==================== input_debouncer
==> config.mk <==
export PLATFORM = sky130hd
export DESIGN_NAME = input_debouncer
export DESIGN_NICKNAME = d
export VERILOG_FILES = /design/src/rtl/input_debouncer.sv
export SDC_FILE = /design/constraint.sdc
export NUM_CORES = 1
export LEC_CHECK = 0
export CORE_AREA = 4 4 41 43
export DETAILED_ROUTE_END_ITERATION = 12
export DIE_AREA = 0 0 45 47
export PLACE_DENSITY = 0.84
export RECOVER_POWER = 25
export SYNTH_ARGS = -nofsm -noshare
export SYNTH_HDL_FRONTEND = slang
export SYNTH_SLANG_ARGS = --single-unit
==> constraint.sdc <==
create_clock -name clk -period 1.33 [get_ports clk]
set_input_delay 0.266 -clock clk [delete_from_list [all_inputs] [get_ports clk]]
set_output_delay 0.266 -clock clk [all_outputs]
set_load 0.05 [all_outputs]
==> src/rtl/input_debouncer.sv <==
// Per-channel synchroniser plus run-length debounce filter. Produces clean levels,
// one-cycle rise/fall pulses, and an OR-reduced activity flag.

module input_debouncer_lane #(
  parameter int STABLE_CYCLES = 4,
  parameter int SYNC_STAGES   = 2
) (
  input  logic clk,
  input  logic rst,
  input  logic raw_i,
  output logic clean_o,
  output logic rise_o,
  output logic fall_o
);
  localparam int CW = $clog2(STABLE_CYCLES) + 1;
  localparam logic [CW-1:0] CNT_MAX = CW'(STABLE_CYCLES - 1);

  logic [SYNC_STAGES-1:0] sync_q;
  logic                   sync;
  logic [CW-1:0]          cnt_q, cnt_d;
  logic                   clean_q, clean_d;
  logic                   rise_q, rise_d;
  logic                   fall_q, fall_d;

  assign sync = sync_q[SYNC_STAGES-1];

  // Any cycle agreeing with the clean level restarts the run; no partial credit.
  always_comb begin
    cnt_d   = '0;
    clean_d = clean_q;
    rise_d  = 1'b0;
    fall_d  = 1'b0;
    if (sync != clean_q) begin
      if (cnt_q == CNT_MAX) begin
        clean_d = sync;
        rise_d  = sync;
        fall_d  = ~sync;
      end else begin
        cnt_d = cnt_q + CW'(1);
      end
    end
  end

  always_ff @(posedge clk) begin
    if (rst) begin
      sync_q  <= '0;
      cnt_q   <= '0;
      clean_q <= 1'b0;
      rise_q  <= 1'b0;
      fall_q  <= 1'b0;
    end else begin
      sync_q  <= {sync_q[SYNC_STAGES-2:0], raw_i};
      cnt_q   <= cnt_d;
      clean_q <= clean_d;
      rise_q  <= rise_d;
      fall_q  <= fall_d;
    end
  end

  assign clean_o = clean_q;
  assign rise_o  = rise_q;
  assign fall_o  = fall_q;
endmodule

module input_debouncer #(
  parameter int WIDTH         = 2,
  parameter int STABLE_CYCLES = 4,
  parameter int SYNC_STAGES   = 2
) (
  input  logic             clk,
  input  logic             rst,
  input  logic [WIDTH-1:0] raw_in,
  output logic [WIDTH-1:0] clean_out,
  output logic [WIDTH-1:0] rise,
  output logic [WIDTH-1:0] fall,
  output logic             any_active
);
  for (genvar g = 0; g < WIDTH; g++) begin : g_lane
    input_debouncer_lane #(
      .STABLE_CYCLES(STABLE_CYCLES),
      .SYNC_STAGES  (SYNC_STAGES)
    ) u_lane (
      .clk    (clk),
      .rst    (rst),
      .raw_i  (raw_in[g]),
      .clean_o(clean_out[g]),
      .rise_o (rise[g]),
      .fall_o (fall[g])
    );
  end

  assign any_active = |clean_out;
endmodule

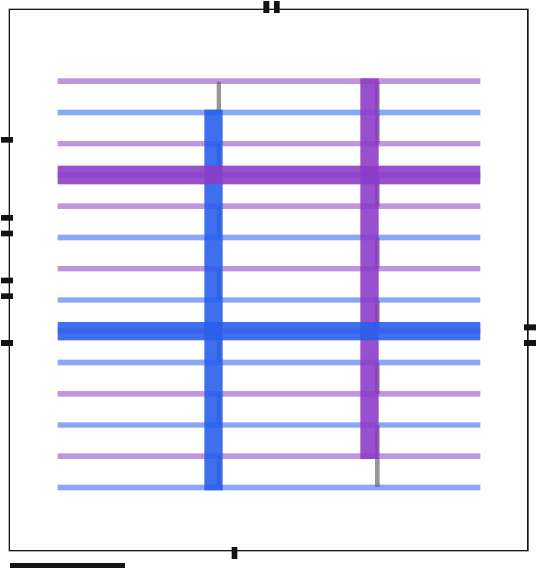
Fig. 1. PDN straps and rails (input_debouncer).
Scale bar: 10 um. Pins as bars on the die edge. Tap cells in grey.
net	colour
VDD	purple
VSS	blue
met4 straps	2
rows	13
worst IR drop on VDD: 0.0009254 V
core region area: 0.001301 mm2
height of the chip: 47 um
width of the die: 45 um

==> run notes <==
Implementation results

In this run the worst hold path is classified as reg -> reg. The depth of the CTS H-tree is 1. For this run, the number of Yosys warnings is 0.

The floorplan utilization is 0.4731. Entering global routing, the biggest net connects 10 pins. The flow ran to the end, and the final reports show no timing, DRC or antenna violations.

The top achievable clock speed is 0.7815 GHz. The final weighted congestion recorded by global placement is 0.6463. The routed design could run at a clock period as short as 1.280 ns. The first global-routing pass estimated 1566 um of wire. Looking at the worst setup and hold paths, the clock pins of their registers show a slew of 0.09 ns. After global routing, the most crowded layer is met2. The residual antenna-violating net count after detailed routing is 0. After synthesis, the mean cell area works out to 12.31 um2.

The final timing summary puts the cycle share of the worst path at 0.9621. The synthesis report gives the async set-or-reset register share as 0. For reference, the critical path is launched at g_lane[0].u_lane.clean_o$_SDFFE_PP0P_. The worst setup path is launched from a flip-flop.

At the end of the flow, the number of nets in the layout was 70. In this run, the number of DRC markers left after iteration 0 of detailed routing was 3. Per the detail_route report, the via count comes to 364. More flip-flops sit in one register than any other, and that register is g_lane.u_lane.cnt_q. The number of antenna violations at the first check in global routing is 0. The count of maximum capacitance violations is 0.
## logic make-up after synthesis
logic type	Yosys count
simple gates	17
flops	16
buf+inv	9
fa+ha+maj	4
xor+xnor	2
mux	2
## layout make-up
type	instances	area [um2]
clock buffers	4	36.28
fillers	116	510.5
inverters	2	7.507
multi-input cells	25	234.0
flip-flops and latches	16	321.6
well taps	15	18.77
repair buffers	14	172.7
## metrics by stage
stage | instance area [um2] | setup TNS (ns) | setup WS [ns] | std cells | util
after floorplan | 615.6 | 0 | 0.2743 | 50 | -
after global placement | 765.7 | 0 | 0.08013 | 72 | 0.5885
after detailed placement | 765.7 | 0 | 0.06868 | 72 | 0.5885
after CTS | 813.3 | 0 | 0.04504 | 76 | 0.6250
after global routing | 790.8 | -0.001995 | -0.001995 | 76 | 0.6077
final | 790.8 | 0 | 0.05041 | 76 | 0.6077
## power breakdown
part           internal, mW  total, mW  switching (mW)  leakage, nW
clock network         0.167      0.313           0.146       0.0210
logic                0.0164     0.0286          0.0122        0.154
registers             0.486      0.490         0.00410        0.130
total                 0.669      0.832           0.163        0.305
## what timing repair did
item | in CTS | in global routing
pin swaps | 0 | 0
setup endpoints to repair | 1 | 1
setup buffers | 0 | 0
gates resized | 4 | 0

==================== code_conv
Fig. 2: code_conv, PDN straps and rails
Scale bar: 10 um. Pins as bars on the die edge. Tap cells in grey.
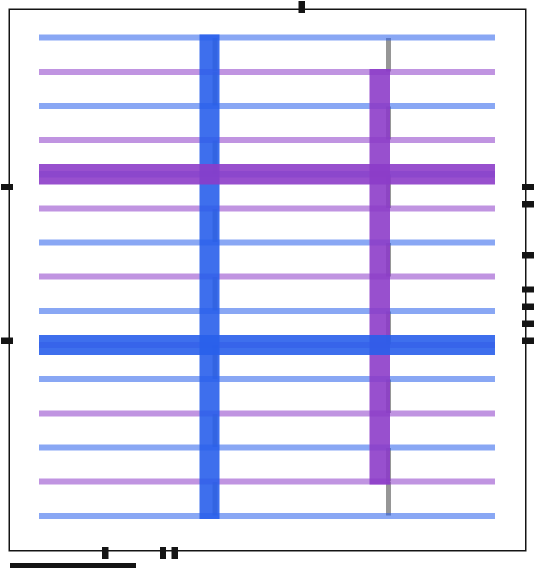
Fig. 3: code_conv, placement by cell class
Scale bar: 10 um.
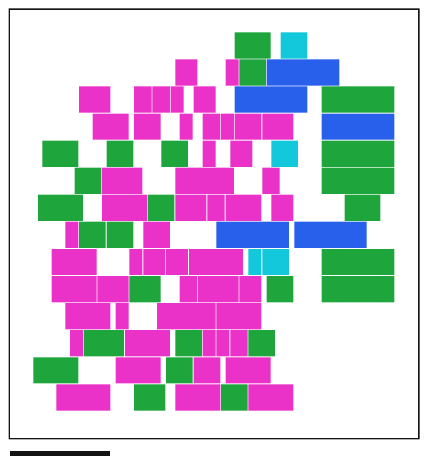
===== config.mk =====
export PLATFORM = sky130hd
export DESIGN_NAME = code_conv
export DESIGN_NICKNAME = d
export VERILOG_FILES = /design/src/rtl/code_conv.sv
export SDC_FILE = /design/constraint.sdc
export NUM_CORES = 1
export LEC_CHECK = 0
export CAP_MARGIN = 10
export CORE_AREA = 2 2 39 41
export DETAILED_ROUTE_END_ITERATION = 8
export DIE_AREA = 0 0 41 43
export PLACE_DENSITY = 0.61
export SLEW_MARGIN = 40
export SYNTH_ARGS = -nofsm -noshare
export SYNTH_HDL_FRONTEND = slang
export SYNTH_SLANG_ARGS = --single-unit

===== constraint.sdc =====
create_clock -name clk -period 1.9 [get_ports clk]
set_clock_uncertainty 0.15 [all_clocks]
set_input_delay 0.38 -clock clk [delete_from_list [all_inputs] [get_ports clk]]
set_output_delay 0.38 -clock clk [all_outputs]
set_load 0.1 [all_outputs]

===== src/rtl/code_conv.sv =====
// Registered 4-bit code converter: binary<->Gray and BCD<->Excess-3 with an
// illegal-input flag. One cycle of latency; synchronous active-high reset.
module code_conv (
  input  logic       clk,
  input  logic       rst,
  input  logic       ain,
  input  logic       bin,
  input  logic       cin,
  input  logic       din,
  input  logic [1:0] mode,
  output logic       aout,
  output logic       bout,
  output logic       cout,
  output logic       dout,
  output logic       err
);

  typedef enum logic [1:0] {
    ModeBin2Gray = 2'b00,
    ModeGray2Bin = 2'b01,
    ModeBcd2Xs3  = 2'b10,
    ModeXs32Bcd  = 2'b11
  } mode_e;

  localparam logic [3:0] BcdMax = 4'd9;
  localparam logic [3:0] Xs3Min = 4'd3;
  localparam logic [3:0] Xs3Max = 4'd12;
  localparam logic [3:0] Xs3Off = 4'd3;

  logic [3:0] word_in;
  logic [3:0] word_d, word_q;
  logic       err_d, err_q;
  mode_e      mode_sel;

  assign word_in  = {ain, bin, cin, din};
  assign mode_sel = mode_e'(mode);

  always_comb begin
    word_d = 4'b0000;
    err_d  = 1'b0;
    unique case (mode_sel)
      ModeBin2Gray: begin
        word_d[3] = word_in[3];
        for (int n = 2; n >= 0; n--) begin
          word_d[n] = word_in[n+1] ^ word_in[n];
        end
      end
      ModeGray2Bin: begin
        // Each binary bit folds in the already-decoded bit above it.
        word_d[3] = word_in[3];
        for (int n = 2; n >= 0; n--) begin
          word_d[n] = word_d[n+1] ^ word_in[n];
        end
      end
      ModeBcd2Xs3: begin
        if (word_in <= BcdMax) begin
          word_d = word_in + Xs3Off;
        end else begin
          err_d = 1'b1;
        end
      end
      ModeXs32Bcd: begin
        if (word_in >= Xs3Min && word_in <= Xs3Max) begin
          word_d = word_in - Xs3Off;
        end else begin
          err_d = 1'b1;
        end
      end
      default: begin
        word_d = 4'b0000;
        err_d  = 1'b0;
      end
    endcase
  end

  always_ff @(posedge clk) begin
    if (rst) begin
      word_q <= 4'b0000;
      err_q  <= 1'b0;
    end else begin
      word_q <= word_d;
      err_q  <= err_d;
    end
  end

  assign aout = word_q[3];
  assign bout = word_q[2];
  assign cout = word_q[1];
  assign dout = word_q[0];
  assign err  = err_q;

endmodule


==> run notes <==
Implementation results

The run finished with clean final reports. Overall routing resource usage recorded by global route was 0.1563. According to the cell report, flip-flops and latches in the layout number 5.

The number of global-route vias before repair is 453. For this design, Yosys synthesis ends with a cell count of 56. Setup repair after global routing left no endpoint under its margin. Timing would allow up to 0.5560 GHz. The area of the multi-input gates is 392.9 um2.

The worst-case setup margin in the final layout is 0.1015 ns. The final antenna diode tally reported by the flow is 0. Measured on the final layout, buffering overhead outside the clock network stands at 0.3278. The worst min-delay path endpoint is word_q[3]$_SDFF_PP0_.

The tally of filler cells in the layout is 122. The worst-case vdd ir drop is 0.0002107 V. The minimum period implied by the final worst setup slack is 1.798 ns. Gates resized during post-CTS repair numbered 4. The library cell with the largest summed area after synthesis is sky130_fd_sc_hd__ha_1.

Per the detailed placement report, the placed cell area equals 787.0 um2. The inverter count is 6. The detailed router's first-iteration violation count is 8.

The DRC violations left is 0. The stat command in Yosys gives a chip area of 499.2 um2. The global-route wire length before repair is 1828 um.

After synthesis, the share of flip-flops with an asynchronous set or reset is 0. The headroom to the max-slew limit is 0.8255. Entering global routing, the biggest net connects 8 pins. The area of the mapped netlist is 499.2 um2. The combinational fraction of the cell area is 0.4701. The registers of the reported paths see a clock transition of 0.04 ns. The count of hold-fix buffers inserted at cts is 0.
About Fig. 2:
net	colour
VDD	purple
VSS	blue
rows	14
signal pins	13
tap cells	16
height of the chip: 43 um
core region area: 0.001384 mm2

About Fig. 3:
class	colour	cells
flip-flops	blue	5
all other logic	magenta	51
clock drivers and dummy loads	cyan	4
other buffers and delay cells	green	25

## worst max-delay path, stage by stage
cell                            delay [ns]
sky130_fd_sc_hd__dlygate4sd2_1        0.28
sky130_fd_sc_hd__inv_2                0.08
sky130_fd_sc_hd__ha_1                 0.21
sky130_fd_sc_hd__nand2b_1             0.14
sky130_fd_sc_hd__a32o_2               0.26
sky130_fd_sc_hd__a221oi_2             0.30
sky130_fd_sc_hd__o32ai_2              0.10
## metal layers
metal	global-route usage	vias up	routed length, um
met3	0.03665	4	60
met5	0	-	0
li1	-	262	-
met1	0.1661	220	479
met2	0.2406	15	638
met4	0.1333	0	25
## power by group
part	internal [mW]	total (mW)	switching, mW
combinational	0.0991	0.224	0.125
clock	0.0792	0.119	0.0398
sequential	0.114	0.121	0.00664
total	0.292	0.464	0.171
## sequential cells by signal, indices dropped and copies added (netlist names)
name,flops
err,1
word_q,4
## logic make-up after synthesis
logic type | after synthesis | share of synthesized area
fa+ha+maj | 11 | 0.2757
xor+xnor | 3 | 0.05264
mux | 2 | 0.04010
buf+inv | 6 | 0.04511
flops | 5 | 0.2005
compound gates | 13 | 0.1955
simple gates | 16 | 0.1905

==================== ro_sensor_receiver
Fig. 4: ro_sensor_receiver, PDN straps and rails
Scale bar: 50 um. Pins as bars on the die edge. Tap cells in grey.
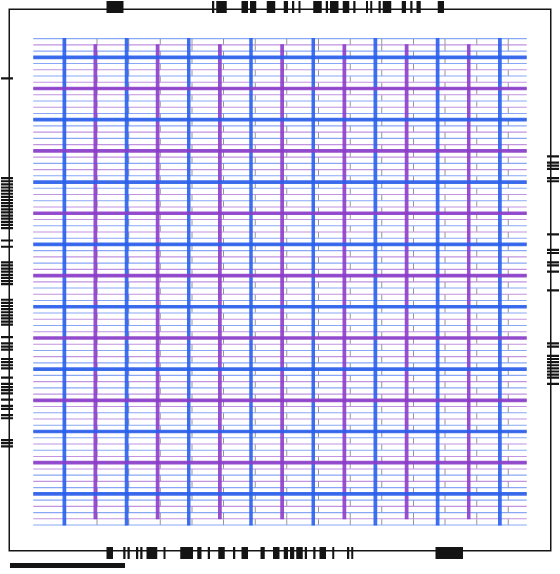
`config.mk`:
```
export PLATFORM = sky130hd
export DESIGN_NAME = ro_sensor_receiver
export DESIGN_NICKNAME = d
export VERILOG_FILES = /design/src/rtl/ro_sensor_receiver.sv
export SDC_FILE = /design/constraint.sdc
export NUM_CORES = 1
export LEC_CHECK = 0
export ABC_AREA = 0
export CORE_MARGIN = 10
export CORE_UTILIZATION = 30
export CTS_BUF_LIST = sky130_fd_sc_hd__clkbuf_4
export DETAILED_ROUTE_END_ITERATION = 7
export GPL_ROUTABILITY_DRIVEN = 0
export PLACE_DENSITY = 0.58
export SETUP_SLACK_MARGIN = 0.02
export SYNTH_ARGS = -nofsm -noshare
export SYNTH_HDL_FRONTEND = slang
export SYNTH_SLANG_ARGS = --single-unit
```
`constraint.sdc`:
```
create_clock -name clk -period 5.2 [get_ports clk]
set_input_delay 1.04 -clock clk [delete_from_list [all_inputs] [get_ports clk]]
set_output_delay 1.04 -clock clk [all_outputs]
set_load 0.02 [all_outputs]
```
`src/rtl/ro_sensor_receiver.sv`:
```
// ro_sensor_receiver
// Receiving end of the temporal thermal covert channel. Counts rising edges of a
// sensing ring oscillator over fixed clk windows. A hot die slows the RO, so a count
// below the latched threshold decodes as 1. Each window's result is offered to the
// host readout over a valid/ready handshake.
//
// Ports:
//   clk, rst                  single clock, synchronous active-high reset
//   ro_sensing_enable         run back-to-back measurements while high
//   ro_osc                    pre-divided RO output, asynchronous to clk
//   window_cycles             window length in clk cycles (0 acts as 1), latched per window
//   threshold                 decode threshold, latched per window
//   ro_sensing_counter_value  edge count of the last completed window
//   bit_out                   decoded bit of the last completed window
//   overflow                  last window's count saturated
//   sample_index              number of samples accepted by the consumer
//   sample_valid              sample available
//   sample_ready              consumer accepts the sample
`timescale 1ns / 1ps

module ro_sensor_receiver #(
   parameter int unsigned COUNT_W = 64,
   parameter int unsigned WIN_W   = 32
) (
   input  logic               clk,
   input  logic               rst,
   input  logic               ro_sensing_enable,
   input  logic               ro_osc,
   input  logic [WIN_W-1:0]   window_cycles,
   input  logic [COUNT_W-1:0] threshold,
   output logic [COUNT_W-1:0] ro_sensing_counter_value,
   output logic               bit_out,
   output logic               overflow,
   output logic [WIN_W-1:0]   sample_index,
   output logic               sample_valid,
   input  logic               sample_ready
);

   typedef enum logic [1:0] {StIdle, StMeasure, StHold} state_e;

   state_e r_state;
   state_e w_state_next;

   logic               r_s1, r_s2, r_s3;
   logic [WIN_W-1:0]   r_remaining;
   logic [COUNT_W-1:0] r_thresh;
   logic [COUNT_W-1:0] r_count;
   logic               r_sat;

   logic               w_edge;
   logic               w_start;
   logic               w_last;
   logic               w_handshake;
   logic               w_all_ones;
   logic [WIN_W-1:0]   w_win_len;
   logic [COUNT_W-1:0] w_count_next;
   logic               w_sat_next;

   assign w_edge       = r_s2 & ~r_s3;
   assign w_last       = (r_remaining == WIN_W'(1));
   assign w_handshake  = sample_valid & sample_ready;
   assign w_all_ones   = &r_count;
   assign w_win_len    = (window_cycles == '0) ? WIN_W'(1) : window_cycles;
   // Count includes this cycle's edge; it sticks at all-ones and flags the window.
   assign w_count_next = (w_edge && !w_all_ones) ? r_count + COUNT_W'(1) : r_count;
   assign w_sat_next   = r_sat | (w_edge & w_all_ones);

   always_ff @(posedge clk) begin
      if (rst) begin
         r_state <= StIdle;
      end else begin
         r_state <= w_state_next;
      end
   end

   always_comb begin
      w_state_next = r_state;
      w_start      = 1'b0;
      case (r_state)
         StIdle: begin
            if (ro_sensing_enable) begin
               w_state_next = StMeasure;
               w_start      = 1'b1;
            end
         end
         StMeasure: begin
            // Losing enable aborts the window without producing a sample.
            if (!ro_sensing_enable) begin
               w_state_next = StIdle;
            end else if (w_last) begin
               w_state_next = StHold;
            end
         end
         StHold: begin
            if (w_handshake) begin
               if (ro_sensing_enable) begin
                  w_state_next = StMeasure;
                  w_start      = 1'b1;
               end else begin
                  w_state_next = StIdle;
               end
            end
         end
         default: w_state_next = StIdle;
      endcase
   end

   always_ff @(posedge clk) begin
      if (rst) begin
         r_s1                     <= 1'b0;
         r_s2                     <= 1'b0;
         r_s3                     <= 1'b0;
         r_remaining              <= '0;
         r_thresh                 <= '0;
         r_count                  <= '0;
         r_sat                    <= 1'b0;
         ro_sensing_counter_value <= '0;
         bit_out                  <= 1'b0;
         overflow                 <= 1'b0;
         sample_index             <= '0;
         sample_valid             <= 1'b0;
      end else begin
         r_s1 <= ro_osc;
         r_s2 <= r_s1;
         r_s3 <= r_s2;

         if (w_start) begin
            r_remaining <= w_win_len;
            r_thresh    <= threshold;
            r_count     <= '0;
            r_sat       <= 1'b0;
         end else if (r_state == StMeasure && ro_sensing_enable) begin
            r_remaining <= r_remaining - WIN_W'(1);
            r_count     <= w_count_next;
            r_sat       <= w_sat_next;
            if (w_last) begin
               ro_sensing_counter_value <= w_count_next;
               bit_out                  <= (w_count_next < r_thresh);
               overflow                 <= w_sat_next;
               sample_valid             <= 1'b1;
            end
         end else if (r_state == StIdle) begin
            r_count <= '0;
            r_sat   <= 1'b0;
         end

         // Only reachable in StHold, so it never collides with the set above.
         if (w_handshake) begin
            sample_valid <= 1'b0;
            sample_index <= sample_index + WIN_W'(1);
         end
      end
   end

endmodule

```
==> run notes <==
Implementation results

The routing usage on met3 is 0.03824. The cell area after layout is 0.01754 mm2. The number of antenna violations at the first check in global routing is 2. Input and output buffers added on the ports amount to 199. The TritonCTS sink count is 265. The fraction of final layout cells with drive strength greater than 1 is 0.09282. The script reports the combined buffer and inverter count of the critical path as 2. Synthesis produced 1787 cells. Yosys mapped a number of flops with a built-in enable equal to 0. For this run the aggregate overflow at the end of global routing stands at 0. The report lists the cells along the critical path as nand4_1, nor4_2, buf_4, o211ai_1, or3_1, nor3_2, xnor2_1, inv_1, ha_1, nand4_1, or2_2, nor3_1, nand4_1, or4_1, nor3_1, o41ai_2. The startpoint of the tightest hold check path is r_s1$_SDFF_PP0_. The number of warnings in the stage logs is 27.

The run finished with clean final reports. The cell leakage power is 6.660 nW. The topmost layer with routed signal wires is met5. In the final layout, excluding clock buffers the buffer count is 232. The number of rows created at floorplan is 78.

Measured on the final layout, buffering overhead outside the clock network stands at 0.1292. Per the synth log, the flip-flop and latch total comes to 265. The cell kind with the greatest summed area is logic gates. The global-route wire length before repair is 72400 um. The depth of the most critical reg-to-reg path is 16. For the worst-skew pair, the clock arrives at the later sink with an insertion delay of 0.79 ns. The global-route usage over all layers is 0.1588. In the synthesized netlist the async set-or-reset flop fraction comes to 0.

The net total in the final layout is 2166. The number of global-route vias before repair came to 13670. Setup slack on the worst reg-to-reg path comes out at 0.35 ns.
About Fig. 4:
net	colour
VSS	blue
VDD	purple
signal pins	200
met1 rails	79
met5 straps	15
met4 straps	15
core region area: 0.04567 mm2
width of the die: 235.5 um
height of the chip: 235.5 um
worst IR drop on VDD: 0.0001335 V

per-stage QoR:
stage | setup slack, ns | power, mW | std cells | util
finish | 0.3486 | 4.528 | 2648 | 0.3840
global route | 0.04466 | 4.766 | 2648 | 0.3840
CTS | 0.1460 | 4.613 | 2646 | 0.3833
detailed placement | 0.1996 | 2.582 | 2515 | 0.3623
global placement | 0.3345 | 2.573 | 2515 | 0.3623
floorplan | 0.9906 | 2.400 | 1787 | -
worst max path at each step:
stage | from | endpoint | slack (ns) | cells past startpoint
2_1_floorplan | r_count[28]$_SDFFE_PP0P_ | bit_out$_SDFFE_PP0P_ | 0.99 | 17
3_3_place_gp | r_count[22]$_SDFFE_PP0P_ | bit_out$_SDFFE_PP0P_ | 0.33 | 14
4_1_cts | r_count[22]$_SDFFE_PP0P_ | bit_out$_SDFFE_PP0P_ | 0.15 | 14
3_5_place_dp | r_count[22]$_SDFFE_PP0P_ | bit_out$_SDFFE_PP0P_ | 0.20 | 14
6_report | r_count[22]$_SDFFE_PP0P_ | bit_out$_SDFFE_PP0P_ | 0.35 | 16
5_1_grt | r_count[0]$_SDFFE_PP0P_ | bit_out$_SDFFE_PP0P_ | 0.04 | 17

==================== fetch_unit
<file path="src/rtl/fetch_unit.sv">
`default_nettype none
// ============================================================================
// fetch_unit : single-outstanding instruction fetch with redirect and stall
// Rev 1.0
// ============================================================================
module fetch_unit #(
  parameter logic [31:0] RESET_PC   = 32'h0000_0000,
  parameter logic [15:0] COUNT_INIT = 16'h0000
) (
  input  logic        clk,
  input  logic        rst_n,
  output logic        imem_req,
  output logic [31:0] imem_addr,
  input  logic [31:0] imem_rdata,
  input  logic        imem_rvalid,
  input  logic        redirect,
  input  logic [31:0] redirect_pc,
  input  logic        stall,
  output logic        instr_valid,
  output logic [31:0] instr,
  output logic [6:0]  opcode,
  output logic [31:0] pc_out,
  output logic [15:0] instr_count
);

  typedef enum logic [1:0] {
    S_FETCH = 2'd0,
    S_WAIT  = 2'd1,
    S_HOLD  = 2'd2
  } state_t;

  state_t      state_q;
  logic [31:0] pc_q;
  logic        kill_q;
  logic        instr_valid_q;
  logic [31:0] instr_q;
  logic [6:0]  opcode_q;
  logic [31:0] pc_out_q;
  logic [15:0] count_q;
  logic [31:0] redirect_tgt;

  assign redirect_tgt = redirect_pc & ~32'h0000_0003;

  // Request is gated by rst_n so nothing is issued while reset is asserted.
  assign imem_req    = rst_n && (state_q == S_FETCH);
  assign imem_addr   = pc_q;
  assign instr_valid = instr_valid_q;
  assign instr       = instr_q;
  assign opcode      = opcode_q;
  assign pc_out      = pc_out_q;
  assign instr_count = count_q;

  always_ff @(posedge clk) begin
    if (!rst_n) begin
      state_q       <= S_FETCH;
      pc_q          <= RESET_PC;
      kill_q        <= 1'b0;
      instr_valid_q <= 1'b0;
      instr_q       <= 32'h0;
      opcode_q      <= 7'h0;
      pc_out_q      <= 32'h0;
      count_q       <= COUNT_INIT;
    end else begin
      case (state_q)
        S_FETCH: begin
          state_q <= S_WAIT;
          if (redirect) begin
            pc_q   <= redirect_tgt;
            kill_q <= 1'b1;
          end
        end
        S_WAIT: begin
          if (redirect) begin
            pc_q <= redirect_tgt;
            if (imem_rvalid) begin
              kill_q  <= 1'b0;
              state_q <= S_FETCH;
            end else begin
              kill_q <= 1'b1;
            end
          end else if (imem_rvalid) begin
            if (kill_q) begin
              kill_q  <= 1'b0;
              state_q <= S_FETCH;
            end else begin
              instr_q       <= imem_rdata;
              opcode_q      <= imem_rdata[6:0];
              pc_out_q      <= pc_q;
              instr_valid_q <= 1'b1;
              state_q       <= S_HOLD;
            end
          end
        end
        S_HOLD: begin
          // Redirect wins over consumption: the held instruction is dropped uncounted.
          if (redirect) begin
            pc_q          <= redirect_tgt;
            instr_valid_q <= 1'b0;
            state_q       <= S_FETCH;
          end else if (!stall) begin
            pc_q          <= pc_q + 32'd4;
            count_q       <= count_q + 16'd1;
            instr_valid_q <= 1'b0;
            state_q       <= S_FETCH;
          end
        end
        default: state_q <= S_FETCH;
      endcase
    end
  end

endmodule
`default_nettype wire

</file>
<file path="config.mk">
export PLATFORM = sky130hd
export DESIGN_NAME = fetch_unit
export DESIGN_NICKNAME = d
export VERILOG_FILES = /design/src/rtl/fetch_unit.sv
export SDC_FILE = /design/constraint.sdc
export NUM_CORES = 1
export LEC_CHECK = 0
export ABC_CLOCK_PERIOD_IN_PS = 4500
export CORE_MARGIN = 5
export CORE_UTILIZATION = 49
export CTS_BUF_LIST = sky130_fd_sc_hd__clkbuf_4 sky130_fd_sc_hd__clkbuf_8
export DETAILED_ROUTE_END_ITERATION = 6
export PLACE_DENSITY_LB_ADDON = 0.15
export SYNTH_ARGS = -nofsm -noshare
export SYNTH_HDL_FRONTEND = slang
export SYNTH_SLANG_ARGS = --single-unit
</file>
<file path="constraint.sdc">
create_clock -name clk -period 4.5 [get_ports clk]
set_input_delay 0.45 -clock clk [delete_from_list [all_inputs] [get_ports clk]]
set_output_delay 0.45 -clock clk [all_outputs]
set_load 0.005 [all_outputs]
</file>
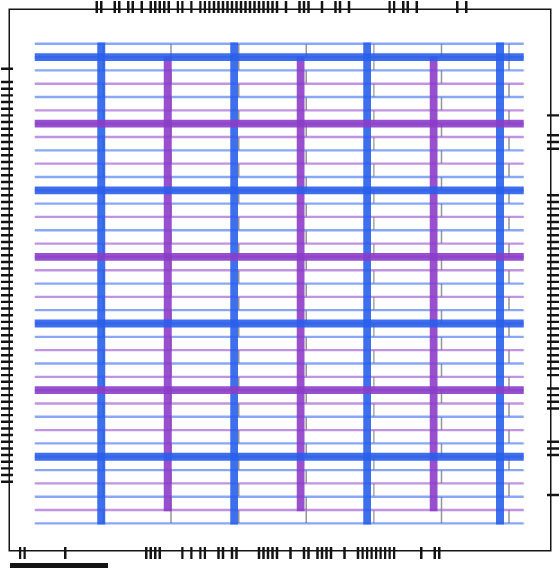
Fig. 5. PDN straps and rails (fetch_unit).
Scale bar: 20 um. Pins as bars on the die edge. Tap cells in grey.
net	colour
VDD	purple
VSS	blue
met4 straps	7
rows	36
met1 rails	37
met5 straps	7
width of the die: 110.3 um
height of the chip: 110.3 um
core region area: 0.009774 mm2

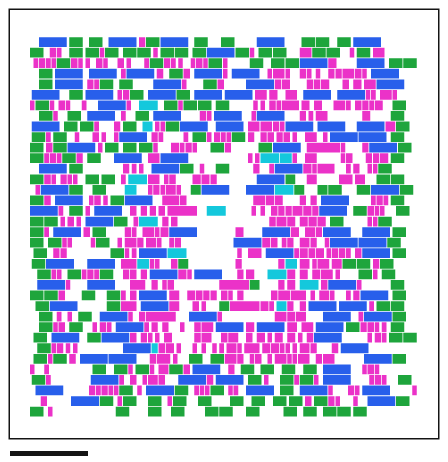
Fig. 6. Placement by cell class (fetch_unit).
Scale bar: 20 um.
class	colour	cells
other buffers and delay cells	green	190
flip-flops	blue	112
all other logic	magenta	470
clock drivers and dummy loads	cyan	16

registers in the layout (all words and copies together), names as in the netlist:
name,flops
pc_out,30
imem_addr,30
instr_count,16
instr,32
kill_q,1
state_q,2
instr_valid,1
power by group:
group	switching [mW]	internal [mW]
Sequential	0.0438	1.02
Clock	0.347	0.220
Combinational	0.104	0.142
cells in the final DEF, fill, tap and decap left out, types with 7 or more instances in the layout:
cell / n
sky130_fd_sc_hd__a21oi_1: 96
sky130_fd_sc_hd__a31oi_1: 12
sky130_fd_sc_hd__and3_1: 7
sky130_fd_sc_hd__buf_4: 7
sky130_fd_sc_hd__clkbuf_8: 9
sky130_fd_sc_hd__clkdlybuf4s50_1: 183
sky130_fd_sc_hd__dfxtp_1: 112
sky130_fd_sc_hd__inv_1: 7
sky130_fd_sc_hd__nand2_1: 151
sky130_fd_sc_hd__nand3_1: 18
sky130_fd_sc_hd__nand4_1: 10
sky130_fd_sc_hd__nor2_1: 48
sky130_fd_sc_hd__nor3_1: 13
sky130_fd_sc_hd__o21ai_0: 21
sky130_fd_sc_hd__or3_1: 8
==> run notes <==
Implementation results

The cell depth of the worst min-delay path is 2. Per the synth stats, the proportion of register bits with asynchronous set or reset is 0. CTS placed an instance of sky130_fd_sc_hd__clkbuf_8 at the clock tree root. In this run the mean area of a mapped cell was 7.792 um2. The cell count after synthesis came out at 632. The fraction of final layout cells with drive strength greater than 1 is 0.05203. For this run, global-route usage on met2 was measured as 0.4090. The post-route setup TNS is 0 ns. The post-route worst hold slack is 0.4596 ns. Summed over all routing layers, the global router reports a total usage of 0.2382. With fillers left out, the area of the finished cells amounts to 0.006933 mm2. The run finished with clean final reports. Timing would allow up to 0.3587 GHz.

The sequential cell count of the final layout is 112. Per the layout area report, the combinational fraction of cell area is 0.3505. Port buffering added 183 buffers. The later-pin clock latency in the skew report is 0.37 ns.

==================== width_sched
Fig. 7: width_sched, PDN straps and rails
Scale bar: 20 um. Pins as bars on the die edge. Tap cells in grey.
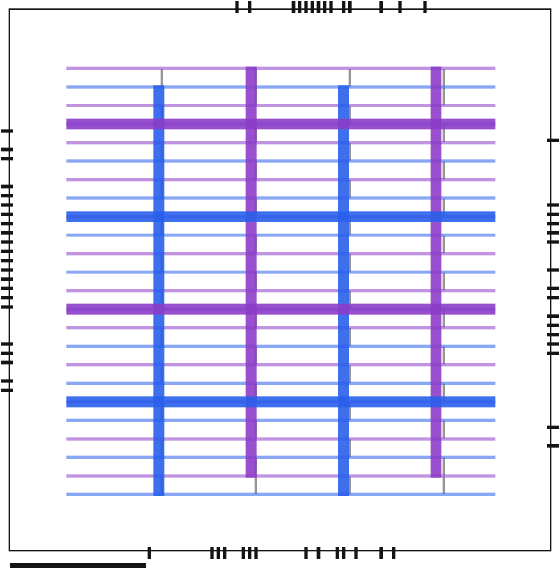
<file path="src/rtl/width_sched.sv">
// Two-port request scheduler for a shared combinational widthcb instance.
// Optional round-robin arbitration on simultaneous requests: define WIDTH_SCHED_RR_EN.
//
// state | meaning
// IDLE  | waiting for req0/req1; arbitration happens here
// ISSUE | wcb_y presented to widthcb, winner's gnt high
// HOLD  | rsp_valid high, response held until rsp_ready

`ifndef WIDTHCB_WIDTH
`define WIDTHCB_WIDTH 16
`endif

module width_sched #(
    parameter int W = `WIDTHCB_WIDTH
) (
    input  logic         clk,
    input  logic         rst_n,
    input  logic         req0,
    input  logic [7:0]   y0,
    output logic         gnt0,
    input  logic         req1,
    input  logic [7:0]   y1,
    output logic         gnt1,
    output logic [7:0]   wcb_y,
    input  logic [W-1:0] wcb_out,
    output logic         rsp_valid,
    output logic         rsp_id,
    output logic [W-1:0] rsp_width,
    input  logic         rsp_ready,
    output logic         busy
);

    localparam logic [1:0] IDLE  = 2'd0;
    localparam logic [1:0] ISSUE = 2'd1;
    localparam logic [1:0] HOLD  = 2'd2;

    logic [1:0] state;
    logic       win_id;

`ifdef WIDTH_SCHED_RR_EN
    logic last_win;

    // On a tie the port that lost the previous grant wins.
    always_comb begin
        win_id = ~req0;
        if (req0 && req1)
            win_id = ~last_win;
    end

    always_ff @(posedge clk or negedge rst_n) begin
        if (!rst_n)
            last_win <= 1'b1;
        else if (state == IDLE && (req0 || req1))
            last_win <= win_id;
    end
`else
    // Fixed priority: port 0 wins any tie.
    always_comb begin
        win_id = ~req0;
    end
`endif

    always_ff @(posedge clk or negedge rst_n) begin
        if (!rst_n) begin
            state     <= IDLE;
            gnt0      <= 1'b0;
            gnt1      <= 1'b0;
            wcb_y     <= 8'd0;
            rsp_valid <= 1'b0;
            rsp_id    <= 1'b0;
            rsp_width <= '0;
        end else begin
            case (state)
                IDLE: begin
                    if (req0 || req1) begin
                        state  <= ISSUE;
                        wcb_y  <= win_id ? y1 : y0;
                        rsp_id <= win_id;
                        gnt0   <= ~win_id;
                        gnt1   <= win_id;
                    end
                end
                ISSUE: begin
                    gnt0      <= 1'b0;
                    gnt1      <= 1'b0;
                    rsp_width <= wcb_out;
                    rsp_valid <= 1'b1;
                    state     <= HOLD;
                end
                HOLD: begin
                    if (rsp_ready) begin
                        rsp_valid <= 1'b0;
                        state     <= IDLE;
                    end
                end
                default: begin
                    gnt0      <= 1'b0;
                    gnt1      <= 1'b0;
                    rsp_valid <= 1'b0;
                    state     <= IDLE;
                end
            endcase
        end
    end

    assign busy = (state != IDLE);

endmodule

</file>
<file path="config.mk">
export PLATFORM = sky130hd
export DESIGN_NAME = width_sched
export DESIGN_NICKNAME = d
export VERILOG_FILES = /design/src/rtl/width_sched.sv
export SDC_FILE = /design/constraint.sdc
export NUM_CORES = 1
export LEC_CHECK = 0
export ABC_AREA = 1
export CELL_PAD_IN_SITES_DETAIL_PLACEMENT = 2
export CELL_PAD_IN_SITES_GLOBAL_PLACEMENT = 2
export CORE_MARGIN = 8
export CORE_UTILIZATION = 32
export CTS_BUF_LIST = sky130_fd_sc_hd__clkbuf_4 sky130_fd_sc_hd__clkbuf_8 sky130_fd_sc_hd__clkbuf_16
export DETAILED_ROUTE_END_ITERATION = 8
export DONT_BUFFER_PORTS = 1
export PLACE_DENSITY = 0.72
export SLEW_MARGIN = 40
export SYNTH_ARGS = -nofsm -noshare
export SYNTH_HDL_FRONTEND = slang
export SYNTH_SLANG_ARGS = --single-unit
</file>
<file path="constraint.sdc">
create_clock -name clk -period 1.27 [get_ports clk]
set_input_delay 0.254 -clock clk [delete_from_list [all_inputs] [get_ports clk]]
set_output_delay 0.254 -clock clk [all_outputs]
set_load 0.02 [all_outputs]
</file>
==> run notes <==
Implementation results

Post-CTS repair changed the size of 2 cells. The flow ran to the end, and the final reports show no timing, DRC or antenna violations. The number of port buffers is 0. Including well taps, the total number of placed cells is 201.

The number of nets in the synthesized netlist is 191. Per the post-synthesis report, the number of cells in the design is 154. The residual antenna-violating net count after detailed routing is 0. Once placement finished, the instance area stood at 0.001328 mm2. The script computed the net switching share of total power as 0.4652. The stage delay of the slowest cell on the critical path is 0.43 ns. The cell area after layout is 0.001489 mm2. The main area contributors are sky130_fd_sc_hd__dfrtp_1, sky130_fd_sc_hd__nand2_1, sky130_fd_sc_hd__nand3_1. The detailed router reported a total wirelength of 3932 um. The number of rows created at floorplan is 23. The global routing report lists combined usage of all routing layers as 0.1273.
Notes on Fig. 7 above:
net	colour
VSS	blue
VDD	purple
signal pins	66
met5 straps	4
rows	23
met1 rails	24
worst IR drop on VDD: 0.0008511 V
width of the die: 79.31 um

layout make-up:
type / instances / area share
sequential: 30 / 0.5050
multi-input combinational: 115 / 0.3286
clock buffer: 8 / 0.07395
tap: 50 / 0.04202
timing repair buffer: 6 / 0.04034
inverter: 4 / 0.01008
final timing paths:
check,endpoint,start,depth (start not counted)
max,busy,state[1]$_DFFE_PN0P_,2
min,state[1]$_DFFE_PN0P_,rsp_ready,1
min in group asynchronous,rsp_width[7]$_DFFE_PN0P_,rst_n,2
max in group asynchronous,state[0]$_DFFE_PN0P_,rst_n,2
max reg2reg,wcb_y[3]$_DFFE_PN0P_,state[1]$_DFFE_PN0P_,5
min reg2reg,wcb_y[6]$_DFFE_PN0P_,wcb_y[6]$_DFFE_PN0P_,2
flip-flops by register name (all words and copies together), names as in the netlist:
register,count
gnt0,1
state,2
wcb_y,8
gnt1,1
rsp_valid,1
rsp_id,1
rsp_width,16
layer usage:
layer,up-vias,global-route usage,part of all wire
li1,498,-,-
met1,496,0.1380,0.38
met2,43,0.2038,0.50
met3,5,0.07562,0.10
met4,0,0.03889,0.010
met5,-,0,0

==================== pc_fetch_stage
Fig. 8: pc_fetch_stage, metal layers overlaid
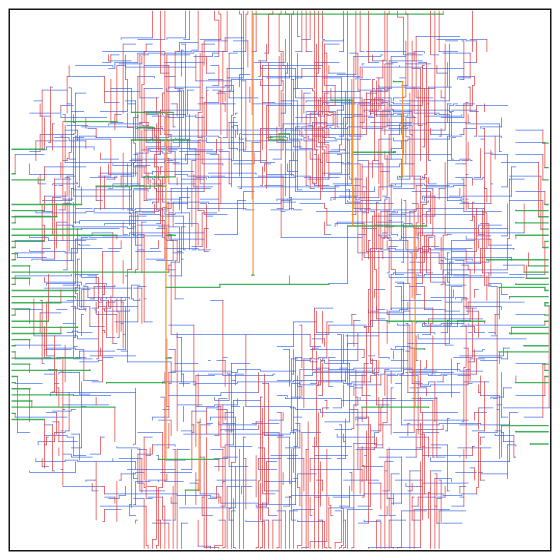
Fig. 9: pc_fetch_stage, PDN straps and rails
Scale bar: 20 um. Pins as bars on the die edge. Tap cells in grey.
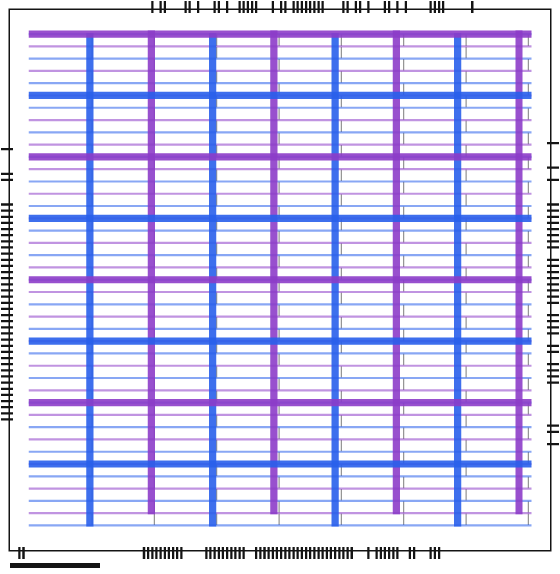
Fig. 10: pc_fetch_stage, placement by cell class
Scale bar: 20 um.
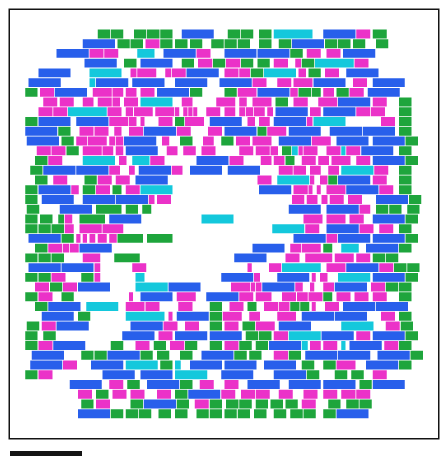
===== config.mk =====
export PLATFORM = sky130hd
export DESIGN_NAME = pc_fetch_stage
export DESIGN_NICKNAME = d
export VERILOG_FILES = /design/src/rtl/pc_fetch_stage_pkg.sv /design/src/rtl/mux_bus_2_1.sv /design/src/rtl/pc_fetch_stage.sv
export SDC_FILE = /design/constraint.sdc
export NUM_CORES = 1
export LEC_CHECK = 0
export CAP_MARGIN = 20
export CORE_MARGIN = 4
export CORE_UTILIZATION = 48
export DETAILED_ROUTE_END_ITERATION = 12
export GPL_ROUTABILITY_DRIVEN = 1
export PLACE_DENSITY = 0.9
export SLEW_MARGIN = 20
export SYNTH_ARGS = -nofsm -noshare
export SYNTH_HDL_FRONTEND = slang
export SYNTH_HIERARCHICAL = 1
export SYNTH_SLANG_ARGS = --single-unit

===== constraint.sdc =====
create_clock -name clk_i -period 2.3 [get_ports clk_i]
set_input_delay 0.46 -clock clk_i [delete_from_list [all_inputs] [get_ports clk_i]]
set_output_delay 0.46 -clock clk_i [all_outputs]
set_load 0.01 [all_outputs]

===== src/rtl/pc_fetch_stage_pkg.sv =====
// pc_fetch_stage_pkg: fetch FSM encoding and PC alignment constant shared by the fetch stage
package pc_fetch_stage_pkg;
   typedef enum logic [1:0] {S_IDLE, S_REQ, S_WAIT, S_HOLD} fetch_state_t;
   localparam int unsigned PC_ALIGN_MASK = 32'd3;
endpackage


===== src/rtl/mux_bus_2_1.sv =====
// mux_bus_2_1: two-input bus multiplexer, s_i selects in_b_i
module mux_bus_2_1 #(
   parameter int unsigned WIDTH = 32
) (
   input  logic [WIDTH-1:0] in_a_i,
   input  logic [WIDTH-1:0] in_b_i,
   input  logic             s_i,
   output logic [WIDTH-1:0] out_o
);
   assign out_o = s_i ? in_b_i : in_a_i;
endmodule


===== src/rtl/pc_fetch_stage.sv =====
// pc_fetch_stage: owns the PC, keeps one imem request in flight and hands {pc, instr} to decode
// over valid/ready; redirects override everything and squash any stale fetch.
module pc_fetch_stage
   import pc_fetch_stage_pkg::*;
#(
   parameter int unsigned          BUS_WIDTH = 32,
   parameter logic [BUS_WIDTH-1:0] RESET_PC  = '0,
   parameter int unsigned          PC_STEP   = 4
) (
   input  logic                 clk_i,
   input  logic                 rst_ni,
   input  logic                 redirect_valid_i,
   input  logic [BUS_WIDTH-1:0] redirect_pc_i,
   output logic                 imem_req_o,
   output logic [BUS_WIDTH-1:0] imem_addr_o,
   input  logic                 imem_gnt_i,
   input  logic                 imem_rvalid_i,
   input  logic [BUS_WIDTH-1:0] imem_rdata_i,
   output logic                 if_valid_o,
   input  logic                 if_ready_i,
   output logic [BUS_WIDTH-1:0] if_pc_o,
   output logic [BUS_WIDTH-1:0] if_instr_o
);
   fetch_state_t         state_q, state_d;
   logic                 drop_q, drop_d;
   logic [BUS_WIDTH-1:0] pc_q, fetch_pc_q, if_pc_q, if_instr_q;
   logic [BUS_WIDTH-1:0] pc_inc, redirect_tgt, next_pc;
   logic                 grant, resp, pc_en, load_instr;

   assign redirect_tgt = redirect_pc_i & ~BUS_WIDTH'(PC_ALIGN_MASK);
   assign pc_inc       = pc_q + BUS_WIDTH'(PC_STEP);

   mux_bus_2_1 #(.WIDTH(BUS_WIDTH)) u_next_pc (
      .in_a_i(pc_inc),
      .in_b_i(redirect_tgt),
      .s_i   (redirect_valid_i),
      .out_o (next_pc)
   );

   assign grant      = (state_q == S_REQ) && imem_gnt_i;
   assign resp       = (state_q == S_WAIT) && imem_rvalid_i;
   assign pc_en      = redirect_valid_i || grant;
   assign load_instr = resp && !drop_q && !redirect_valid_i;

   // drop marks an in-flight request made stale by a redirect; its response is swallowed
   always_comb begin
      state_d = state_q;
      drop_d  = drop_q;
      case (state_q)
         S_IDLE:  state_d = S_REQ;
         S_REQ:   state_d = imem_gnt_i ? S_WAIT : S_REQ;
         S_WAIT:  state_d = !imem_rvalid_i ? S_WAIT : (load_instr ? S_HOLD : S_REQ);
         S_HOLD:  state_d = (if_ready_i || redirect_valid_i) ? S_REQ : S_HOLD;
         default: state_d = S_IDLE;
      endcase
      if (resp)
         drop_d = 1'b0;
      else if (redirect_valid_i && (grant || state_q == S_WAIT))
         drop_d = 1'b1;
   end

   always_ff @(posedge clk_i or negedge rst_ni) begin
      if (!rst_ni) begin
         state_q <= S_IDLE;
         drop_q  <= 1'b0;
      end else begin
         state_q <= state_d;
         drop_q  <= drop_d;
      end
   end

   always_ff @(posedge clk_i or negedge rst_ni) begin
      if (!rst_ni) begin
         pc_q       <= RESET_PC;
         fetch_pc_q <= RESET_PC;
         if_pc_q    <= '0;
         if_instr_q <= '0;
      end else begin
         if (pc_en) pc_q <= next_pc;
         if (grant) fetch_pc_q <= pc_q;
         if (load_instr) begin
            if_pc_q    <= fetch_pc_q;
            if_instr_q <= imem_rdata_i;
         end
      end
   end

   assign imem_req_o  = state_q == S_REQ;
   assign imem_addr_o = pc_q;
   assign if_valid_o  = state_q == S_HOLD;
   assign if_pc_o     = if_pc_q;
   assign if_instr_o  = if_instr_q;

   a_hold_stable: assert property (@(posedge clk_i) disable iff (!rst_ni)
      if_valid_o && !if_ready_i |=> $stable(if_pc_o) && $stable(if_instr_o));
endmodule


==> run notes <==
Implementation results

The flow ran to the end, and the final reports show no timing, DRC or antenna violations. The number of I/O pins is 168. Post-route period utilization is reported as 0.9348. Dividing the detail-routed via count by the number of cells gives 5.144.

The endpoint of the worst hold path is reported as state_q[1]$_DFF_PN0_. TritonCTS built the clock tree. The simple-gate share of the synthesized area is 0.05634. Recorded from the global router log, the overflow total was 0.

For this design the total switching power over the nets is 3.235 mW. Looking at the clock tree report, the root buffer type is sky130_fd_sc_hd__clkbuf_16. The timing report gives the clock slew at the launch and capture registers of the worst setup and hold paths as 0.06 ns.

In the final layout, the multi-input gates occupy 0.002575 mm2. Counting every sink on the clock net gives 131. The residual antenna-violating net count after detailed routing is 0. The kind of cell with the highest combined delay along the critical path is multiplexers. The pin count of the biggest net entering global routing is 66.

Per the synth log, the flip-flop and latch total comes to 131. The net total in the final layout is 660. The detailed router used layers up to and including met4.
About Fig. 8:
layer	colour	wire length
met4	orange	239 um
met1	blue	5570 um
met3	green	719 um
met2	red	7420 um

About Fig. 9:
net	colour
VSS	blue
VDD	purple
tap cells	168
met4 straps	8
signal pins	168
rows	40
met1 rails	41
core region area: 0.01211 mm2
worst IR drop on VDD: 0.0006989 V

About Fig. 10:
class	colour	cells
flip-flops	blue	131
clock drivers and dummy loads	cyan	32
other buffers and delay cells	green	184
all other logic	magenta	255
share of the core filled with cells: 0.7083
share of cell area taken by flip-flops and latches: 0.3821
# rows: 40
area of all placed cells without fillers: 0.008578 mm2

-- what timing repair did --
action	4_1_cts	5_1_grt
pin swaps	0	0
resized	1	2
endpoints found under the hold margin	33	0
setup endpoints to repair	1	7
hold buffers	1	0
-- cell usage in the layout (no fill, tap or decap), types with 4 or more instances in the layout --
cell | Yosys | layout
sky130_fd_sc_hd__nor2_1 | 6 | 6
sky130_fd_sc_hd__nand2_1 | 8 | 8
sky130_fd_sc_hd__xnor2_1 | 22 | 22
sky130_fd_sc_hd__mux2_2 | 128 | 128
sky130_fd_sc_hd__buf_4 | 2 | 13
sky130_fd_sc_hd__buf_12 | 3 | 5
sky130_fd_sc_hd__nand3_1 | 13 | 11
sky130_fd_sc_hd__nand4_1 | 10 | 10
sky130_fd_sc_hd__dfrtp_1 | 131 | 131
sky130_fd_sc_hd__and3_1 | 6 | 6
sky130_fd_sc_hd__bufinv_16 | 0 | 5
sky130_fd_sc_hd__xor2_1 | 6 | 6
sky130_fd_sc_hd__clkinv_2 | 0 | 4
sky130_fd_sc_hd__clkdlybuf4s50_1 | 0 | 163
sky130_fd_sc_hd__clkbuf_16 | 0 | 17
sky130_fd_sc_hd__mux2_4 | 30 | 30

==================== wireout_capture
===== src/rtl/wireout_capture.sv =====
// -----------------------------------------------------------------------------
// wireout_capture
//   Frame-based sample capture into a first-word-fall-through FIFO that a host
//   drains one word per ep_read strobe. A frame starts on cap_start and stores
//   cap_len din_valid samples. A status word reports the FIFO state, the sticky
//   error flags and the FSM state.
//
//   Handshake: a sample is offered on every cycle in which din_valid is high.
//   It is accepted only in CAPTURE and only if the FIFO has room, or a pop
//   happens in the same cycle. A word is popped on every cycle in which
//   ep_read is high and the FIFO is non-empty. There is no back-pressure. A
//   write that cannot be accepted sets overflow, and a read of an empty FIFO
//   sets underflow.
//
// Ports
//   ti_clk     in   clock, rising edge
//   reset_n    in   synchronous active-low reset
//   cap_start  in   frame start pulse
//   cap_len    in   [15:0] samples per frame (0 = empty frame)
//   din        in   [DATA_W-1:0] sample data
//   din_valid  in   sample qualifier
//   ep_read    in   host pop strobe
//   ep_datain  out  [DATA_W-1:0] FIFO head word (0 when empty)
//   flag_clr   in   clear the sticky overflow and underflow flags
//   status     out  [15:0] {2'b0, state, udf, ovf, full, empty, fill[7:0]}
//   busy       out  FSM in CAPTURE
//   done       out  FSM in DONE
// -----------------------------------------------------------------------------
module wireout_capture #(
  parameter int DATA_W = 16,
  parameter int DEPTH  = 16
) (
  input  logic              ti_clk,
  input  logic              reset_n,
  input  logic              cap_start,
  input  logic [15:0]       cap_len,
  input  logic [DATA_W-1:0] din,
  input  logic              din_valid,
  input  logic              ep_read,
  output logic [DATA_W-1:0] ep_datain,
  input  logic              flag_clr,
  output logic [15:0]       status,
  output logic              busy,
  output logic              done
);

  localparam int AW = $clog2(DEPTH);

  localparam logic [1:0] ST_IDLE    = 2'b00;
  localparam logic [1:0] ST_CAPTURE = 2'b01;
  localparam logic [1:0] ST_DONE    = 2'b10;

  localparam logic [AW-1:0] PTR_ONE  = 1;
  localparam logic [AW:0]   FILL_ONE = 1;
  localparam logic [AW:0]   FILL_MAX = DEPTH;

  logic [1:0]        r_state;
  logic [15:0]       r_len;
  logic [15:0]       r_cnt;
  logic [DATA_W-1:0] r_mem [DEPTH];
  logic [AW-1:0]     r_wptr;
  logic [AW-1:0]     r_rptr;
  logic [AW:0]       r_fill;
  logic              r_ovf;
  logic              r_udf;

  logic w_empty, w_full, w_wr_req, w_wr, w_rd, w_ovf_set, w_udf_set;
  logic [7:0] w_fill8;

  assign w_empty   = (r_fill == '0);
  assign w_full    = (r_fill == FILL_MAX);
  assign w_wr_req  = (r_state == ST_CAPTURE) && din_valid;
  assign w_rd      = ep_read && !w_empty;
  // When the FIFO is full, a simultaneous pop makes room for the write.
  assign w_wr      = w_wr_req && (!w_full || ep_read);
  assign w_ovf_set = w_wr_req && w_full && !ep_read;
  assign w_udf_set = ep_read && w_empty;
  assign w_fill8   = 8'(r_fill);

  // FSM and frame sample counter
  always_ff @(posedge ti_clk) begin
    if (!reset_n) begin
      r_state <= ST_IDLE;
      r_len   <= '0;
      r_cnt   <= '0;
    end else begin
      case (r_state)
        ST_CAPTURE: begin
          // Every valid cycle counts toward the frame, even a dropped sample.
          if (din_valid) begin
            r_cnt <= r_cnt + 16'd1;
            if (r_cnt == r_len - 16'd1) r_state <= ST_DONE;
          end
        end
        ST_IDLE, ST_DONE: begin
          if (cap_start) begin
            if (cap_len != 16'd0) begin
              r_state <= ST_CAPTURE;
              r_len   <= cap_len;
              r_cnt   <= '0;
            end else begin
              r_state <= ST_DONE;
            end
          end
        end
        default: r_state <= ST_IDLE;
      endcase
    end
  end

  // FIFO storage: no reset is needed because the pointers and fill count guard it.
  always_ff @(posedge ti_clk) begin
    if (reset_n && w_wr) r_mem[r_wptr] <= din;
  end

  // FIFO pointers, fill count and sticky flags
  always_ff @(posedge ti_clk) begin
    if (!reset_n) begin
      r_wptr <= '0;
      r_rptr <= '0;
      r_fill <= '0;
      r_ovf  <= 1'b0;
      r_udf  <= 1'b0;
    end else begin
      if (w_wr) r_wptr <= r_wptr + PTR_ONE;
      if (w_rd) r_rptr <= r_rptr + PTR_ONE;
      case ({w_wr, w_rd})
        2'b10:   r_fill <= r_fill + FILL_ONE;
        2'b01:   r_fill <= r_fill - FILL_ONE;
        default: r_fill <= r_fill;
      endcase
      // A set event in the same cycle takes precedence over the clear.
      if (w_ovf_set)     r_ovf <= 1'b1;
      else if (flag_clr) r_ovf <= 1'b0;
      if (w_udf_set)     r_udf <= 1'b1;
      else if (flag_clr) r_udf <= 1'b0;
    end
  end

  assign ep_datain = w_empty ? '0 : r_mem[r_rptr];
  assign status    = {2'b00, r_state, r_udf, r_ovf, w_full, w_empty, w_fill8};
  assign busy      = (r_state == ST_CAPTURE);
  assign done      = (r_state == ST_DONE);

endmodule


===== config.mk =====
export PLATFORM = sky130hd
export DESIGN_NAME = wireout_capture
export DESIGN_NICKNAME = d
export VERILOG_FILES = /design/src/rtl/wireout_capture.sv
export SDC_FILE = /design/constraint.sdc
export NUM_CORES = 1
export LEC_CHECK = 0
export ABC_AREA = 1
export CAP_MARGIN = 20
export CORE_MARGIN = 5
export CORE_UTILIZATION = 55
export CTS_CLUSTER_DIAMETER = 80
export CTS_CLUSTER_SIZE = 12
export DETAILED_ROUTE_END_ITERATION = 8
export HOLD_SLACK_MARGIN = 0.08
export PLACE_DENSITY = 0.74
export SETUP_SLACK_MARGIN = 0.5
export SLEW_MARGIN = 40
export SYNTH_ARGS = -nofsm -noshare
export SYNTH_HDL_FRONTEND = slang
export SYNTH_SLANG_ARGS = --single-unit

===== constraint.sdc =====
create_clock -name ti_clk -period 3.2 [get_ports ti_clk]
set_input_delay 0.64 -clock ti_clk [delete_from_list [all_inputs] [get_ports ti_clk]]
set_output_delay 0.64 -clock ti_clk [all_outputs]
set_load 0.005 [all_outputs]

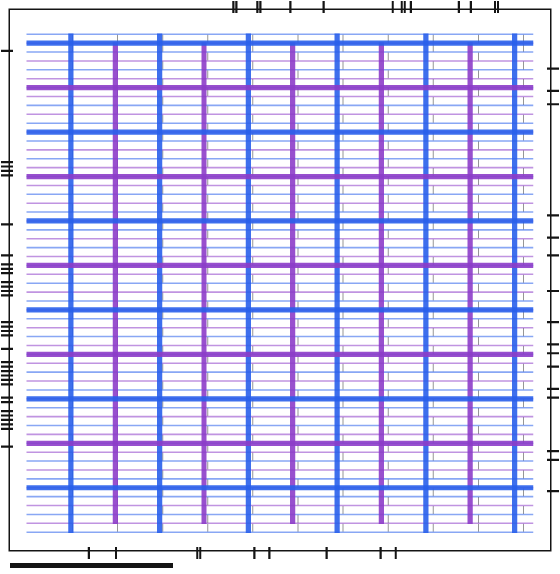
Fig. 11. PDN straps and rails (wireout_capture).
Scale bar: 50 um. Pins as bars on the die edge. Tap cells in grey.
net	colour
VDD	purple
VSS	blue
met4 straps	11
met1 rails	57
rows	56
signal pins	72
width of the die: 165.2 um
core region area: 0.02361 mm2
height of the chip: 165.2 um
worst IR drop on VDD: 0.0005929 V

==> run notes <==
Implementation results

The flow ran to the end, and the final reports show no timing, DRC or antenna violations. The pin closest to its max-slew limit shows a slew of 0.6516 ns. The proportion of final cell area spent on non-clock buffers is 0.1419.

The cell type with the highest occurrence count on the critical path is sky130_fd_sc_hd__buf_12. In the power breakdown, the biggest contributor is combinational cells. Of the total synthesized cell area, the portion taken by full adders, half adders and majority gates is 0.01190. The most frequent logic cell in the layout is sky130_fd_sc_hd__edfxtp_1. The count of hold-fix buffers inserted at cts is 0. The synthesis report lists the most area-consuming cells as sky130_fd_sc_hd__edfxtp_1, sky130_fd_sc_hd__dfxtp_1, sky130_fd_sc_hd__o21ai_0. In this run the number of H-tree levels came out at 1. The endpoint arrival time on the critical path is 2.32 ns. The top achievable clock speed is 0.3377 GHz. The commonest cells after synthesis are sky130_fd_sc_hd__edfxtp_1, sky130_fd_sc_hd__nor2_1, sky130_fd_sc_hd__o21ai_0. The final route contains 10460 vias. The share of total power consumed by net switching is 0.3242. The register with the most flip-flops in the layout has 256 of them.

The global-route wire length before repair is 54830 um. Per the post-route antenna check, the number of violating nets is 0. The analysis attributes to cell leakage a power of 6.071 nW. The area of the mapped netlist is 0.01324 mm2. The registers of the reported paths see a clock transition of 0.06 ns. The count of final setup violators is 0. Per the CTS log, the root buffer master is sky130_fd_sc_hd__clkbuf_16. The pin count of the biggest net entering global routing is 40.

The design has 309 sequential cells. The fraction of final layout cells with drive strength greater than 1 is 0.2275.
==> per-stage QoR <==
stage / instance area, um2 / total power [mW] / utilization / hold WS [ns] / instances
2_1_floorplan: 13260 / 6.274 / - / 0.4437 / 1205
3_5_place_dp: 14560 / 7.476 / 0.6166 / 0.4642 / 1577
3_3_place_gp: 14560 / 7.393 / 0.6166 / 0.4568 / 1577
5_1_grt: 17040 / 12.93 / 0.7215 / 0.4949 / 1708
6_report: 17040 / 12.42 / 0.7216 / 0.4700 / 1709
4_1_cts: 16200 / 11.41 / 0.6861 / 0.4755 / 1672
==> cell families (layout without fill, tap and decap cells) <==
family / count (synthesis) / in the layout
buf+inv: 143 / 327
compound gates: 290 / 290
xor+xnor: 23 / 23
flops: 309 / 309
other cells: 1 / 6
simple gates: 423 / 423
fa+ha+maj: 12 / 12
==> final timing paths <==
kind                       endpoint  depth (start not counted)
max reg2reg  r_fill[4]$_SDFFE_PN0P_                         17
min              r_udf$_SDFFE_PN0P_                          2
max                    ep_datain[8]                          9
min reg2reg      r_udf$_SDFFE_PN0P_                          2
==> metal layers <==
layer  global-route usage  wire length, um
met5                    0                0
met4               0.1062             1797
met3              0.04691             3982
met2               0.4484            19260
met1               0.3308            14210

==================== fifo_bus_arbiter
<file path="config.mk">
export PLATFORM = sky130hd
export DESIGN_NAME = fifo_bus_arbiter
export DESIGN_NICKNAME = d
export VERILOG_FILES = /design/src/rtl/fifo_arb_pkg.sv /design/src/rtl/fifo_arb_rr.sv /design/src/rtl/fifo_bus_arbiter.sv
export SDC_FILE = /design/constraint.sdc
export NUM_CORES = 1
export LEC_CHECK = 0
export CAP_MARGIN = 25
export CORE_MARGIN = 1.5
export CORE_UTILIZATION = 37
export DETAILED_ROUTE_END_ITERATION = 10
export HOLD_SLACK_MARGIN = 0.12
export PLACE_DENSITY = 0.95
export RECOVER_POWER = 100
export SYNTH_ARGS = -nofsm -noshare
export SYNTH_HDL_FRONTEND = slang
export SYNTH_HIERARCHICAL = 1
export SYNTH_SLANG_ARGS = --single-unit
export TNS_END_PERCENT = 10
</file>
<file path="constraint.sdc">
create_clock -name clk -period 2.9 [get_ports clk]
set_input_delay 0.58 -clock clk [delete_from_list [all_inputs] [get_ports clk]]
set_output_delay 0.58 -clock clk [all_outputs]
set_load 0.01 [all_outputs]
</file>
<file path="src/rtl/fifo_arb_pkg.sv">
// Shared types and default parameters for the two-master FIFO-top bus arbiter.
package fifo_arb_pkg;

  localparam int DW_DEFAULT        = 32;
  localparam int AW_DEFAULT        = 8;
  localparam int MAX_BURST_DEFAULT = 16;

  typedef enum logic [1:0] {
    ST_IDLE = 2'd0,
    ST_GNT0 = 2'd1,
    ST_GNT1 = 2'd2
  } arb_state_e;

endpackage

</file>
<file path="src/rtl/fifo_arb_rr.sv">
// Round-robin pick between two requesters; ptr breaks the tie when both ask.
module fifo_arb_rr
  import fifo_arb_pkg::*;
(
  input  logic m0_req_i,
  input  logic m1_req_i,
  input  logic ptr_i,
  output logic any_o,
  output logic pick_o
);

  assign any_o  = m0_req_i | m1_req_i;
  assign pick_o = (m0_req_i & m1_req_i) ? ptr_i : m1_req_i;

endmodule

</file>
<file path="src/rtl/fifo_bus_arbiter.sv">
// Two-master arbiter in front of a FIFO-top bus: bounded bursts, one-cycle
// turnaround gap between owners, registered read data return.
module fifo_bus_arbiter
  import fifo_arb_pkg::*;
#(
  parameter int DW        = DW_DEFAULT,
  parameter int AW        = AW_DEFAULT,
  parameter int MAX_BURST = MAX_BURST_DEFAULT
) (
  input  logic          clk,
  input  logic          reset,
  input  logic          m0_req,
  input  logic          m1_req,
  input  logic          m0_wr,
  input  logic          m1_wr,
  input  logic [AW-1:0] m0_address,
  input  logic [AW-1:0] m1_address,
  input  logic [DW-1:0] m0_din,
  input  logic [DW-1:0] m1_din,
  output logic          m0_grant,
  output logic          m1_grant,
  output logic [DW-1:0] m0_rdata,
  output logic [DW-1:0] m1_rdata,
  output logic          m0_rvalid,
  output logic          m1_rvalid,
  output logic          s_sel,
  output logic          s_wr,
  output logic [AW-1:0] s_address,
  output logic [DW-1:0] s_din,
  input  logic [DW-1:0] s_dout
);

  localparam int BCW = $clog2(MAX_BURST) + 1;
  typedef logic [BCW-1:0] bcnt_t;
  localparam bcnt_t BCNT_LAST = bcnt_t'(MAX_BURST - 1);

  arb_state_e    state_q;
  logic          ptr_q;
  bcnt_t         bcnt_q;
  logic          m0_grant_q, m1_grant_q;
  logic          m0_rvalid_q, m1_rvalid_q;
  logic [DW-1:0] m0_rdata_q, m1_rdata_q;

  logic beat_m0, beat_m1, beat, other_req;
  logic rr_any, rr_pick;

  fifo_arb_rr u_rr (
    .m0_req_i (m0_req),
    .m1_req_i (m1_req),
    .ptr_i    (ptr_q),
    .any_o    (rr_any),
    .pick_o   (rr_pick)
  );

  assign beat_m0   = (state_q == ST_GNT0) && m0_req;
  assign beat_m1   = (state_q == ST_GNT1) && m1_req;
  assign beat      = beat_m0 | beat_m1;
  assign other_req = (state_q == ST_GNT0) ? m1_req : m0_req;

  // NOTE: every output gets a default before the if-chain so no latch is inferred.
  always_comb begin
    s_sel     = 1'b0;
    s_wr      = 1'b0;
    s_address = '0;
    s_din     = '0;
    if (beat_m0) begin
      s_sel     = 1'b1;
      s_wr      = m0_wr;
      s_address = m0_address;
      s_din     = m0_din;
    end else if (beat_m1) begin
      s_sel     = 1'b1;
      s_wr      = m1_wr;
      s_address = m1_address;
      s_din     = m1_din;
    end
  end

  // NOTE: state uses non-blocking assignments so every register sees pre-edge values.
  always_ff @(posedge clk) begin
    if (reset) begin
      state_q     <= ST_IDLE;
      ptr_q       <= 1'b0;
      bcnt_q      <= '0;
      m0_grant_q  <= 1'b0;
      m1_grant_q  <= 1'b0;
      m0_rvalid_q <= 1'b0;
      m1_rvalid_q <= 1'b0;
      // NOTE: read-data holding registers are reset too, so outputs are 0 after reset.
      m0_rdata_q  <= '0;
      m1_rdata_q  <= '0;
    end else begin
      m0_rvalid_q <= beat_m0 & ~m0_wr;
      m1_rvalid_q <= beat_m1 & ~m1_wr;
      if (beat_m0 && !m0_wr) m0_rdata_q <= s_dout;
      if (beat_m1 && !m1_wr) m1_rdata_q <= s_dout;

      case (state_q)
        ST_IDLE: begin
          if (rr_any) begin
            state_q    <= rr_pick ? ST_GNT1 : ST_GNT0;
            m0_grant_q <= ~rr_pick;
            m1_grant_q <= rr_pick;
            bcnt_q     <= '0;
          end
        end
        ST_GNT0, ST_GNT1: begin
          if (!beat) begin
            state_q    <= ST_IDLE;
            ptr_q      <= (state_q == ST_GNT0);
            m0_grant_q <= 1'b0;
            m1_grant_q <= 1'b0;
          end else if (bcnt_q == BCNT_LAST) begin
            // Burst limit only yields the bus when the other master is waiting.
            bcnt_q <= '0;
            if (other_req) begin
              state_q    <= ST_IDLE;
              ptr_q      <= (state_q == ST_GNT0);
              m0_grant_q <= 1'b0;
              m1_grant_q <= 1'b0;
            end
          end else begin
            bcnt_q <= bcnt_q + 1'b1;
          end
        end
        default: begin
          state_q    <= ST_IDLE;
          m0_grant_q <= 1'b0;
          m1_grant_q <= 1'b0;
        end
      endcase
    end
  end

  assign m0_grant  = m0_grant_q;
  assign m1_grant  = m1_grant_q;
  assign m0_rvalid = m0_rvalid_q;
  assign m1_rvalid = m1_rvalid_q;
  assign m0_rdata  = m0_rdata_q;
  assign m1_rdata  = m1_rdata_q;

endmodule

</file>
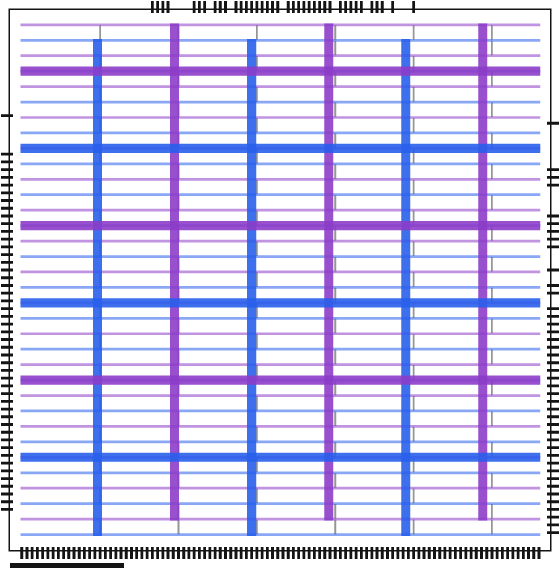
Fig. 12. PDN straps and rails (fifo_bus_arbiter).
Scale bar: 20 um. Pins as bars on the die edge. Tap cells in grey.
net	colour
VSS	blue
VDD	purple
met4 straps	6
tap cells	105
signal pins	228
met1 rails	34
rows	33

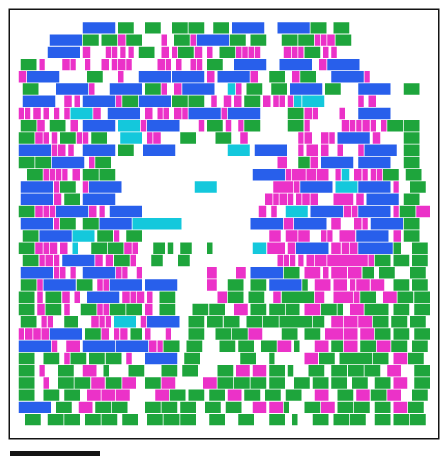
Fig. 13. Placement by cell class (fifo_bus_arbiter).
Scale bar: 20 um.
class	colour	cells
clock drivers and dummy loads	cyan	16
other buffers and delay cells	green	244
flip-flops	blue	74
all other logic	magenta	291
# rows: 33
core region area: 0.008217 mm2
area of all placed cells without fillers: 0.005743 mm2
share of the core filled with cells: 0.6989
share of cell area taken by flip-flops and latches: 0.2582

-- worst register-to-register path: stages, from the launching register on --
cell and delay, ns:
sky130_fd_sc_hd__dfxtp_1 0.43, sky130_fd_sc_hd__inv_1 0.11, sky130_fd_sc_hd__ha_1 0.24, sky130_fd_sc_hd__nand2_1 0.14, sky130_fd_sc_hd__clkbuf_1 0.20, sky130_fd_sc_hd__or2_1 0.98
sky130_fd_sc_hd__nand2_1 0.20, sky130_fd_sc_hd__a21oi_1 0.23
-- registers in the layout (all words and copies together), names as in the netlist --
| name | count |
|---|---|
| m1_rvalid | 1 |
| m0_rvalid | 1 |
| state_q | 2 |
| m0_rdata | 32 |
| m1_rdata | 32 |
| bcnt_q | 5 |
| ptr_q | 1 |
-- what timing repair did --
action / 4_1_cts / 5_1_grt
gates resized: 5 / 22
pin swaps: 0 / 1
setup endpoints to repair: 41 / 39
-- power breakdown --
| part | switching (mW) | total (mW) | leakage, nW | internal, mW |
|---|---|---|---|---|
| Combinational | 0.222 | 0.520 | 1.55 | 0.298 |
| Clock | 0.372 | 0.790 | 0.103 | 0.418 |
| Sequential | 0.0149 | 1.05 | 0.598 | 1.04 |
| Total | 0.609 | 2.36 | 2.25 | 1.76 |
==> run notes <==
Implementation results

In this run, the number of DRC markers left after iteration 0 of detailed routing was 163. The sort of element at the end of the critical path is an output port. The floorplan utilization is 0.3819. The max-slew check reports its worst relative slack as 0.1517. The area of the mapped netlist is 0.003138 mm2. The number of cells reported by Yosys stat comes to 397. During placement, the flow inserted port buffers numbering 227. Once placement completed, the tool counted placed cells totaling 714. In the post-synthesis netlist, the biggest area contributors are sky130_fd_sc_hd__dfxtp_1, sky130_fd_sc_hd__nand2_1, sky130_fd_sc_hd__a22o_1. In the hold timing report, the worst path depth is 2. After its last routability iteration, the placer logged a weighted congestion of 0.9593. Per the synthesis report, the AND-OR/OR-AND share of the synthesized area is 0.2536. The number of antenna violations at the first check in global routing is 0. The stat command in Yosys gives a chip area of 0.003138 mm2. TritonCTS built the clock tree. The total buffers and inverters traversed by the critical path is 3.

The cell leakage power is 2.251 nW. The final worst clock skew is 0.01457 ns. The die area is 0.009042 mm2. Grouping non-sequential cells by family puts the most area in AND-OR/OR-AND gates. The report lists the power per cell area as 411.7 mW/mm2. Of the post-synthesis cell area, the part taken by muxes is 0.003190. The terminus of the critical flop-to-flop path is m1_rdata[19]$_SDFFE_PP0P_. The layout report lists the multi-input gate area as 0.001530 mm2.

The run finished with clean final reports. The count of maximum capacitance violations is 0. The cell kind with the greatest summed area is non-clock buffers.

The clock-cell share of area is 0.03399.

==================== lifo_unloader
--- src/rtl/lifo_unloader.sv ---
// Packs four nibbles pushed through an external 4-deep stack into a 16-bit word, last pushed nibble in the top position.
// Latency: wordValid rises 5 cycles after the edge that stores the 4th nibble.
// Backpressure: wrBusy is high outside FILL and such pushes only set wrDrop; a finished word is held until wordReady.
module lifo_unloader (
  input  logic        Clk,
  input  logic        Rst_n,
  input  logic        wrReq,
  input  logic [3:0]  wrData,
  output logic        wrBusy,
  output logic        wrDrop,
  output logic        lifoEN,
  output logic        lifoRW,
  output logic        lifoRst,
  output logic [3:0]  lifoDataIn,
  input  logic [3:0]  lifoDataOut,
  output logic [15:0] wordOut,
  output logic        wordValid,
  input  logic        wordReady
);

  localparam logic [1:0] INIT  = 2'd0;
  localparam logic [1:0] FILL  = 2'd1;
  localparam logic [1:0] DRAIN = 2'd2;
  localparam logic [1:0] HOLD  = 2'd3;

  logic [1:0] state;
  logic [2:0] cnt;
  logic [2:0] ph;

  // While in reset the stack is left unclocked; INIT clears it once reset is released.
  always_comb begin
    lifoEN     = 1'b0;
    lifoRW     = 1'b0;
    lifoRst    = 1'b0;
    wrBusy     = 1'b1;
    lifoDataIn = wrData;
    if (!Rst_n) begin
      lifoRst = 1'b1;
    end else begin
      case (state)
        INIT: begin
          lifoEN  = 1'b1;
          lifoRst = 1'b1;
        end
        FILL: begin
          wrBusy = 1'b0;
          lifoEN = wrReq && (cnt < 3'd4);
        end
        DRAIN: begin
          lifoEN = (ph < 3'd4);
          lifoRW = 1'b1;
        end
        default: ;
      endcase
    end
  end

  always_ff @(posedge Clk or negedge Rst_n) begin
    if (!Rst_n) begin
      state     <= INIT;
      cnt       <= 3'd0;
      ph        <= 3'd0;
      wordOut   <= 16'h0000;
      wordValid <= 1'b0;
      wrDrop    <= 1'b0;
    end else begin
      if (wrReq && wrBusy)
        wrDrop <= 1'b1;
      case (state)
        INIT: begin
          state <= FILL;
          cnt   <= 3'd0;
          ph    <= 3'd0;
        end
        FILL: begin
          if (wrReq && (cnt < 3'd4)) begin
            cnt <= cnt + 3'd1;
            if (cnt == 3'd3) begin
              state <= DRAIN;
              ph    <= 3'd0;
            end
          end
        end
        DRAIN: begin
          // Popped data appears one cycle after its pop edge, hence shift at ph 1..4.
          if (ph != 3'd0)
            wordOut <= {wordOut[11:0], lifoDataOut};
          if (ph == 3'd4) begin
            state     <= HOLD;
            wordValid <= 1'b1;
            cnt       <= 3'd0;
            ph        <= 3'd0;
          end else begin
            ph <= ph + 3'd1;
          end
        end
        HOLD: begin
          if (wordValid && wordReady) begin
            wordValid <= 1'b0;
            state     <= FILL;
          end
        end
        default: state <= INIT;
      endcase
    end
  end

endmodule
--- config.mk ---
export PLATFORM = sky130hd
export DESIGN_NAME = lifo_unloader
export DESIGN_NICKNAME = d
export VERILOG_FILES = /design/src/rtl/lifo_unloader.sv
export SDC_FILE = /design/constraint.sdc
export NUM_CORES = 1
export LEC_CHECK = 0
export ABC_AREA = 1
export ABC_CLOCK_PERIOD_IN_PS = 1200
export CELL_PAD_IN_SITES_DETAIL_PLACEMENT = 1
export CELL_PAD_IN_SITES_GLOBAL_PLACEMENT = 2
export CORE_MARGIN = 3
export CORE_UTILIZATION = 26
export CTS_BUF_LIST = sky130_fd_sc_hd__clkbuf_8
export DETAILED_ROUTE_END_ITERATION = 7
export PLACE_DENSITY_LB_ADDON = 0.05
export SLEW_MARGIN = 25
export SYNTH_ARGS = -nofsm -noshare
export SYNTH_HDL_FRONTEND = slang
export SYNTH_SLANG_ARGS = --single-unit
--- constraint.sdc ---
create_clock -name Clk -period 1.2 [get_ports Clk]
set_input_delay 0.18 -clock Clk [delete_from_list [all_inputs] [get_ports Clk]]
set_output_delay 0.18 -clock Clk [all_outputs]
set_load 0.05 [all_outputs]
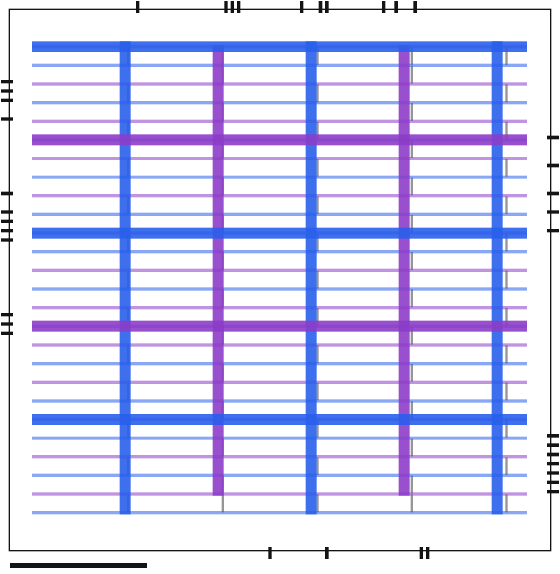
Fig. 14. PDN straps and rails (lifo_unloader).
Scale bar: 20 um. Pins as bars on the die edge. Tap cells in grey.
net	colour
VSS	blue
VDD	purple
met5 straps	5
signal pins	38
width of the die: 78.79 um
worst IR drop on VDD: 0.001562 V
core region area: 0.004911 mm2

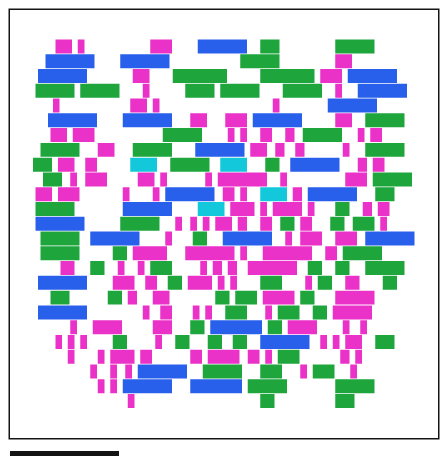
Fig. 15. Placement by cell class (lifo_unloader).
Scale bar: 20 um.
class	colour	cells
flip-flops	blue	26
other buffers and delay cells	green	65
clock drivers and dummy loads	cyan	4
all other logic	magenta	125
area of all placed cells without fillers: 0.002565 mm2
share of cell area taken by flip-flops and latches: 0.2546
share of the core filled with cells: 0.5223
# rows: 25

==> run notes <==
Implementation results

The synthesized netlist occupies a cell area of 0.001378 mm2. The count of synthesis-stage warnings from yosys is 0. The post-synth count of flops with an enable pin is 0. In the final layout, the share of cells above drive strength 1 is 0.5682. For this block, the via count after detailed routing is 1245. The run finished, with violations left.

The number of antenna violations at the first check in global routing was 0. The pin count of the biggest net entering global routing is 17. TritonCTS built the clock tree. The critical path in the final layout is reported with a setup slack of -0.4081 ns. The count of final setup violators is 29. OpenROAD emitted warnings numbering 35. TritonCTS created 3 clock buffers. The checks that failed: negative setup slack. The max-slew violation count is 0. The floorplan report gives the top-level pin count as 38. The data required time of the critical path is 1.02 ns. The proportion of synthesized flip-flops having asynchronous set or reset is 1.000. STA on the placed design reports a worst setup slack of -0.2434 ns.

Ranked by total cell area, the synthesized netlist is headed by sky130_fd_sc_hd__dfrtp_1, sky130_fd_sc_hd__nand2_1, sky130_fd_sc_hd__ha_1.
-- per-stage QoR --
stage               hold WS (ns)  cells  TNS (ns)  cell area [um2]
floorplan                -0.1156    158    -1.662             1418
global placement          0.3606    269    -3.136             2126
detailed placement        0.3606    269    -4.328             2126
CTS                       0.3606    284    -5.661             2477
global route              0.3601    287    -7.579             2565
finish                    0.3600    287    -5.736             2565
-- layout make-up --
type / instances / share of cell area
clock buffer: 4 / 0.02146
inverter: 22 / 0.03366
multi-input combinational: 103 / 0.3166
tap: 67 / 0.03268
sequential: 26 / 0.2546
timing repair buffer: 65 / 0.3410
-- report_power, final --
group,internal (mW),switching (mW),total [mW]
logic,2.64,2.82,5.46
registers,1.25,0.479,1.73
clock network,0.294,0.293,0.586
-- critical path, stage by stage (launching register included) --
cell	delay, ns
sky130_fd_sc_hd__dfrtp_2	0.45
sky130_fd_sc_hd__inv_2	0.10
sky130_fd_sc_hd__buf_6	0.11
sky130_fd_sc_hd__ha_4	0.15
sky130_fd_sc_hd__a21oi_4	0.04
sky130_fd_sc_hd__a21oi_4	0.16
sky130_fd_sc_hd__buf_12	0.15

==================== ro_window_counter
File: config.mk
export PLATFORM = sky130hd
export DESIGN_NAME = ro_window_counter
export DESIGN_NICKNAME = d
export VERILOG_FILES = /design/src/rtl/ro_window_counter.sv
export SDC_FILE = /design/constraint.sdc
export NUM_CORES = 1
export LEC_CHECK = 0
export ABC_CLOCK_PERIOD_IN_PS = 3300
export CAP_MARGIN = 10
export CORE_UTILIZATION = 42
export CTS_BUF_LIST = sky130_fd_sc_hd__clkbuf_4 sky130_fd_sc_hd__clkbuf_8 sky130_fd_sc_hd__clkbuf_16
export DETAILED_ROUTE_END_ITERATION = 8
export GPL_TIMING_DRIVEN = 0
export PLACE_DENSITY = 0.68
export SYNTH_ARGS = -nofsm -noshare
export SYNTH_HDL_FRONTEND = slang
export SYNTH_SLANG_ARGS = --single-unit
export TNS_END_PERCENT = 5
File: constraint.sdc
create_clock -name clk -period 3.3 [get_ports clk]
set_clock_uncertainty 0.2 [all_clocks]
set_input_delay 0.66 -clock clk [delete_from_list [all_inputs] [get_ports clk]]
set_output_delay 0.66 -clock clk [all_outputs]
set_load 0.03 [all_outputs]
File: src/rtl/ro_window_counter.sv
// ro_window_counter
// -----------------
// Multi-channel windowed event counter for the ring-oscillator PUF
// measurement path. Each oscillator/mux output is synchronised to clk, and
// its rising edges (or its high cycles, in level mode) are counted over an
// exact window of WINDOW clock cycles. At the end of the window all channel
// counts are latched together and a one-cycle done pulse is raised.
//
// Ports:
//   clk        system clock
//   rst        synchronous active-high reset
//   start      begin a measurement (sampled only in IDLE)
//   abort      cancel a measurement in progress (ARM or COUNT)
//   mode_level 0 = count rising edges, 1 = count high cycles (sampled at start)
//   ro_in      raw oscillator outputs, asynchronous to clk
//   busy       measurement in progress
//   done       one-cycle pulse, count_out/sat freshly updated
//   count_out  latched counts, channel i at [i*CNT_W +: CNT_W]
//   sat        latched per-channel saturation flags

module ro_window_counter #(
  parameter int NUM_CH      = 8,
  parameter int CNT_W       = 16,
  parameter int WINDOW      = 1024,
  parameter int SYNC_STAGES = 2
) (
  input  logic                    clk,
  input  logic                    rst,
  input  logic                    start,
  input  logic                    abort,
  input  logic                    mode_level,
  input  logic [NUM_CH-1:0]       ro_in,
  output logic                    busy,
  output logic                    done,
  output logic [NUM_CH*CNT_W-1:0] count_out,
  output logic [NUM_CH-1:0]       sat
);

  // The window counter only ever holds 0..WINDOW-1.
  localparam int              WIN_W    = (WINDOW > 1) ? $clog2(WINDOW) : 1;
  localparam logic [WIN_W-1:0] WIN_LOAD = WIN_W'(WINDOW - 1);
  localparam logic [CNT_W-1:0] CNT_MAX  = '1;

  typedef enum logic [1:0] {
    IDLE,
    ARM,
    COUNT
  } state_t;

  state_t                  state;
  logic [NUM_CH-1:0]       sync_q [SYNC_STAGES];
  logic [NUM_CH-1:0]       s;
  logic [NUM_CH-1:0]       hist;
  logic [NUM_CH-1:0]       evt;
  logic                    mode_q;
  logic [WIN_W-1:0]        win_cnt;
  logic [CNT_W-1:0]        cnt     [NUM_CH];
  logic [CNT_W-1:0]        cnt_nxt [NUM_CH];
  logic [NUM_CH-1:0]       sat_int;
  logic [NUM_CH-1:0]       sat_nxt;
  logic [NUM_CH*CNT_W-1:0] cnt_flat_nxt;

  assign s = sync_q[SYNC_STAGES-1];

  // Edge mode compares against the history flop; since hist always follows s,
  // the history taken during ARM keeps an already-high input from counting
  // as an edge in the first COUNT cycle.
  assign evt = mode_q ? s : (s & ~hist);

  // Input synchronisers and edge history run in every state.
  always_ff @(posedge clk) begin
    if (rst) begin
      for (int i = 0; i < SYNC_STAGES; i++) sync_q[i] <= '0;
      hist <= '0;
    end else begin
      sync_q[0] <= ro_in;
      for (int i = 1; i < SYNC_STAGES; i++) sync_q[i] <= sync_q[i-1];
      hist <= s;
    end
  end

  // Saturating next-count per channel; an event at max sets the sticky flag
  // instead of wrapping.
  always_comb begin
    cnt_flat_nxt = '0;
    sat_nxt      = sat_int;
    for (int i = 0; i < NUM_CH; i++) begin
      cnt_nxt[i] = cnt[i];
      if (evt[i]) begin
        if (cnt[i] == CNT_MAX) sat_nxt[i] = 1'b1;
        else                   cnt_nxt[i] = cnt[i] + 1'b1;
      end
      cnt_flat_nxt[i*CNT_W +: CNT_W] = cnt_nxt[i];
    end
  end

  // Control FSM with registered busy/done and the latched result registers.
  // The final-window event is folded into the latched result via cnt_nxt.
  always_ff @(posedge clk) begin
    if (rst) begin
      state     <= IDLE;
      busy      <= 1'b0;
      done      <= 1'b0;
      count_out <= '0;
      sat       <= '0;
      mode_q    <= 1'b0;
      win_cnt   <= '0;
      sat_int   <= '0;
      for (int i = 0; i < NUM_CH; i++) cnt[i] <= '0;
    end else begin
      done <= 1'b0;
      case (state)
        IDLE: begin
          if (start) begin
            state  <= ARM;
            busy   <= 1'b1;
            mode_q <= mode_level;
          end
        end
        ARM: begin
          if (abort) begin
            state <= IDLE;
            busy  <= 1'b0;
          end else begin
            for (int i = 0; i < NUM_CH; i++) cnt[i] <= '0;
            sat_int <= '0;
            win_cnt <= WIN_LOAD;
            state   <= COUNT;
          end
        end
        COUNT: begin
          if (abort) begin
            state <= IDLE;
            busy  <= 1'b0;
          end else begin
            cnt     <= cnt_nxt;
            sat_int <= sat_nxt;
            if (win_cnt == '0) begin
              count_out <= cnt_flat_nxt;
              sat       <= sat_nxt;
              done      <= 1'b1;
              busy      <= 1'b0;
              state     <= IDLE;
            end else begin
              win_cnt <= win_cnt - 1'b1;
            end
          end
        end
        default: begin
          state <= IDLE;
          busy  <= 1'b0;
        end
      endcase
    end
  end

endmodule

==> run notes <==
Implementation results

The run finished, with violations left. The final reports fail on negative setup slack. Per the final layout report, the fraction of cells sized above drive strength 1 comes to 0.06690. In the synthesized netlist, the cells that appear most often are sky130_fd_sc_hd__dfxtp_1, sky130_fd_sc_hd__nor2_1, sky130_fd_sc_hd__a21oi_1. The TritonCTS sink count is 311. Across all setup checks in the final design, the least slack found is -0.02502 ns. The count of final setup violators is 4. The simple-gate share of the synthesized area is 0.2345. The number of antenna violations at the first check in global routing is 4.

The area used by sequential logic in the layout is 0.006226 mm2. The top achievable clock speed is 0.3008 GHz. The TritonCTS clock tree is yes. The iteration tally of the first detailed-router pass is 6. The depth of the CTS H-tree is 2. The floorplan utilization is 0.4252. Nets still carrying antenna violations after routing amount to 0. Setup repair after global routing could not meet its margin everywhere.

The largest registers in the layout are cnt x128, count_out x128, sync_q x16. The cell area after layout is 0.01801 mm2. Logged for this run, the post-placement worst setup slack is -0.9652 ns.

The post-detailed-placement half-perimeter wirelength is 38150 um. The share of total power consumed by net switching is 0.2384. The share of the core filled with cells in the final layout is 0.5226. For this run, global-route usage on met2 was measured as 0.4682. The number of instances in the synthesized netlist is 1761. The tap cell count is 455. The power density over the cells is 473.9 mW/mm2. Among logic cells in the layout, the one with the most instances is sky130_fd_sc_hd__dfxtp_1.
## power groups by stage
stage | logic (mW) | registers (mW) | clock network [mW]
floorplan | 0.228 | 3.95 | 0
global placement | 0.467 | 3.92 | 0
detailed placement | 0.474 | 3.93 | 0
CTS | 0.477 | 3.84 | 4.23
global route | 0.515 | 3.85 | 4.39
finish | 0.491 | 3.84 | 4.20
## worst max-delay path, cell delays in order
cell                              delay [ns]
sky130_fd_sc_hd__clkdlybuf4s50_1        0.50
sky130_fd_sc_hd__or2_2                  0.33
sky130_fd_sc_hd__clkbuf_1               0.31
sky130_fd_sc_hd__nand2_1                0.39
sky130_fd_sc_hd__clkbuf_2               0.50
sky130_fd_sc_hd__clkbuf_1               0.60
sky130_fd_sc_hd__a31oi_1                0.18
## final timing paths
kind                                              start                          end  slack [ns]  depth (start not counted)
worst max register to register  win_cnt[2]$_SDFFE_PP0P_  count_out[126]$_SDFFE_PP0P_        0.12                          6
worst min-delay path            sync_q[0][0]$_SDFF_PP0_      sync_q[0][8]$_SDFF_PP0_        0.25                          1
worst min register to register  sync_q[0][0]$_SDFF_PP0_      sync_q[0][8]$_SDFF_PP0_        0.25                          1
worst max-delay path                              abort         cnt[88]$_SDFFE_PP0P_       -0.03                          7
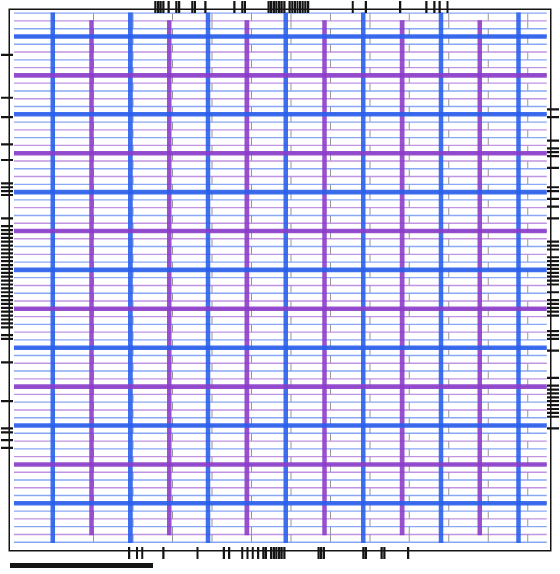
Fig. 16. PDN straps and rails (ro_window_counter).
Scale bar: 50 um. Pins as bars on the die edge. Tap cells in grey.
net	colour
VSS	blue
VDD	purple
met1 rails	69
met5 straps	13
met4 straps	13
signal pins	151
worst IR drop on VDD: 0.0003558 V
core region area: 0.03446 mm2
width of the die: 188.8 um
height of the chip: 188.8 um


==================== mult_sequencer
Fig. 17: mult_sequencer, PDN straps and rails
Scale bar: 20 um. Pins as bars on the die edge. Tap cells in grey.
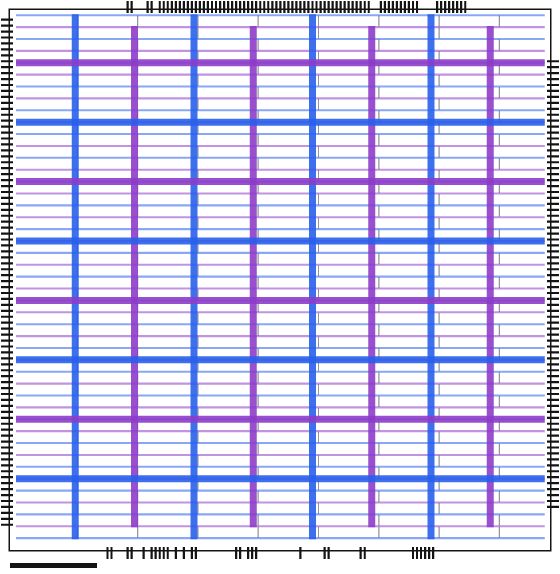
Fig. 18: mult_sequencer, placement by cell class
Scale bar: 20 um.
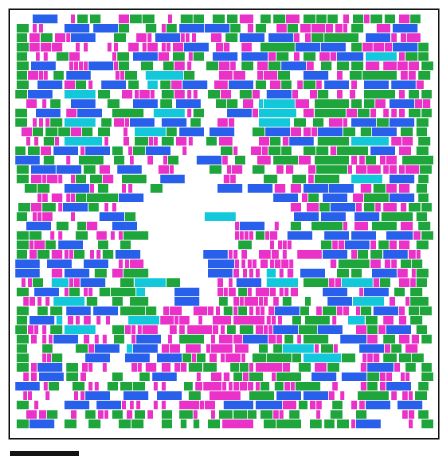
Fig. 19: mult_sequencer, clock wires, drivers and flops
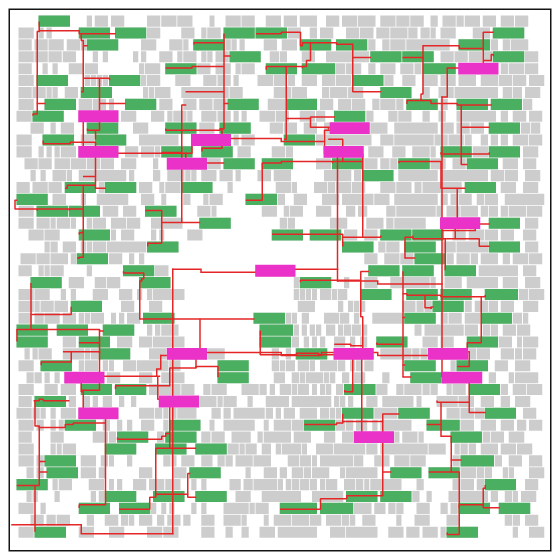
==> config.mk <==
export PLATFORM = sky130hd
export DESIGN_NAME = mult_sequencer
export DESIGN_NICKNAME = d
export VERILOG_FILES = /design/src/rtl/mult_sequencer.sv
export SDC_FILE = /design/constraint.sdc
export NUM_CORES = 1
export LEC_CHECK = 0
export ABC_AREA = 1
export CORE_MARGIN = 1
export CORE_UTILIZATION = 37
export DETAILED_ROUTE_END_ITERATION = 10
export PLACE_DENSITY_LB_ADDON = 0.12
export SLEW_MARGIN = 20
export SYNTH_ARGS = -nofsm -noshare
export SYNTH_HDL_FRONTEND = slang
export SYNTH_SLANG_ARGS = --single-unit
==> constraint.sdc <==
create_clock -name clock -period 1.41 [get_ports clock]
set_input_delay 0.2115 -clock clock [delete_from_list [all_inputs] [get_ports clock]]
set_output_delay 0.2115 -clock clock [all_outputs]
set_load 0.005 [all_outputs]
==> src/rtl/mult_sequencer.sv <==
// mult_sequencer: valid/ready front end for the shift-add multiplier.
// Registers one operand pair and restarts the multiplier by holding its
// reset for START_CYCLES cycles. It then waits for DONE_STATE, or aborts
// after TIMEOUT cycles, and holds the product until downstream takes it.
// Optional macro MULT_SEQ_SIGNED_EN: two's-complement operands. The
// magnitudes are sent to the multiplier, and the captured product has its
// sign restored.
module mult_sequencer #(
  parameter int         START_CYCLES = 1,
  parameter logic [1:0] DONE_STATE   = 2'b11,
  parameter int         TIMEOUT      = 200
) (
  input  logic        clock,
  input  logic        reset,
  input  logic        in_valid,
  output logic        in_ready,
  input  logic [31:0] in_a,
  input  logic [31:0] in_b,
  output logic        mult_reset,
  output logic [31:0] mult_multiplicand,
  output logic [31:0] mult_multiplier,
  input  logic [63:0] mult_product,
  input  logic [1:0]  mult_state,
  output logic        out_valid,
  input  logic        out_ready,
  output logic [63:0] out_product,
  output logic        busy,
  output logic        timeout_err
);

  typedef enum logic [1:0] {S_IDLE, S_LAUNCH, S_WAIT, S_HOLD} state_t;

  localparam logic [3:0] LAUNCH_LAST = 4'(START_CYCLES - 1);
  localparam logic [9:0] WAIT_LAST   = 10'(TIMEOUT - 1);

  state_t      state_q, state_d;
  logic [3:0]  launch_cnt;
  logic [9:0]  wait_cnt;
  logic        accept, done, expired;
  logic [31:0] a_mag, b_mag;
  logic [63:0] product_fix;

  assign accept  = in_valid && in_ready;
  assign done    = (mult_state == DONE_STATE);
  assign expired = (wait_cnt == WAIT_LAST);

`ifdef MULT_SEQ_SIGNED_EN
  logic sign_q;
  // Magnitudes go to the unsigned multiplier. 0x80000000 maps to itself,
  // and that value is exact when read as unsigned.
  assign a_mag       = in_a[31] ? -in_a : in_a;
  assign b_mag       = in_b[31] ? -in_b : in_b;
  assign product_fix = sign_q ? -mult_product : mult_product;

  // Result sign, latched together with the operands.
  always_ff @(posedge clock) begin
    if (reset)       sign_q <= 1'b0;
    else if (accept) sign_q <= in_a[31] ^ in_b[31];
  end
`else
  assign a_mag       = in_a;
  assign b_mag       = in_b;
  assign product_fix = mult_product;
`endif

  // State register.
  always_ff @(posedge clock) begin
    if (reset) state_q <= S_IDLE;
    else       state_q <= state_d;
  end

  // Next state and the control outputs that are decoded from the state.
  always_comb begin
    state_d    = state_q;
    in_ready   = 1'b0;
    mult_reset = 1'b1;
    out_valid  = 1'b0;
    busy       = 1'b1;
    case (state_q)
      S_IDLE: begin
        in_ready = 1'b1;
        busy     = 1'b0;
        if (in_valid) state_d = S_LAUNCH;
      end
      S_LAUNCH: if (launch_cnt == LAUNCH_LAST) state_d = S_WAIT;
      S_WAIT: begin
        mult_reset = 1'b0;
        if (done || expired) state_d = S_HOLD;
      end
      S_HOLD: begin
        out_valid = 1'b1;
        if (out_ready) state_d = S_IDLE;
      end
      default: state_d = S_IDLE;
    endcase
  end

  // Operand, counter, result and sticky-error registers.
  always_ff @(posedge clock) begin
    if (reset) begin
      mult_multiplicand <= '0;
      mult_multiplier   <= '0;
      out_product       <= '0;
      launch_cnt        <= '0;
      wait_cnt          <= '0;
      timeout_err       <= 1'b0;
    end else begin
      case (state_q)
        S_IDLE: if (accept) begin
          mult_multiplicand <= a_mag;
          mult_multiplier   <= b_mag;
          launch_cnt        <= '0;
        end
        S_LAUNCH: begin
          launch_cnt <= launch_cnt + 4'd1;
          if (launch_cnt == LAUNCH_LAST) wait_cnt <= '0;
        end
        S_WAIT: begin
          wait_cnt <= wait_cnt + 10'd1;
          // DONE wins over timeout when both happen in the same cycle.
          if (done) out_product <= product_fix;
          else if (expired) begin
            out_product <= '0;
            timeout_err <= 1'b1;
          end
        end
        default: ;
      endcase
    end
  end

endmodule

==> run notes <==
Implementation results

The number of setup buffers added after CTS is 12. The routing usage on met3 is 0.1044. The layout report gives the multi-input gate share of total cell area as 0.2783. The multi-input combinational cell count is 488. A synthesized cell averages 7.759 um2. Counting every instance in the synthesized netlist gives 705. In the post-route analysis, the smallest setup slack over all paths is -0.1993 ns. The global-route wire length before repair is 25170 um. The design received a total of 184 well taps at floorplan.

For this run, the script counts the antenna cells in the layout as 0. The multi-input combinational cells in the finished layout cover a total of 0.002942 mm2. In this run the critical register-to-register path is launched from state_q[1]$_SDFFE_PP0P_. The simple-gate share of the synthesized area is 0.2500. The number of nets handed over by synthesis was 847. The global routing report lists met1 layer usage as 0.2338. Looking at the critical path, the single cell with the biggest stage delay is sky130_fd_sc_hd__dfxtp_4. In this run, synthesis produced a sequential element count of 145. The run finished, with violations left.

The post-detailed-placement half-perimeter wirelength is 10830 um. The number of port buffers is 266. The final reports fail on negative setup slack. The most instantiated library cell after synthesis is sky130_fd_sc_hd__nor2_1.

For this run, the slowest stage of the critical path takes 0.36 ns. From the final report, the count of setup violators was given as 119. The sequential cell count of the final layout is 145. Summing all multiplexer cells gives an area fraction of 0. The count of buffers not belonging to the clock network in the layout is 345. Once detail routing completed, the nets flagged for antenna violations numbered 0.
Notes on Fig. 17 above:
net	colour
VDD	purple
VSS	blue
signal pins	267
met5 straps	8
met1 rails	45
core region area: 0.01448 mm2
height of the chip: 123.6 um
worst IR drop on VDD: 0.0009897 V
width of the die: 123.6 um

Notes on Fig. 18 above:
class	colour	cells
other buffers and delay cells	green	345
flip-flops	blue	145
all other logic	magenta	513
clock drivers and dummy loads	cyan	30
share of the core filled with cells: 0.7300
area of all placed cells without fillers: 0.01057 mm2
# rows: 44
share of cell area taken by flip-flops and latches: 0.2758

Notes on Fig. 19 above:
[clock wires] red | length: 1830 um
[cells driving clock nets] magenta | count: 17
[flip-flops] green | count: 145
flops lie	spread over the die
power attributed to the clock group: 4.92 mW
Clock Latency Late Sink: 0.43 ns

==> cell usage in the layout, fill, tap and decap left out, drive strengths merged <==
| cell type | instances |
|---|---|
| clkdlybuf4s50 | 132 |
| clkbuf | 32 |
| a211oi | 2 |
| or2 | 1 |
| dlygate4sd2 | 129 |
| ha | 8 |
| and3 | 1 |
| dfxtp | 145 |
| buf | 72 |
| inv | 25 |
| a21oi | 77 |
| xor2 | 1 |
| nand4 | 7 |
| nor2 | 150 |
| clkinv | 3 |
| o21ai | 69 |
| nand2 | 96 |
| bufinv | 5 |
| clkinvlp | 2 |
| nand3 | 73 |
| nor3 | 3 |
==> final timing paths <==
check	to	slack, ns	cells past startpoint
worst min-delay path	state_q[0]$_SDFFE_PP0P_	0.21	4
worst max-delay path	out_product[51]$_SDFFE_PP0P_	-0.20	10
worst min register to register	timeout_err$_SDFFE_PP0P_	0.45	2
worst max register to register	out_product[51]$_SDFFE_PP0P_	-0.20	10
==> registers in the layout, indices dropped and copies added, names as in the netlist <==
register           count
launch_cnt             4
mult_multiplicand     32
mult_multiplier       32
out_product           64
state_q                2
wait_cnt              10
timeout_err            1

==================== ads_eeg_frame_reader_flat
Fig. 20: ads_eeg_frame_reader_flat, PDN straps and rails
Scale bar: 20 um. Pins as bars on the die edge. Tap cells in grey.
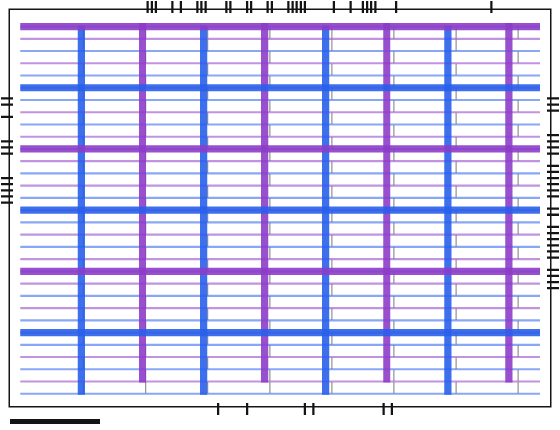
Fig. 21: ads_eeg_frame_reader_flat, placement by cell class
Scale bar: 20 um.
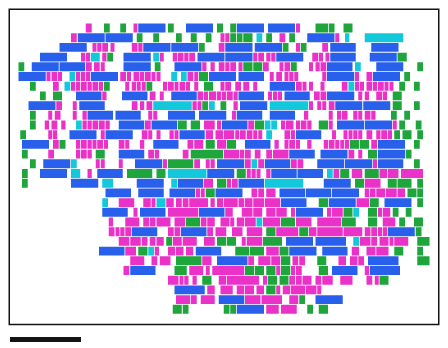
### src/rtl/eeg_adc_pkg.sv
// Shared types and frame geometry for the EEG ADC frame reader.
package eeg_adc_pkg;

  typedef enum logic [1:0] {
    IDLE,
    CS_SETUP,
    SHIFT,
    CS_HOLD
  } state_t;

  localparam int          NUM_CH_DEFAULT    = 8;
  localparam int          WORD_BITS_DEFAULT = 24;
  localparam int          FRAME_WORDS       = NUM_CH_DEFAULT + 1;
  localparam int          FRAME_BITS        = FRAME_WORDS * WORD_BITS_DEFAULT;
  localparam logic [3:0]  STATUS_HDR_DEFAULT = 4'hC;

endpackage

### src/rtl/ads_eeg_frame_reader_if.sv
// ADC-side pins plus the sample stream towards the ADC input of the cursor top level.
interface ads_eeg_frame_reader_if
  import eeg_adc_pkg::*;
#(
  parameter int WORD_BITS = WORD_BITS_DEFAULT,
  parameter int CH_W      = $clog2(NUM_CH_DEFAULT)
);
  logic                 enable;
  logic                 drdy_n;
  logic                 spi_miso;
  logic                 spi_sclk;
  logic                 spi_cs_n;
  logic [WORD_BITS-1:0] raw_adc_out;
  logic [CH_W-1:0]      adc_channel_sel;
  logic                 adc_data_ready;
  logic [WORD_BITS-1:0] status_word;
  logic                 frame_err;
  logic [7:0]           overrun_cnt;
  logic                 busy;

  modport master (
    input  enable, drdy_n, spi_miso,
    output spi_sclk, spi_cs_n, raw_adc_out, adc_channel_sel, adc_data_ready,
           status_word, frame_err, overrun_cnt, busy
  );

  modport slave (
    output enable, drdy_n, spi_miso,
    input  spi_sclk, spi_cs_n, raw_adc_out, adc_channel_sel, adc_data_ready,
           status_word, frame_err, overrun_cnt, busy
  );
endinterface

### src/rtl/drdy_sync_edge.sv
// Two-flop synchronizer for an asynchronous active-low strobe, plus a falling-edge pulse.
module drdy_sync_edge (
  input  logic clk,
  input  logic rst,
  input  logic i_async_n,
  output logic o_fall
);
  logic r_meta;
  logic r_sync;
  logic r_prev;

  // Reset to the inactive (high) level so leaving reset never fakes an edge.
  always_ff @(posedge clk) begin
    if (rst) begin
      r_meta <= 1'b1;
      r_sync <= 1'b1;
      r_prev <= 1'b1;
    end else begin
      r_meta <= i_async_n;
      r_sync <= r_meta;
      r_prev <= r_sync;
    end
  end

  assign o_fall = r_prev & ~r_sync;
endmodule

### src/rtl/ads_eeg_frame_reader.sv
// SPI mode-1 master reading one status word plus NUM_CH channel words per DRDY edge,
// streaming the channel words out as one-cycle strobes when the status header is valid.
module ads_eeg_frame_reader
  import eeg_adc_pkg::*;
#(
  parameter int         CLK_DIV    = 4,
  parameter int         NUM_CH     = NUM_CH_DEFAULT,
  parameter int         WORD_BITS  = WORD_BITS_DEFAULT,
  parameter logic [3:0] STATUS_HDR = STATUS_HDR_DEFAULT
) (
  input logic                   clk,
  input logic                   rst,
  ads_eeg_frame_reader_if.master bus
);
  localparam int TOTAL_BITS = (NUM_CH + 1) * WORD_BITS;
  localparam int DIV_W      = $clog2(CLK_DIV);
  localparam int BIT_W      = $clog2(TOTAL_BITS);
  localparam int BW_W       = $clog2(WORD_BITS);
  localparam int WI_W       = $clog2(NUM_CH + 1);
  localparam int CH_W       = $clog2(NUM_CH);

  localparam logic [DIV_W-1:0] DIV_LAST = DIV_W'(CLK_DIV - 1);
  localparam logic [BIT_W-1:0] BIT_LAST = BIT_W'(TOTAL_BITS - 1);
  localparam logic [BW_W-1:0]  BW_LAST  = BW_W'(WORD_BITS - 1);

  logic                 w_fall;
  state_t               r_state;
  logic [DIV_W-1:0]     r_div;
  logic                 r_sclk;
  logic                 r_cs_n;
  logic                 r_busy;
  logic [BIT_W-1:0]     r_bit_cnt;
  logic [BW_W-1:0]      r_bit_in_word;
  logic [WI_W-1:0]      r_word_idx;
  logic [WI_W-1:0]      r_done_idx;
  logic                 r_word_done;
  logic [WORD_BITS-1:0] r_shift;
  logic [WORD_BITS-1:0] r_raw;
  logic [CH_W-1:0]      r_sel;
  logic                 r_ready;
  logic [WORD_BITS-1:0] r_status;
  logic                 r_frame_err;
  logic [7:0]           r_overrun;

  drdy_sync_edge u_drdy (
    .clk       (clk),
    .rst       (rst),
    .i_async_n (bus.drdy_n),
    .o_fall    (w_fall)
  );

  always_ff @(posedge clk) begin
    if (rst) begin
      r_state       <= IDLE;
      r_div         <= '0;
      r_sclk        <= 1'b0;
      r_cs_n        <= 1'b1;
      r_busy        <= 1'b0;
      r_bit_cnt     <= '0;
      r_bit_in_word <= '0;
      r_word_idx    <= '0;
      r_done_idx    <= '0;
      r_word_done   <= 1'b0;
      r_shift       <= '0;
      r_raw         <= '0;
      r_sel         <= '0;
      r_ready       <= 1'b0;
      r_status      <= '0;
      r_frame_err   <= 1'b0;
      r_overrun     <= '0;
    end else begin
      // NOTE: strobes default low here; a later non-blocking assignment in this block wins.
      r_ready     <= 1'b0;
      r_word_done <= 1'b0;

      if (w_fall && (r_state != IDLE) && (r_overrun != 8'hFF))
        r_overrun <= r_overrun + 8'd1;

      // A completed word is consumed one cycle after its last sample, also in CS_HOLD.
      if (r_word_done) begin
        if (r_done_idx == '0) begin
          r_status    <= r_shift;
          r_frame_err <= (r_shift[WORD_BITS-1 -: 4] != STATUS_HDR);
        end else if (!r_frame_err) begin
          r_raw   <= r_shift;
          r_sel   <= CH_W'(r_done_idx - WI_W'(1));
          r_ready <= 1'b1;
        end
      end

      case (r_state)
        IDLE: begin
          if (w_fall && bus.enable) begin
            r_state       <= CS_SETUP;
            r_cs_n        <= 1'b0;
            r_busy        <= 1'b1;
            r_div         <= '0;
            r_bit_cnt     <= '0;
            r_bit_in_word <= '0;
            r_word_idx    <= '0;
          end
        end
        CS_SETUP: begin
          if (r_div == DIV_LAST) begin
            r_div   <= '0;
            r_state <= SHIFT;
          end else begin
            r_div <= r_div + 1'b1;
          end
        end
        SHIFT: begin
          if (r_div == DIV_LAST) begin
            r_div  <= '0;
            r_sclk <= ~r_sclk;
            if (r_sclk) begin
              r_shift   <= {r_shift[WORD_BITS-2:0], bus.spi_miso};
              r_bit_cnt <= r_bit_cnt + 1'b1;
              if (r_bit_in_word == BW_LAST) begin
                r_bit_in_word <= '0;
                r_word_done   <= 1'b1;
                r_done_idx    <= r_word_idx;
                r_word_idx    <= r_word_idx + 1'b1;
              end else begin
                r_bit_in_word <= r_bit_in_word + 1'b1;
              end
              if (r_bit_cnt == BIT_LAST)
                r_state <= CS_HOLD;
            end
          end else begin
            r_div <= r_div + 1'b1;
          end
        end
        CS_HOLD: begin
          if (r_div == DIV_LAST) begin
            r_div   <= '0;
            r_cs_n  <= 1'b1;
            r_busy  <= 1'b0;
            r_state <= IDLE;
          end else begin
            r_div <= r_div + 1'b1;
          end
        end
        default: r_state <= IDLE;
      endcase
    end
  end

  assign bus.spi_sclk        = r_sclk;
  assign bus.spi_cs_n        = r_cs_n;
  assign bus.raw_adc_out     = r_raw;
  assign bus.adc_channel_sel = r_sel;
  assign bus.adc_data_ready  = r_ready;
  assign bus.status_word     = r_status;
  assign bus.frame_err       = r_frame_err;
  assign bus.overrun_cnt     = r_overrun;
  assign bus.busy            = r_busy;
endmodule

### src/flat_wrapper.sv
// flat-port wrapper written by rule: the top's interface ports become plain ports
module ads_eeg_frame_reader_flat import eeg_adc_pkg::*;
#(
  parameter int         CLK_DIV    = 4,
  parameter int         NUM_CH     = NUM_CH_DEFAULT,
  parameter int         WORD_BITS  = WORD_BITS_DEFAULT,
  parameter logic [3:0] STATUS_HDR = STATUS_HDR_DEFAULT
)
  (clk, rst, bus_enable, bus_drdy_n, bus_spi_miso, bus_spi_sclk, bus_spi_cs_n, bus_raw_adc_out, bus_adc_channel_sel, bus_adc_data_ready, bus_status_word, bus_frame_err, bus_overrun_cnt, bus_busy);
  ads_eeg_frame_reader_if #(.WORD_BITS(WORD_BITS)) bus_i ();
  input logic clk;
  input logic rst;
  input wire logic [$bits(bus_i.enable)-1:0] bus_enable;
  input wire logic [$bits(bus_i.drdy_n)-1:0] bus_drdy_n;
  input wire logic [$bits(bus_i.spi_miso)-1:0] bus_spi_miso;
  output wire logic [$bits(bus_i.spi_sclk)-1:0] bus_spi_sclk;
  output wire logic [$bits(bus_i.spi_cs_n)-1:0] bus_spi_cs_n;
  output wire logic [$bits(bus_i.raw_adc_out)-1:0] bus_raw_adc_out;
  output wire logic [$bits(bus_i.adc_channel_sel)-1:0] bus_adc_channel_sel;
  output wire logic [$bits(bus_i.adc_data_ready)-1:0] bus_adc_data_ready;
  output wire logic [$bits(bus_i.status_word)-1:0] bus_status_word;
  output wire logic [$bits(bus_i.frame_err)-1:0] bus_frame_err;
  output wire logic [$bits(bus_i.overrun_cnt)-1:0] bus_overrun_cnt;
  output wire logic [$bits(bus_i.busy)-1:0] bus_busy;
  assign bus_i.enable = bus_enable;
  assign bus_i.drdy_n = bus_drdy_n;
  assign bus_i.spi_miso = bus_spi_miso;
  assign bus_spi_sclk = bus_i.spi_sclk;
  assign bus_spi_cs_n = bus_i.spi_cs_n;
  assign bus_raw_adc_out = bus_i.raw_adc_out;
  assign bus_adc_channel_sel = bus_i.adc_channel_sel;
  assign bus_adc_data_ready = bus_i.adc_data_ready;
  assign bus_status_word = bus_i.status_word;
  assign bus_frame_err = bus_i.frame_err;
  assign bus_overrun_cnt = bus_i.overrun_cnt;
  assign bus_busy = bus_i.busy;
  ads_eeg_frame_reader #(.CLK_DIV(CLK_DIV), .NUM_CH(NUM_CH), .WORD_BITS(WORD_BITS), .STATUS_HDR(STATUS_HDR)) u_core (.clk(clk), .rst(rst), .bus(bus_i));
endmodule
### config.mk
export PLATFORM = sky130hd
export DESIGN_NAME = ads_eeg_frame_reader_flat
export DESIGN_NICKNAME = d
export VERILOG_FILES = /design/src/rtl/eeg_adc_pkg.sv /design/src/rtl/ads_eeg_frame_reader_if.sv /design/src/rtl/drdy_sync_edge.sv /design/src/rtl/ads_eeg_frame_reader.sv /design/src/flat_wrapper.sv
export SDC_FILE = /design/constraint.sdc
export NUM_CORES = 1
export LEC_CHECK = 0
export CAP_MARGIN = 15
export CORE_AREA = 2 2 118 86
export CTS_BUF_LIST = sky130_fd_sc_hd__clkbuf_2
export CTS_CLUSTER_SIZE = 10
export DETAILED_ROUTE_END_ITERATION = 10
export DIE_AREA = 0 0 120 88
export PLACE_DENSITY = 0.84
export SLEW_MARGIN = 10
export SYNTH_ARGS = -nofsm -noshare
export SYNTH_HDL_FRONTEND = slang
export SYNTH_SLANG_ARGS = --single-unit
### constraint.sdc
create_clock -name clk -period 1.7 [get_ports clk]
set_clock_uncertainty 0.05 [all_clocks]
set_input_delay 0.34 -clock clk [delete_from_list [all_inputs] [get_ports clk]]
set_output_delay 0.34 -clock clk [all_outputs]
set_load 0.005 [all_outputs]
==> run notes <==
Implementation results

The detailed router finished its first iteration with 333 violations. In the final timing run, aggregate negative setup slack is -0.4096 ns. The detail-routed via count per cell is 5.499. According to the CTS report, the clock sink count is 117. The layout summary lists the proportion of cells stronger than drive strength 1 as 0.3919. The number of antenna violations at the first check in global routing is 0. The flow ran to the end, but the final reports show violations. The minimum period implied by the final worst setup slack is 1.782 ns. The critical path is of the reg -> reg type.

The count of final setup violators is 12. The iteration tally of the first detailed-router pass is 5. The later-pin clock latency in the skew report is 0.69 ns.

The number of CTS-inserted buffers is 17. After layout, the worst setup slack is -0.08158 ns. The routed design has 12710 um of wire. The routing usage on met3 is 0.06380. By count the netlist is led by sky130_fd_sc_hd__nand2_1, sky130_fd_sc_hd__dfxtp_1, sky130_fd_sc_hd__a21oi_1. The checks that failed: negative setup slack.
Notes on Fig. 20 above:
net	colour
VDD	purple
VSS	blue
rows	30
met5 straps	6
met4 straps	8

Notes on Fig. 21 above:
class	colour	cells
flip-flops	blue	117
all other logic	magenta	409
other buffers and delay cells	green	136
clock drivers and dummy loads	cyan	32
core region area: 0.009422 mm2
area of all placed cells without fillers: 0.006151 mm2

-- worst max-delay path: stages, from the launching register on --
cell                       delay (ns)
sky130_fd_sc_hd__dfxtp_2         0.40
sky130_fd_sc_hd__inv_4           0.06
sky130_fd_sc_hd__ha_4            0.16
sky130_fd_sc_hd__nand2b_4        0.14
sky130_fd_sc_hd__a22o_4          0.26
sky130_fd_sc_hd__or4_1           0.49
sky130_fd_sc_hd__a21oi_1         0.14
-- cell type report --
cell class                      count  share of cell area
Multi-Input combinational cell    399              0.3664
Sequential cell                   117              0.3967
Tap cell                          128             0.02604
Clock buffer                       17             0.01383
Clock inverter                     15             0.03417
Inverter                           10            0.006916
Timing Repair Buffer              136              0.1560
-- power groups by stage --
stage,clock network [mW],registers (mW),logic (mW)
4_1_cts,2.22,2.80,0.624
3_3_place_gp,0,2.86,0.512
6_report,2.19,2.80,0.715
2_1_floorplan,0,2.86,0.347
5_1_grt,2.35,2.80,0.762
3_5_place_dp,0,2.86,0.537
-- what timing repair did --
item                                   in CTS  in global routing
cloned                                      1                  1
setup buffers                              27                 10
hold buffers                                1                  0
endpoints found under the hold margin      15                  0
gates resized                             215                 93
setup endpoints to repair                  82                 96
pin swaps                                  23                 14

==================== mac_accum
$ cat config.mk
export PLATFORM = sky130hd
export DESIGN_NAME = mac_accum
export DESIGN_NICKNAME = d
export VERILOG_FILES = /design/src/rtl/mac_accum.sv
export SDC_FILE = /design/constraint.sdc
export NUM_CORES = 1
export LEC_CHECK = 0
export CAP_MARGIN = 20
export CORE_ASPECT_RATIO = 1.2
export CORE_MARGIN = 8
export CORE_UTILIZATION = 45
export DETAILED_ROUTE_END_ITERATION = 7
export PLACE_DENSITY = 0.77
export SYNTH_ARGS = -nofsm -noshare
export SYNTH_HDL_FRONTEND = slang
export SYNTH_SLANG_ARGS = --single-unit
$ cat constraint.sdc
create_clock -name clk -period 3.9 [get_ports clk]
set_input_delay 0.78 -clock clk [delete_from_list [all_inputs] [get_ports clk]]
set_output_delay 0.78 -clock clk [all_outputs]
set_load 0.005 [all_outputs]
$ cat src/rtl/mac_accum.sv
// Multiply-accumulate back end: sums a frame of signed products from the Booth
// multiplier and hands the frame result downstream over a valid/ready port.
module mac_accum #(
  parameter int WIDTH     = 8,
  parameter int ACC_WIDTH = 24,
  parameter int LEN       = 4,
  parameter int SAT       = 1,
  localparam int CNT_W    = $clog2(LEN + 1)
) (
  input  logic                   clk,
  input  logic                   rst_n,
  input  logic                   clr,
  input  logic                   in_valid,
  output logic                   in_ready,
  input  logic [2*WIDTH-1:0]     in_prod,
  input  logic                   in_last,
  output logic                   out_valid,
  input  logic                   out_ready,
  output logic [ACC_WIDTH-1:0]   out_sum,
  output logic [CNT_W-1:0]       out_cnt,
  output logic                   out_ovf
);

  typedef enum logic [0:0] {
    ST_ACC  = 1'b0,
    ST_HOLD = 1'b1
  } state_t;

  localparam int                 EXT_W   = ACC_WIDTH + 1 - 2 * WIDTH;
  localparam logic [ACC_WIDTH-1:0] SAT_MAX = {1'b0, {(ACC_WIDTH - 1){1'b1}}};
  localparam logic [ACC_WIDTH-1:0] SAT_MIN = {1'b1, {(ACC_WIDTH - 1){1'b0}}};
  localparam logic [CNT_W-1:0]   CNT_LEN = CNT_W'(LEN);

  state_t                 state_reg, state_next;
  logic [ACC_WIDTH-1:0]   acc_reg, acc_next;
  logic [CNT_W-1:0]       cnt_reg, cnt_next;
  logic                   ovf_reg, ovf_next;
  logic [ACC_WIDTH-1:0]   out_sum_reg, out_sum_next;
  logic [CNT_W-1:0]       out_cnt_reg, out_cnt_next;
  logic                   out_ovf_reg, out_ovf_next;

  logic [ACC_WIDTH:0]     prod_ext;
  logic [ACC_WIDTH:0]     sum_wide;
  logic                   add_ovf;
  logic [ACC_WIDTH-1:0]   sum_res;
  logic [CNT_W-1:0]       cnt_inc;
  logic                   ovf_upd;
  logic                   frame_end;

  // One guard bit above the accumulator exposes signed overflow directly.
  always_comb begin
    prod_ext = {{EXT_W{in_prod[2*WIDTH-1]}}, in_prod};
    sum_wide = {acc_reg[ACC_WIDTH-1], acc_reg} + prod_ext;
    add_ovf  = sum_wide[ACC_WIDTH] ^ sum_wide[ACC_WIDTH-1];
    if (add_ovf && (SAT != 0)) begin
      sum_res = sum_wide[ACC_WIDTH] ? SAT_MIN : SAT_MAX;
    end else begin
      sum_res = sum_wide[ACC_WIDTH-1:0];
    end
    cnt_inc   = cnt_reg + CNT_W'(1);
    ovf_upd   = ovf_reg | add_ovf;
    frame_end = (cnt_inc == CNT_LEN) || in_last;
  end

  always_comb begin
    state_next   = state_reg;
    acc_next     = acc_reg;
    cnt_next     = cnt_reg;
    ovf_next     = ovf_reg;
    out_sum_next = out_sum_reg;
    out_cnt_next = out_cnt_reg;
    out_ovf_next = out_ovf_reg;
    in_ready     = (state_reg == ST_ACC);
    out_valid    = (state_reg == ST_HOLD);

    if (clr) begin
      // Frame abort wins over any handshake offered in the same cycle.
      state_next = ST_ACC;
      acc_next   = '0;
      cnt_next   = '0;
      ovf_next   = 1'b0;
    end else begin
      case (state_reg)
        ST_ACC: begin
          if (in_valid) begin
            acc_next = sum_res;
            cnt_next = cnt_inc;
            ovf_next = ovf_upd;
            if (frame_end) begin
              out_sum_next = sum_res;
              out_cnt_next = cnt_inc;
              out_ovf_next = ovf_upd;
              state_next   = ST_HOLD;
            end
          end
        end
        ST_HOLD: begin
          if (out_ready) begin
            acc_next   = '0;
            cnt_next   = '0;
            ovf_next   = 1'b0;
            state_next = ST_ACC;
          end
        end
        default: begin
          state_next = ST_ACC;
        end
      endcase
    end
  end

  always_ff @(posedge clk or negedge rst_n) begin
    if (!rst_n) begin
      state_reg   <= ST_ACC;
      acc_reg     <= '0;
      cnt_reg     <= '0;
      ovf_reg     <= 1'b0;
      out_sum_reg <= '0;
      out_cnt_reg <= '0;
      out_ovf_reg <= 1'b0;
    end else begin
      state_reg   <= state_next;
      acc_reg     <= acc_next;
      cnt_reg     <= cnt_next;
      ovf_reg     <= ovf_next;
      out_sum_reg <= out_sum_next;
      out_cnt_reg <= out_cnt_next;
      out_ovf_reg <= out_ovf_next;
    end
  end

  assign out_sum = out_sum_reg;
  assign out_cnt = out_cnt_reg;
  assign out_ovf = out_ovf_reg;

endmodule
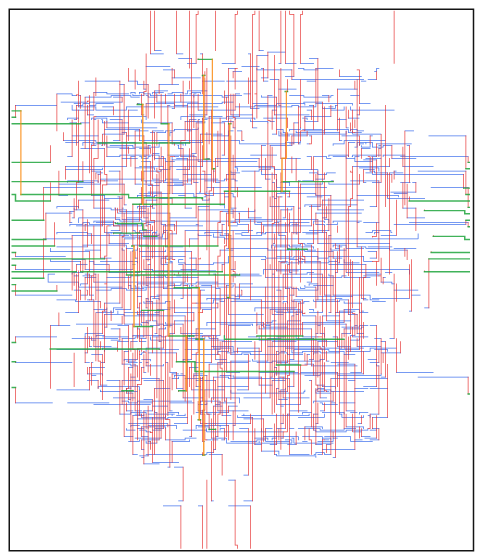
Fig. 22. Metal layers overlaid (mac_accum).
layer	colour	wire length
met3	green	505 um
met4	orange	264 um
met1	blue	4270 um
met2	red	4870 um

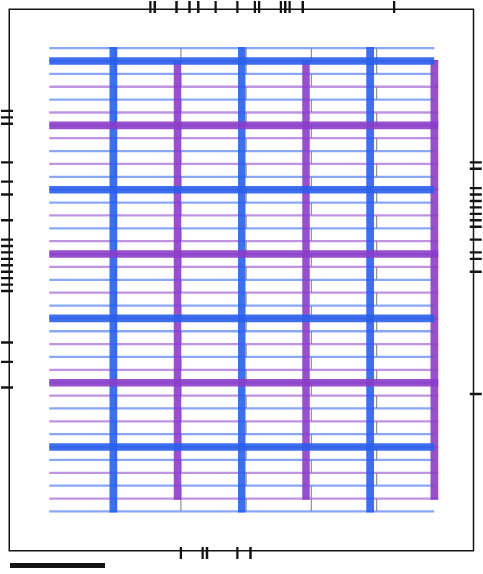
Fig. 23. PDN straps and rails (mac_accum).
Scale bar: 20 um. Pins as bars on the die edge. Tap cells in grey.
net	colour
VSS	blue
VDD	purple
signal pins	52
met5 straps	7
rows	36
tap cells	95

==> run notes <==
Implementation results

The first global-routing pass estimated 17020 um of wire. The total power after layout is 3.068 mW. The global-route congestion overflow total is 0. In this run the tightest slew margin relative to its limit is 0.3649. The total buffers and inverters traversed by the critical path is 3. The floorplan utilization is 0.4531.

The portion of synthesized area spent on multiplexers is 0.003117. Entering global routing, the biggest net connects 43 pins. The maximum fanout encountered on the critical timing path is 20. The script logs the ratio of routed vias to standard cells as 5.830. Per the cell usage report, the commonest logic cells after layout are sky130_fd_sc_hd__dfrtp_1, sky130_fd_sc_hd__nand2_1, sky130_fd_sc_hd__clkdlybuf4s50_1. The iteration tally of the first detailed-router pass is 5. The clock period could shrink to 3.653 ns. OpenROAD emitted warnings numbering 27. Yosys mapped a number of flops with a built-in enable equal to 0. The number of I/O pins is 52. After synthesis, the design contains 398 cells according to Yosys.

The weighted congestion at the end of routability-driven global placement is 0.9188. The clock tree synthesis step divided the H-tree into 3 levels. The area of the mapped netlist is 0.003612 mm2. By instance count after routing, the leading logic cell type is sky130_fd_sc_hd__dfrtp_1. For this run, the register share of the synthesized area comes to 0.3949.

The run finished with clean final reports. TritonCTS built the clock tree. The number of distinct library cell variants in the gate-level netlist after synthesis is 52. The synthesis report lists the most area-consuming cells as sky130_fd_sc_hd__dfrtp_1, sky130_fd_sc_hd__ha_1, sky130_fd_sc_hd__a21oi_1. The post-CTS resize count is 0. The post-detailed-placement half-perimeter wirelength is 7453 um. From left edge to right edge, the die measures 97.79 um. The post-CTS setup buffer count is 0.
==> final timing paths <==
| check | start | endpoint | slack [ns] | depth (start not counted) |
|---|---|---|---|---|
| setup / recovery | in_prod[0] | acc_reg[4]$_DFFE_PN0P_ | 0.25 | 13 |
| hold / removal | out_sum[23]$_DFFE_PN0P_ | out_sum[23]$_DFFE_PN0P_ | 0.48 | 2 |
| setup reg to reg | acc_reg[0]$_DFFE_PN0P_ | acc_reg[4]$_DFFE_PN0P_ | 0.81 | 12 |
| hold reg to reg | out_sum[23]$_DFFE_PN0P_ | out_sum[23]$_DFFE_PN0P_ | 0.48 | 2 |
| max in group asynchronous | rst_n | out_sum[16]$_DFFE_PN0P_ | 2.51 | 2 |
| min in group asynchronous | rst_n | out_sum[3]$_DFFE_PN0P_ | 0.59 | 1 |
==> area by class of cell <==
class / count / area [um2]
well taps: 95 / 118.9
fillers: 710 / 3441
repair buffers: 77 / 713.2
flip-flops and latches: 57 / 1426
inverters: 8 / 30.03
multi-input cells: 313 / 2067
clock inverters: 4 / 45.04
clock buffers: 11 / 131.4


==> gallery <==
Metal layers overlaid.
Plate I
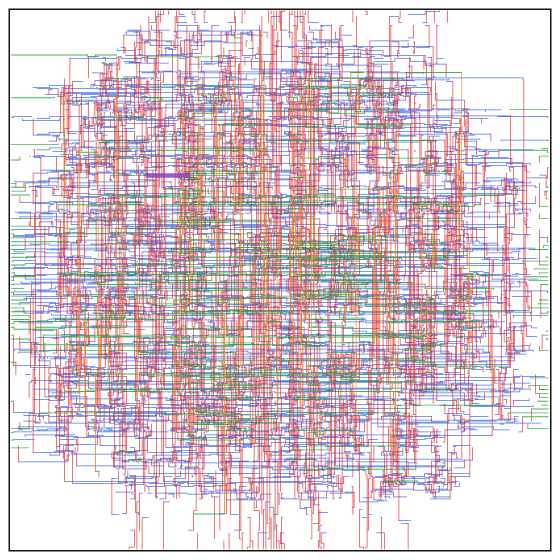
Plate II
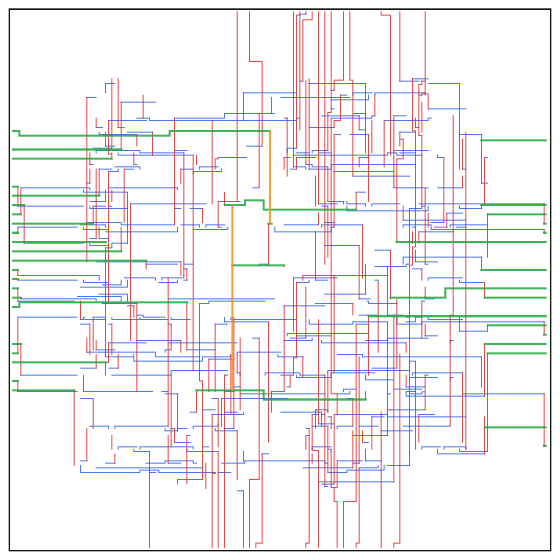
Plate III
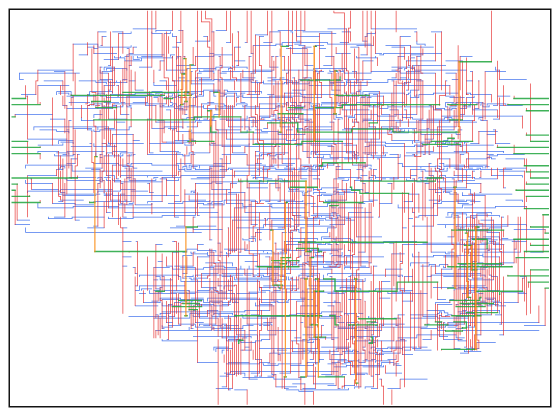
Plate IV
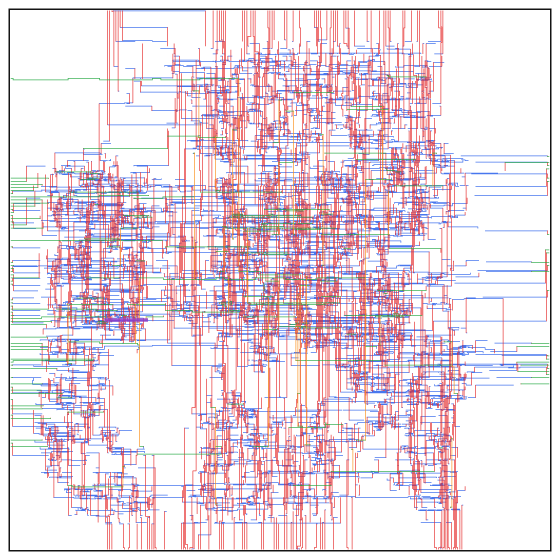
Plate V
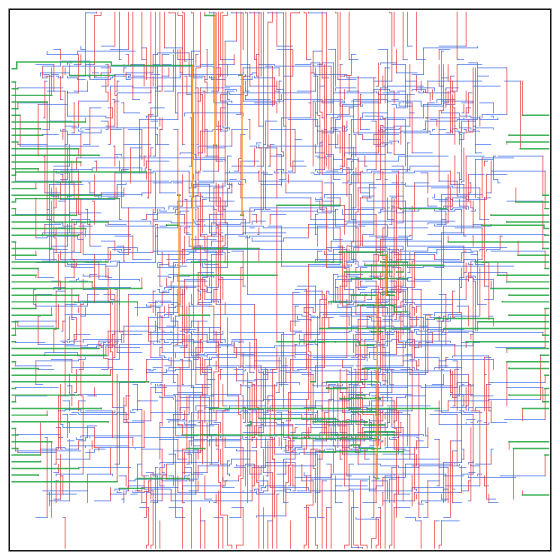
Plate VI
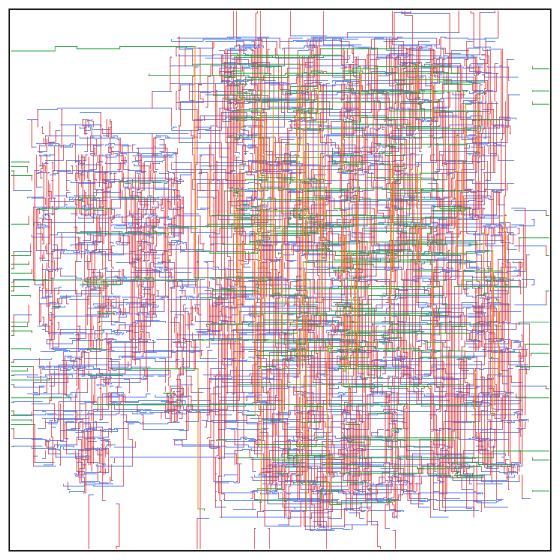
fetch_unit: Plate V
ro_window_counter: Plate I
width_sched: Plate II
wireout_capture: Plate VI
ro_sensor_receiver: Plate IV
ads_eeg_frame_reader_flat: Plate III
- least wire: Plate II

Key to Plate VI:
layer	colour	wire length
met2	red	19300 um
met4	orange	1800 um
met1	blue	14200 um
met3	green	3980 um


==> gallery <==
Placement by cell class.
picture 1
Scale bar: 50 um.
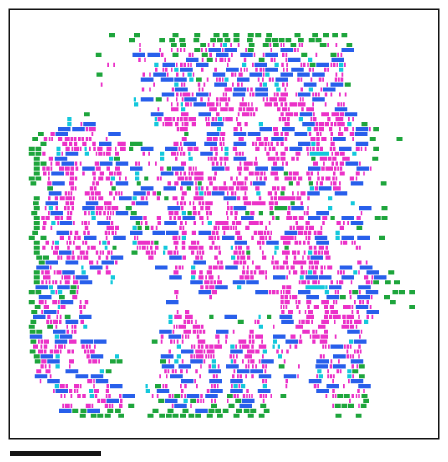
picture 2
Scale bar: 20 um.
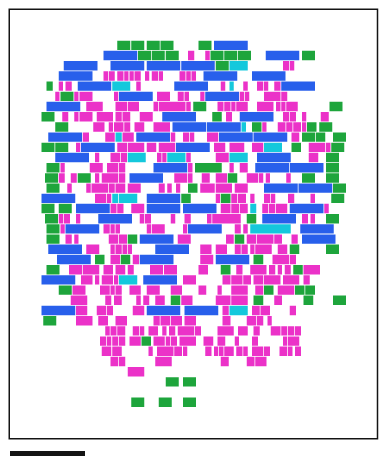
picture 3
Scale bar: 50 um.
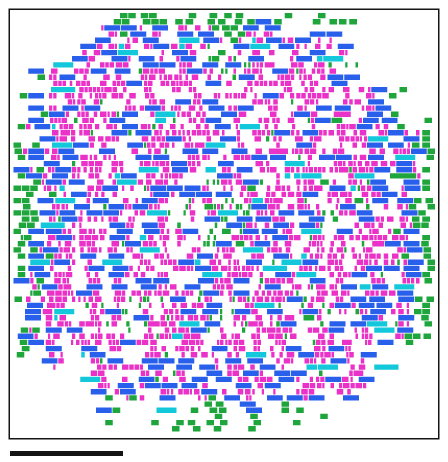
picture 4
Scale bar: 10 um.
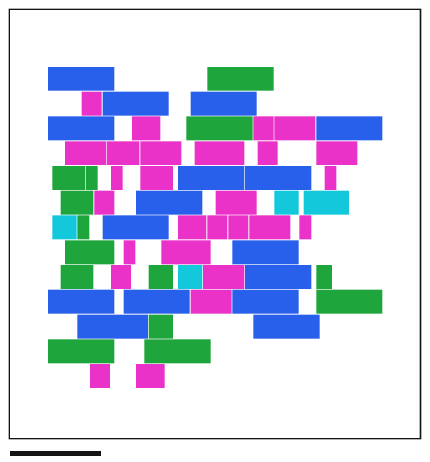
picture 5
Scale bar: 50 um.
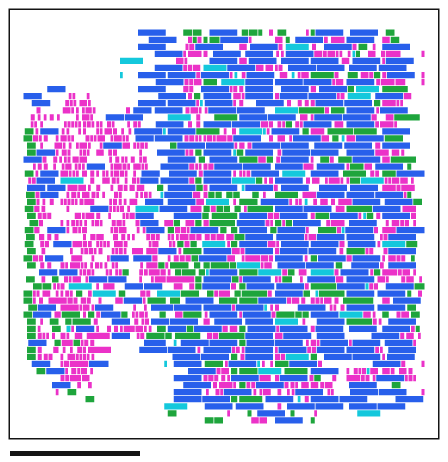
picture 6
Scale bar: 20 um.
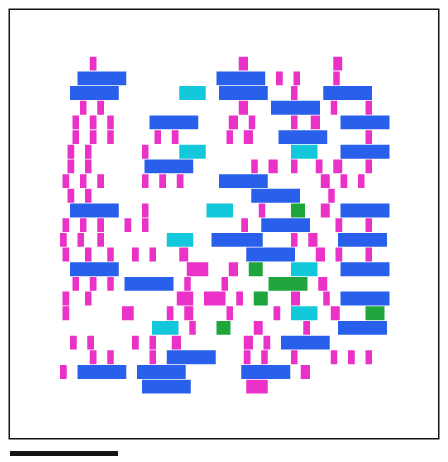
ro_sensor_receiver is picture 1.
width_sched is picture 6.
mac_accum is picture 2.
ro_window_counter is picture 3.
wireout_capture is picture 5.
input_debouncer is picture 4.
Of these, fewest cells: picture 4
Of these, largest die: picture 1

Key to picture 6:
class	colour	cells
other buffers and delay cells	green	6
all other logic	magenta	119
flip-flops	blue	30
clock drivers and dummy loads	cyan	8

Power is estimated from default activity; no workload was simulated.
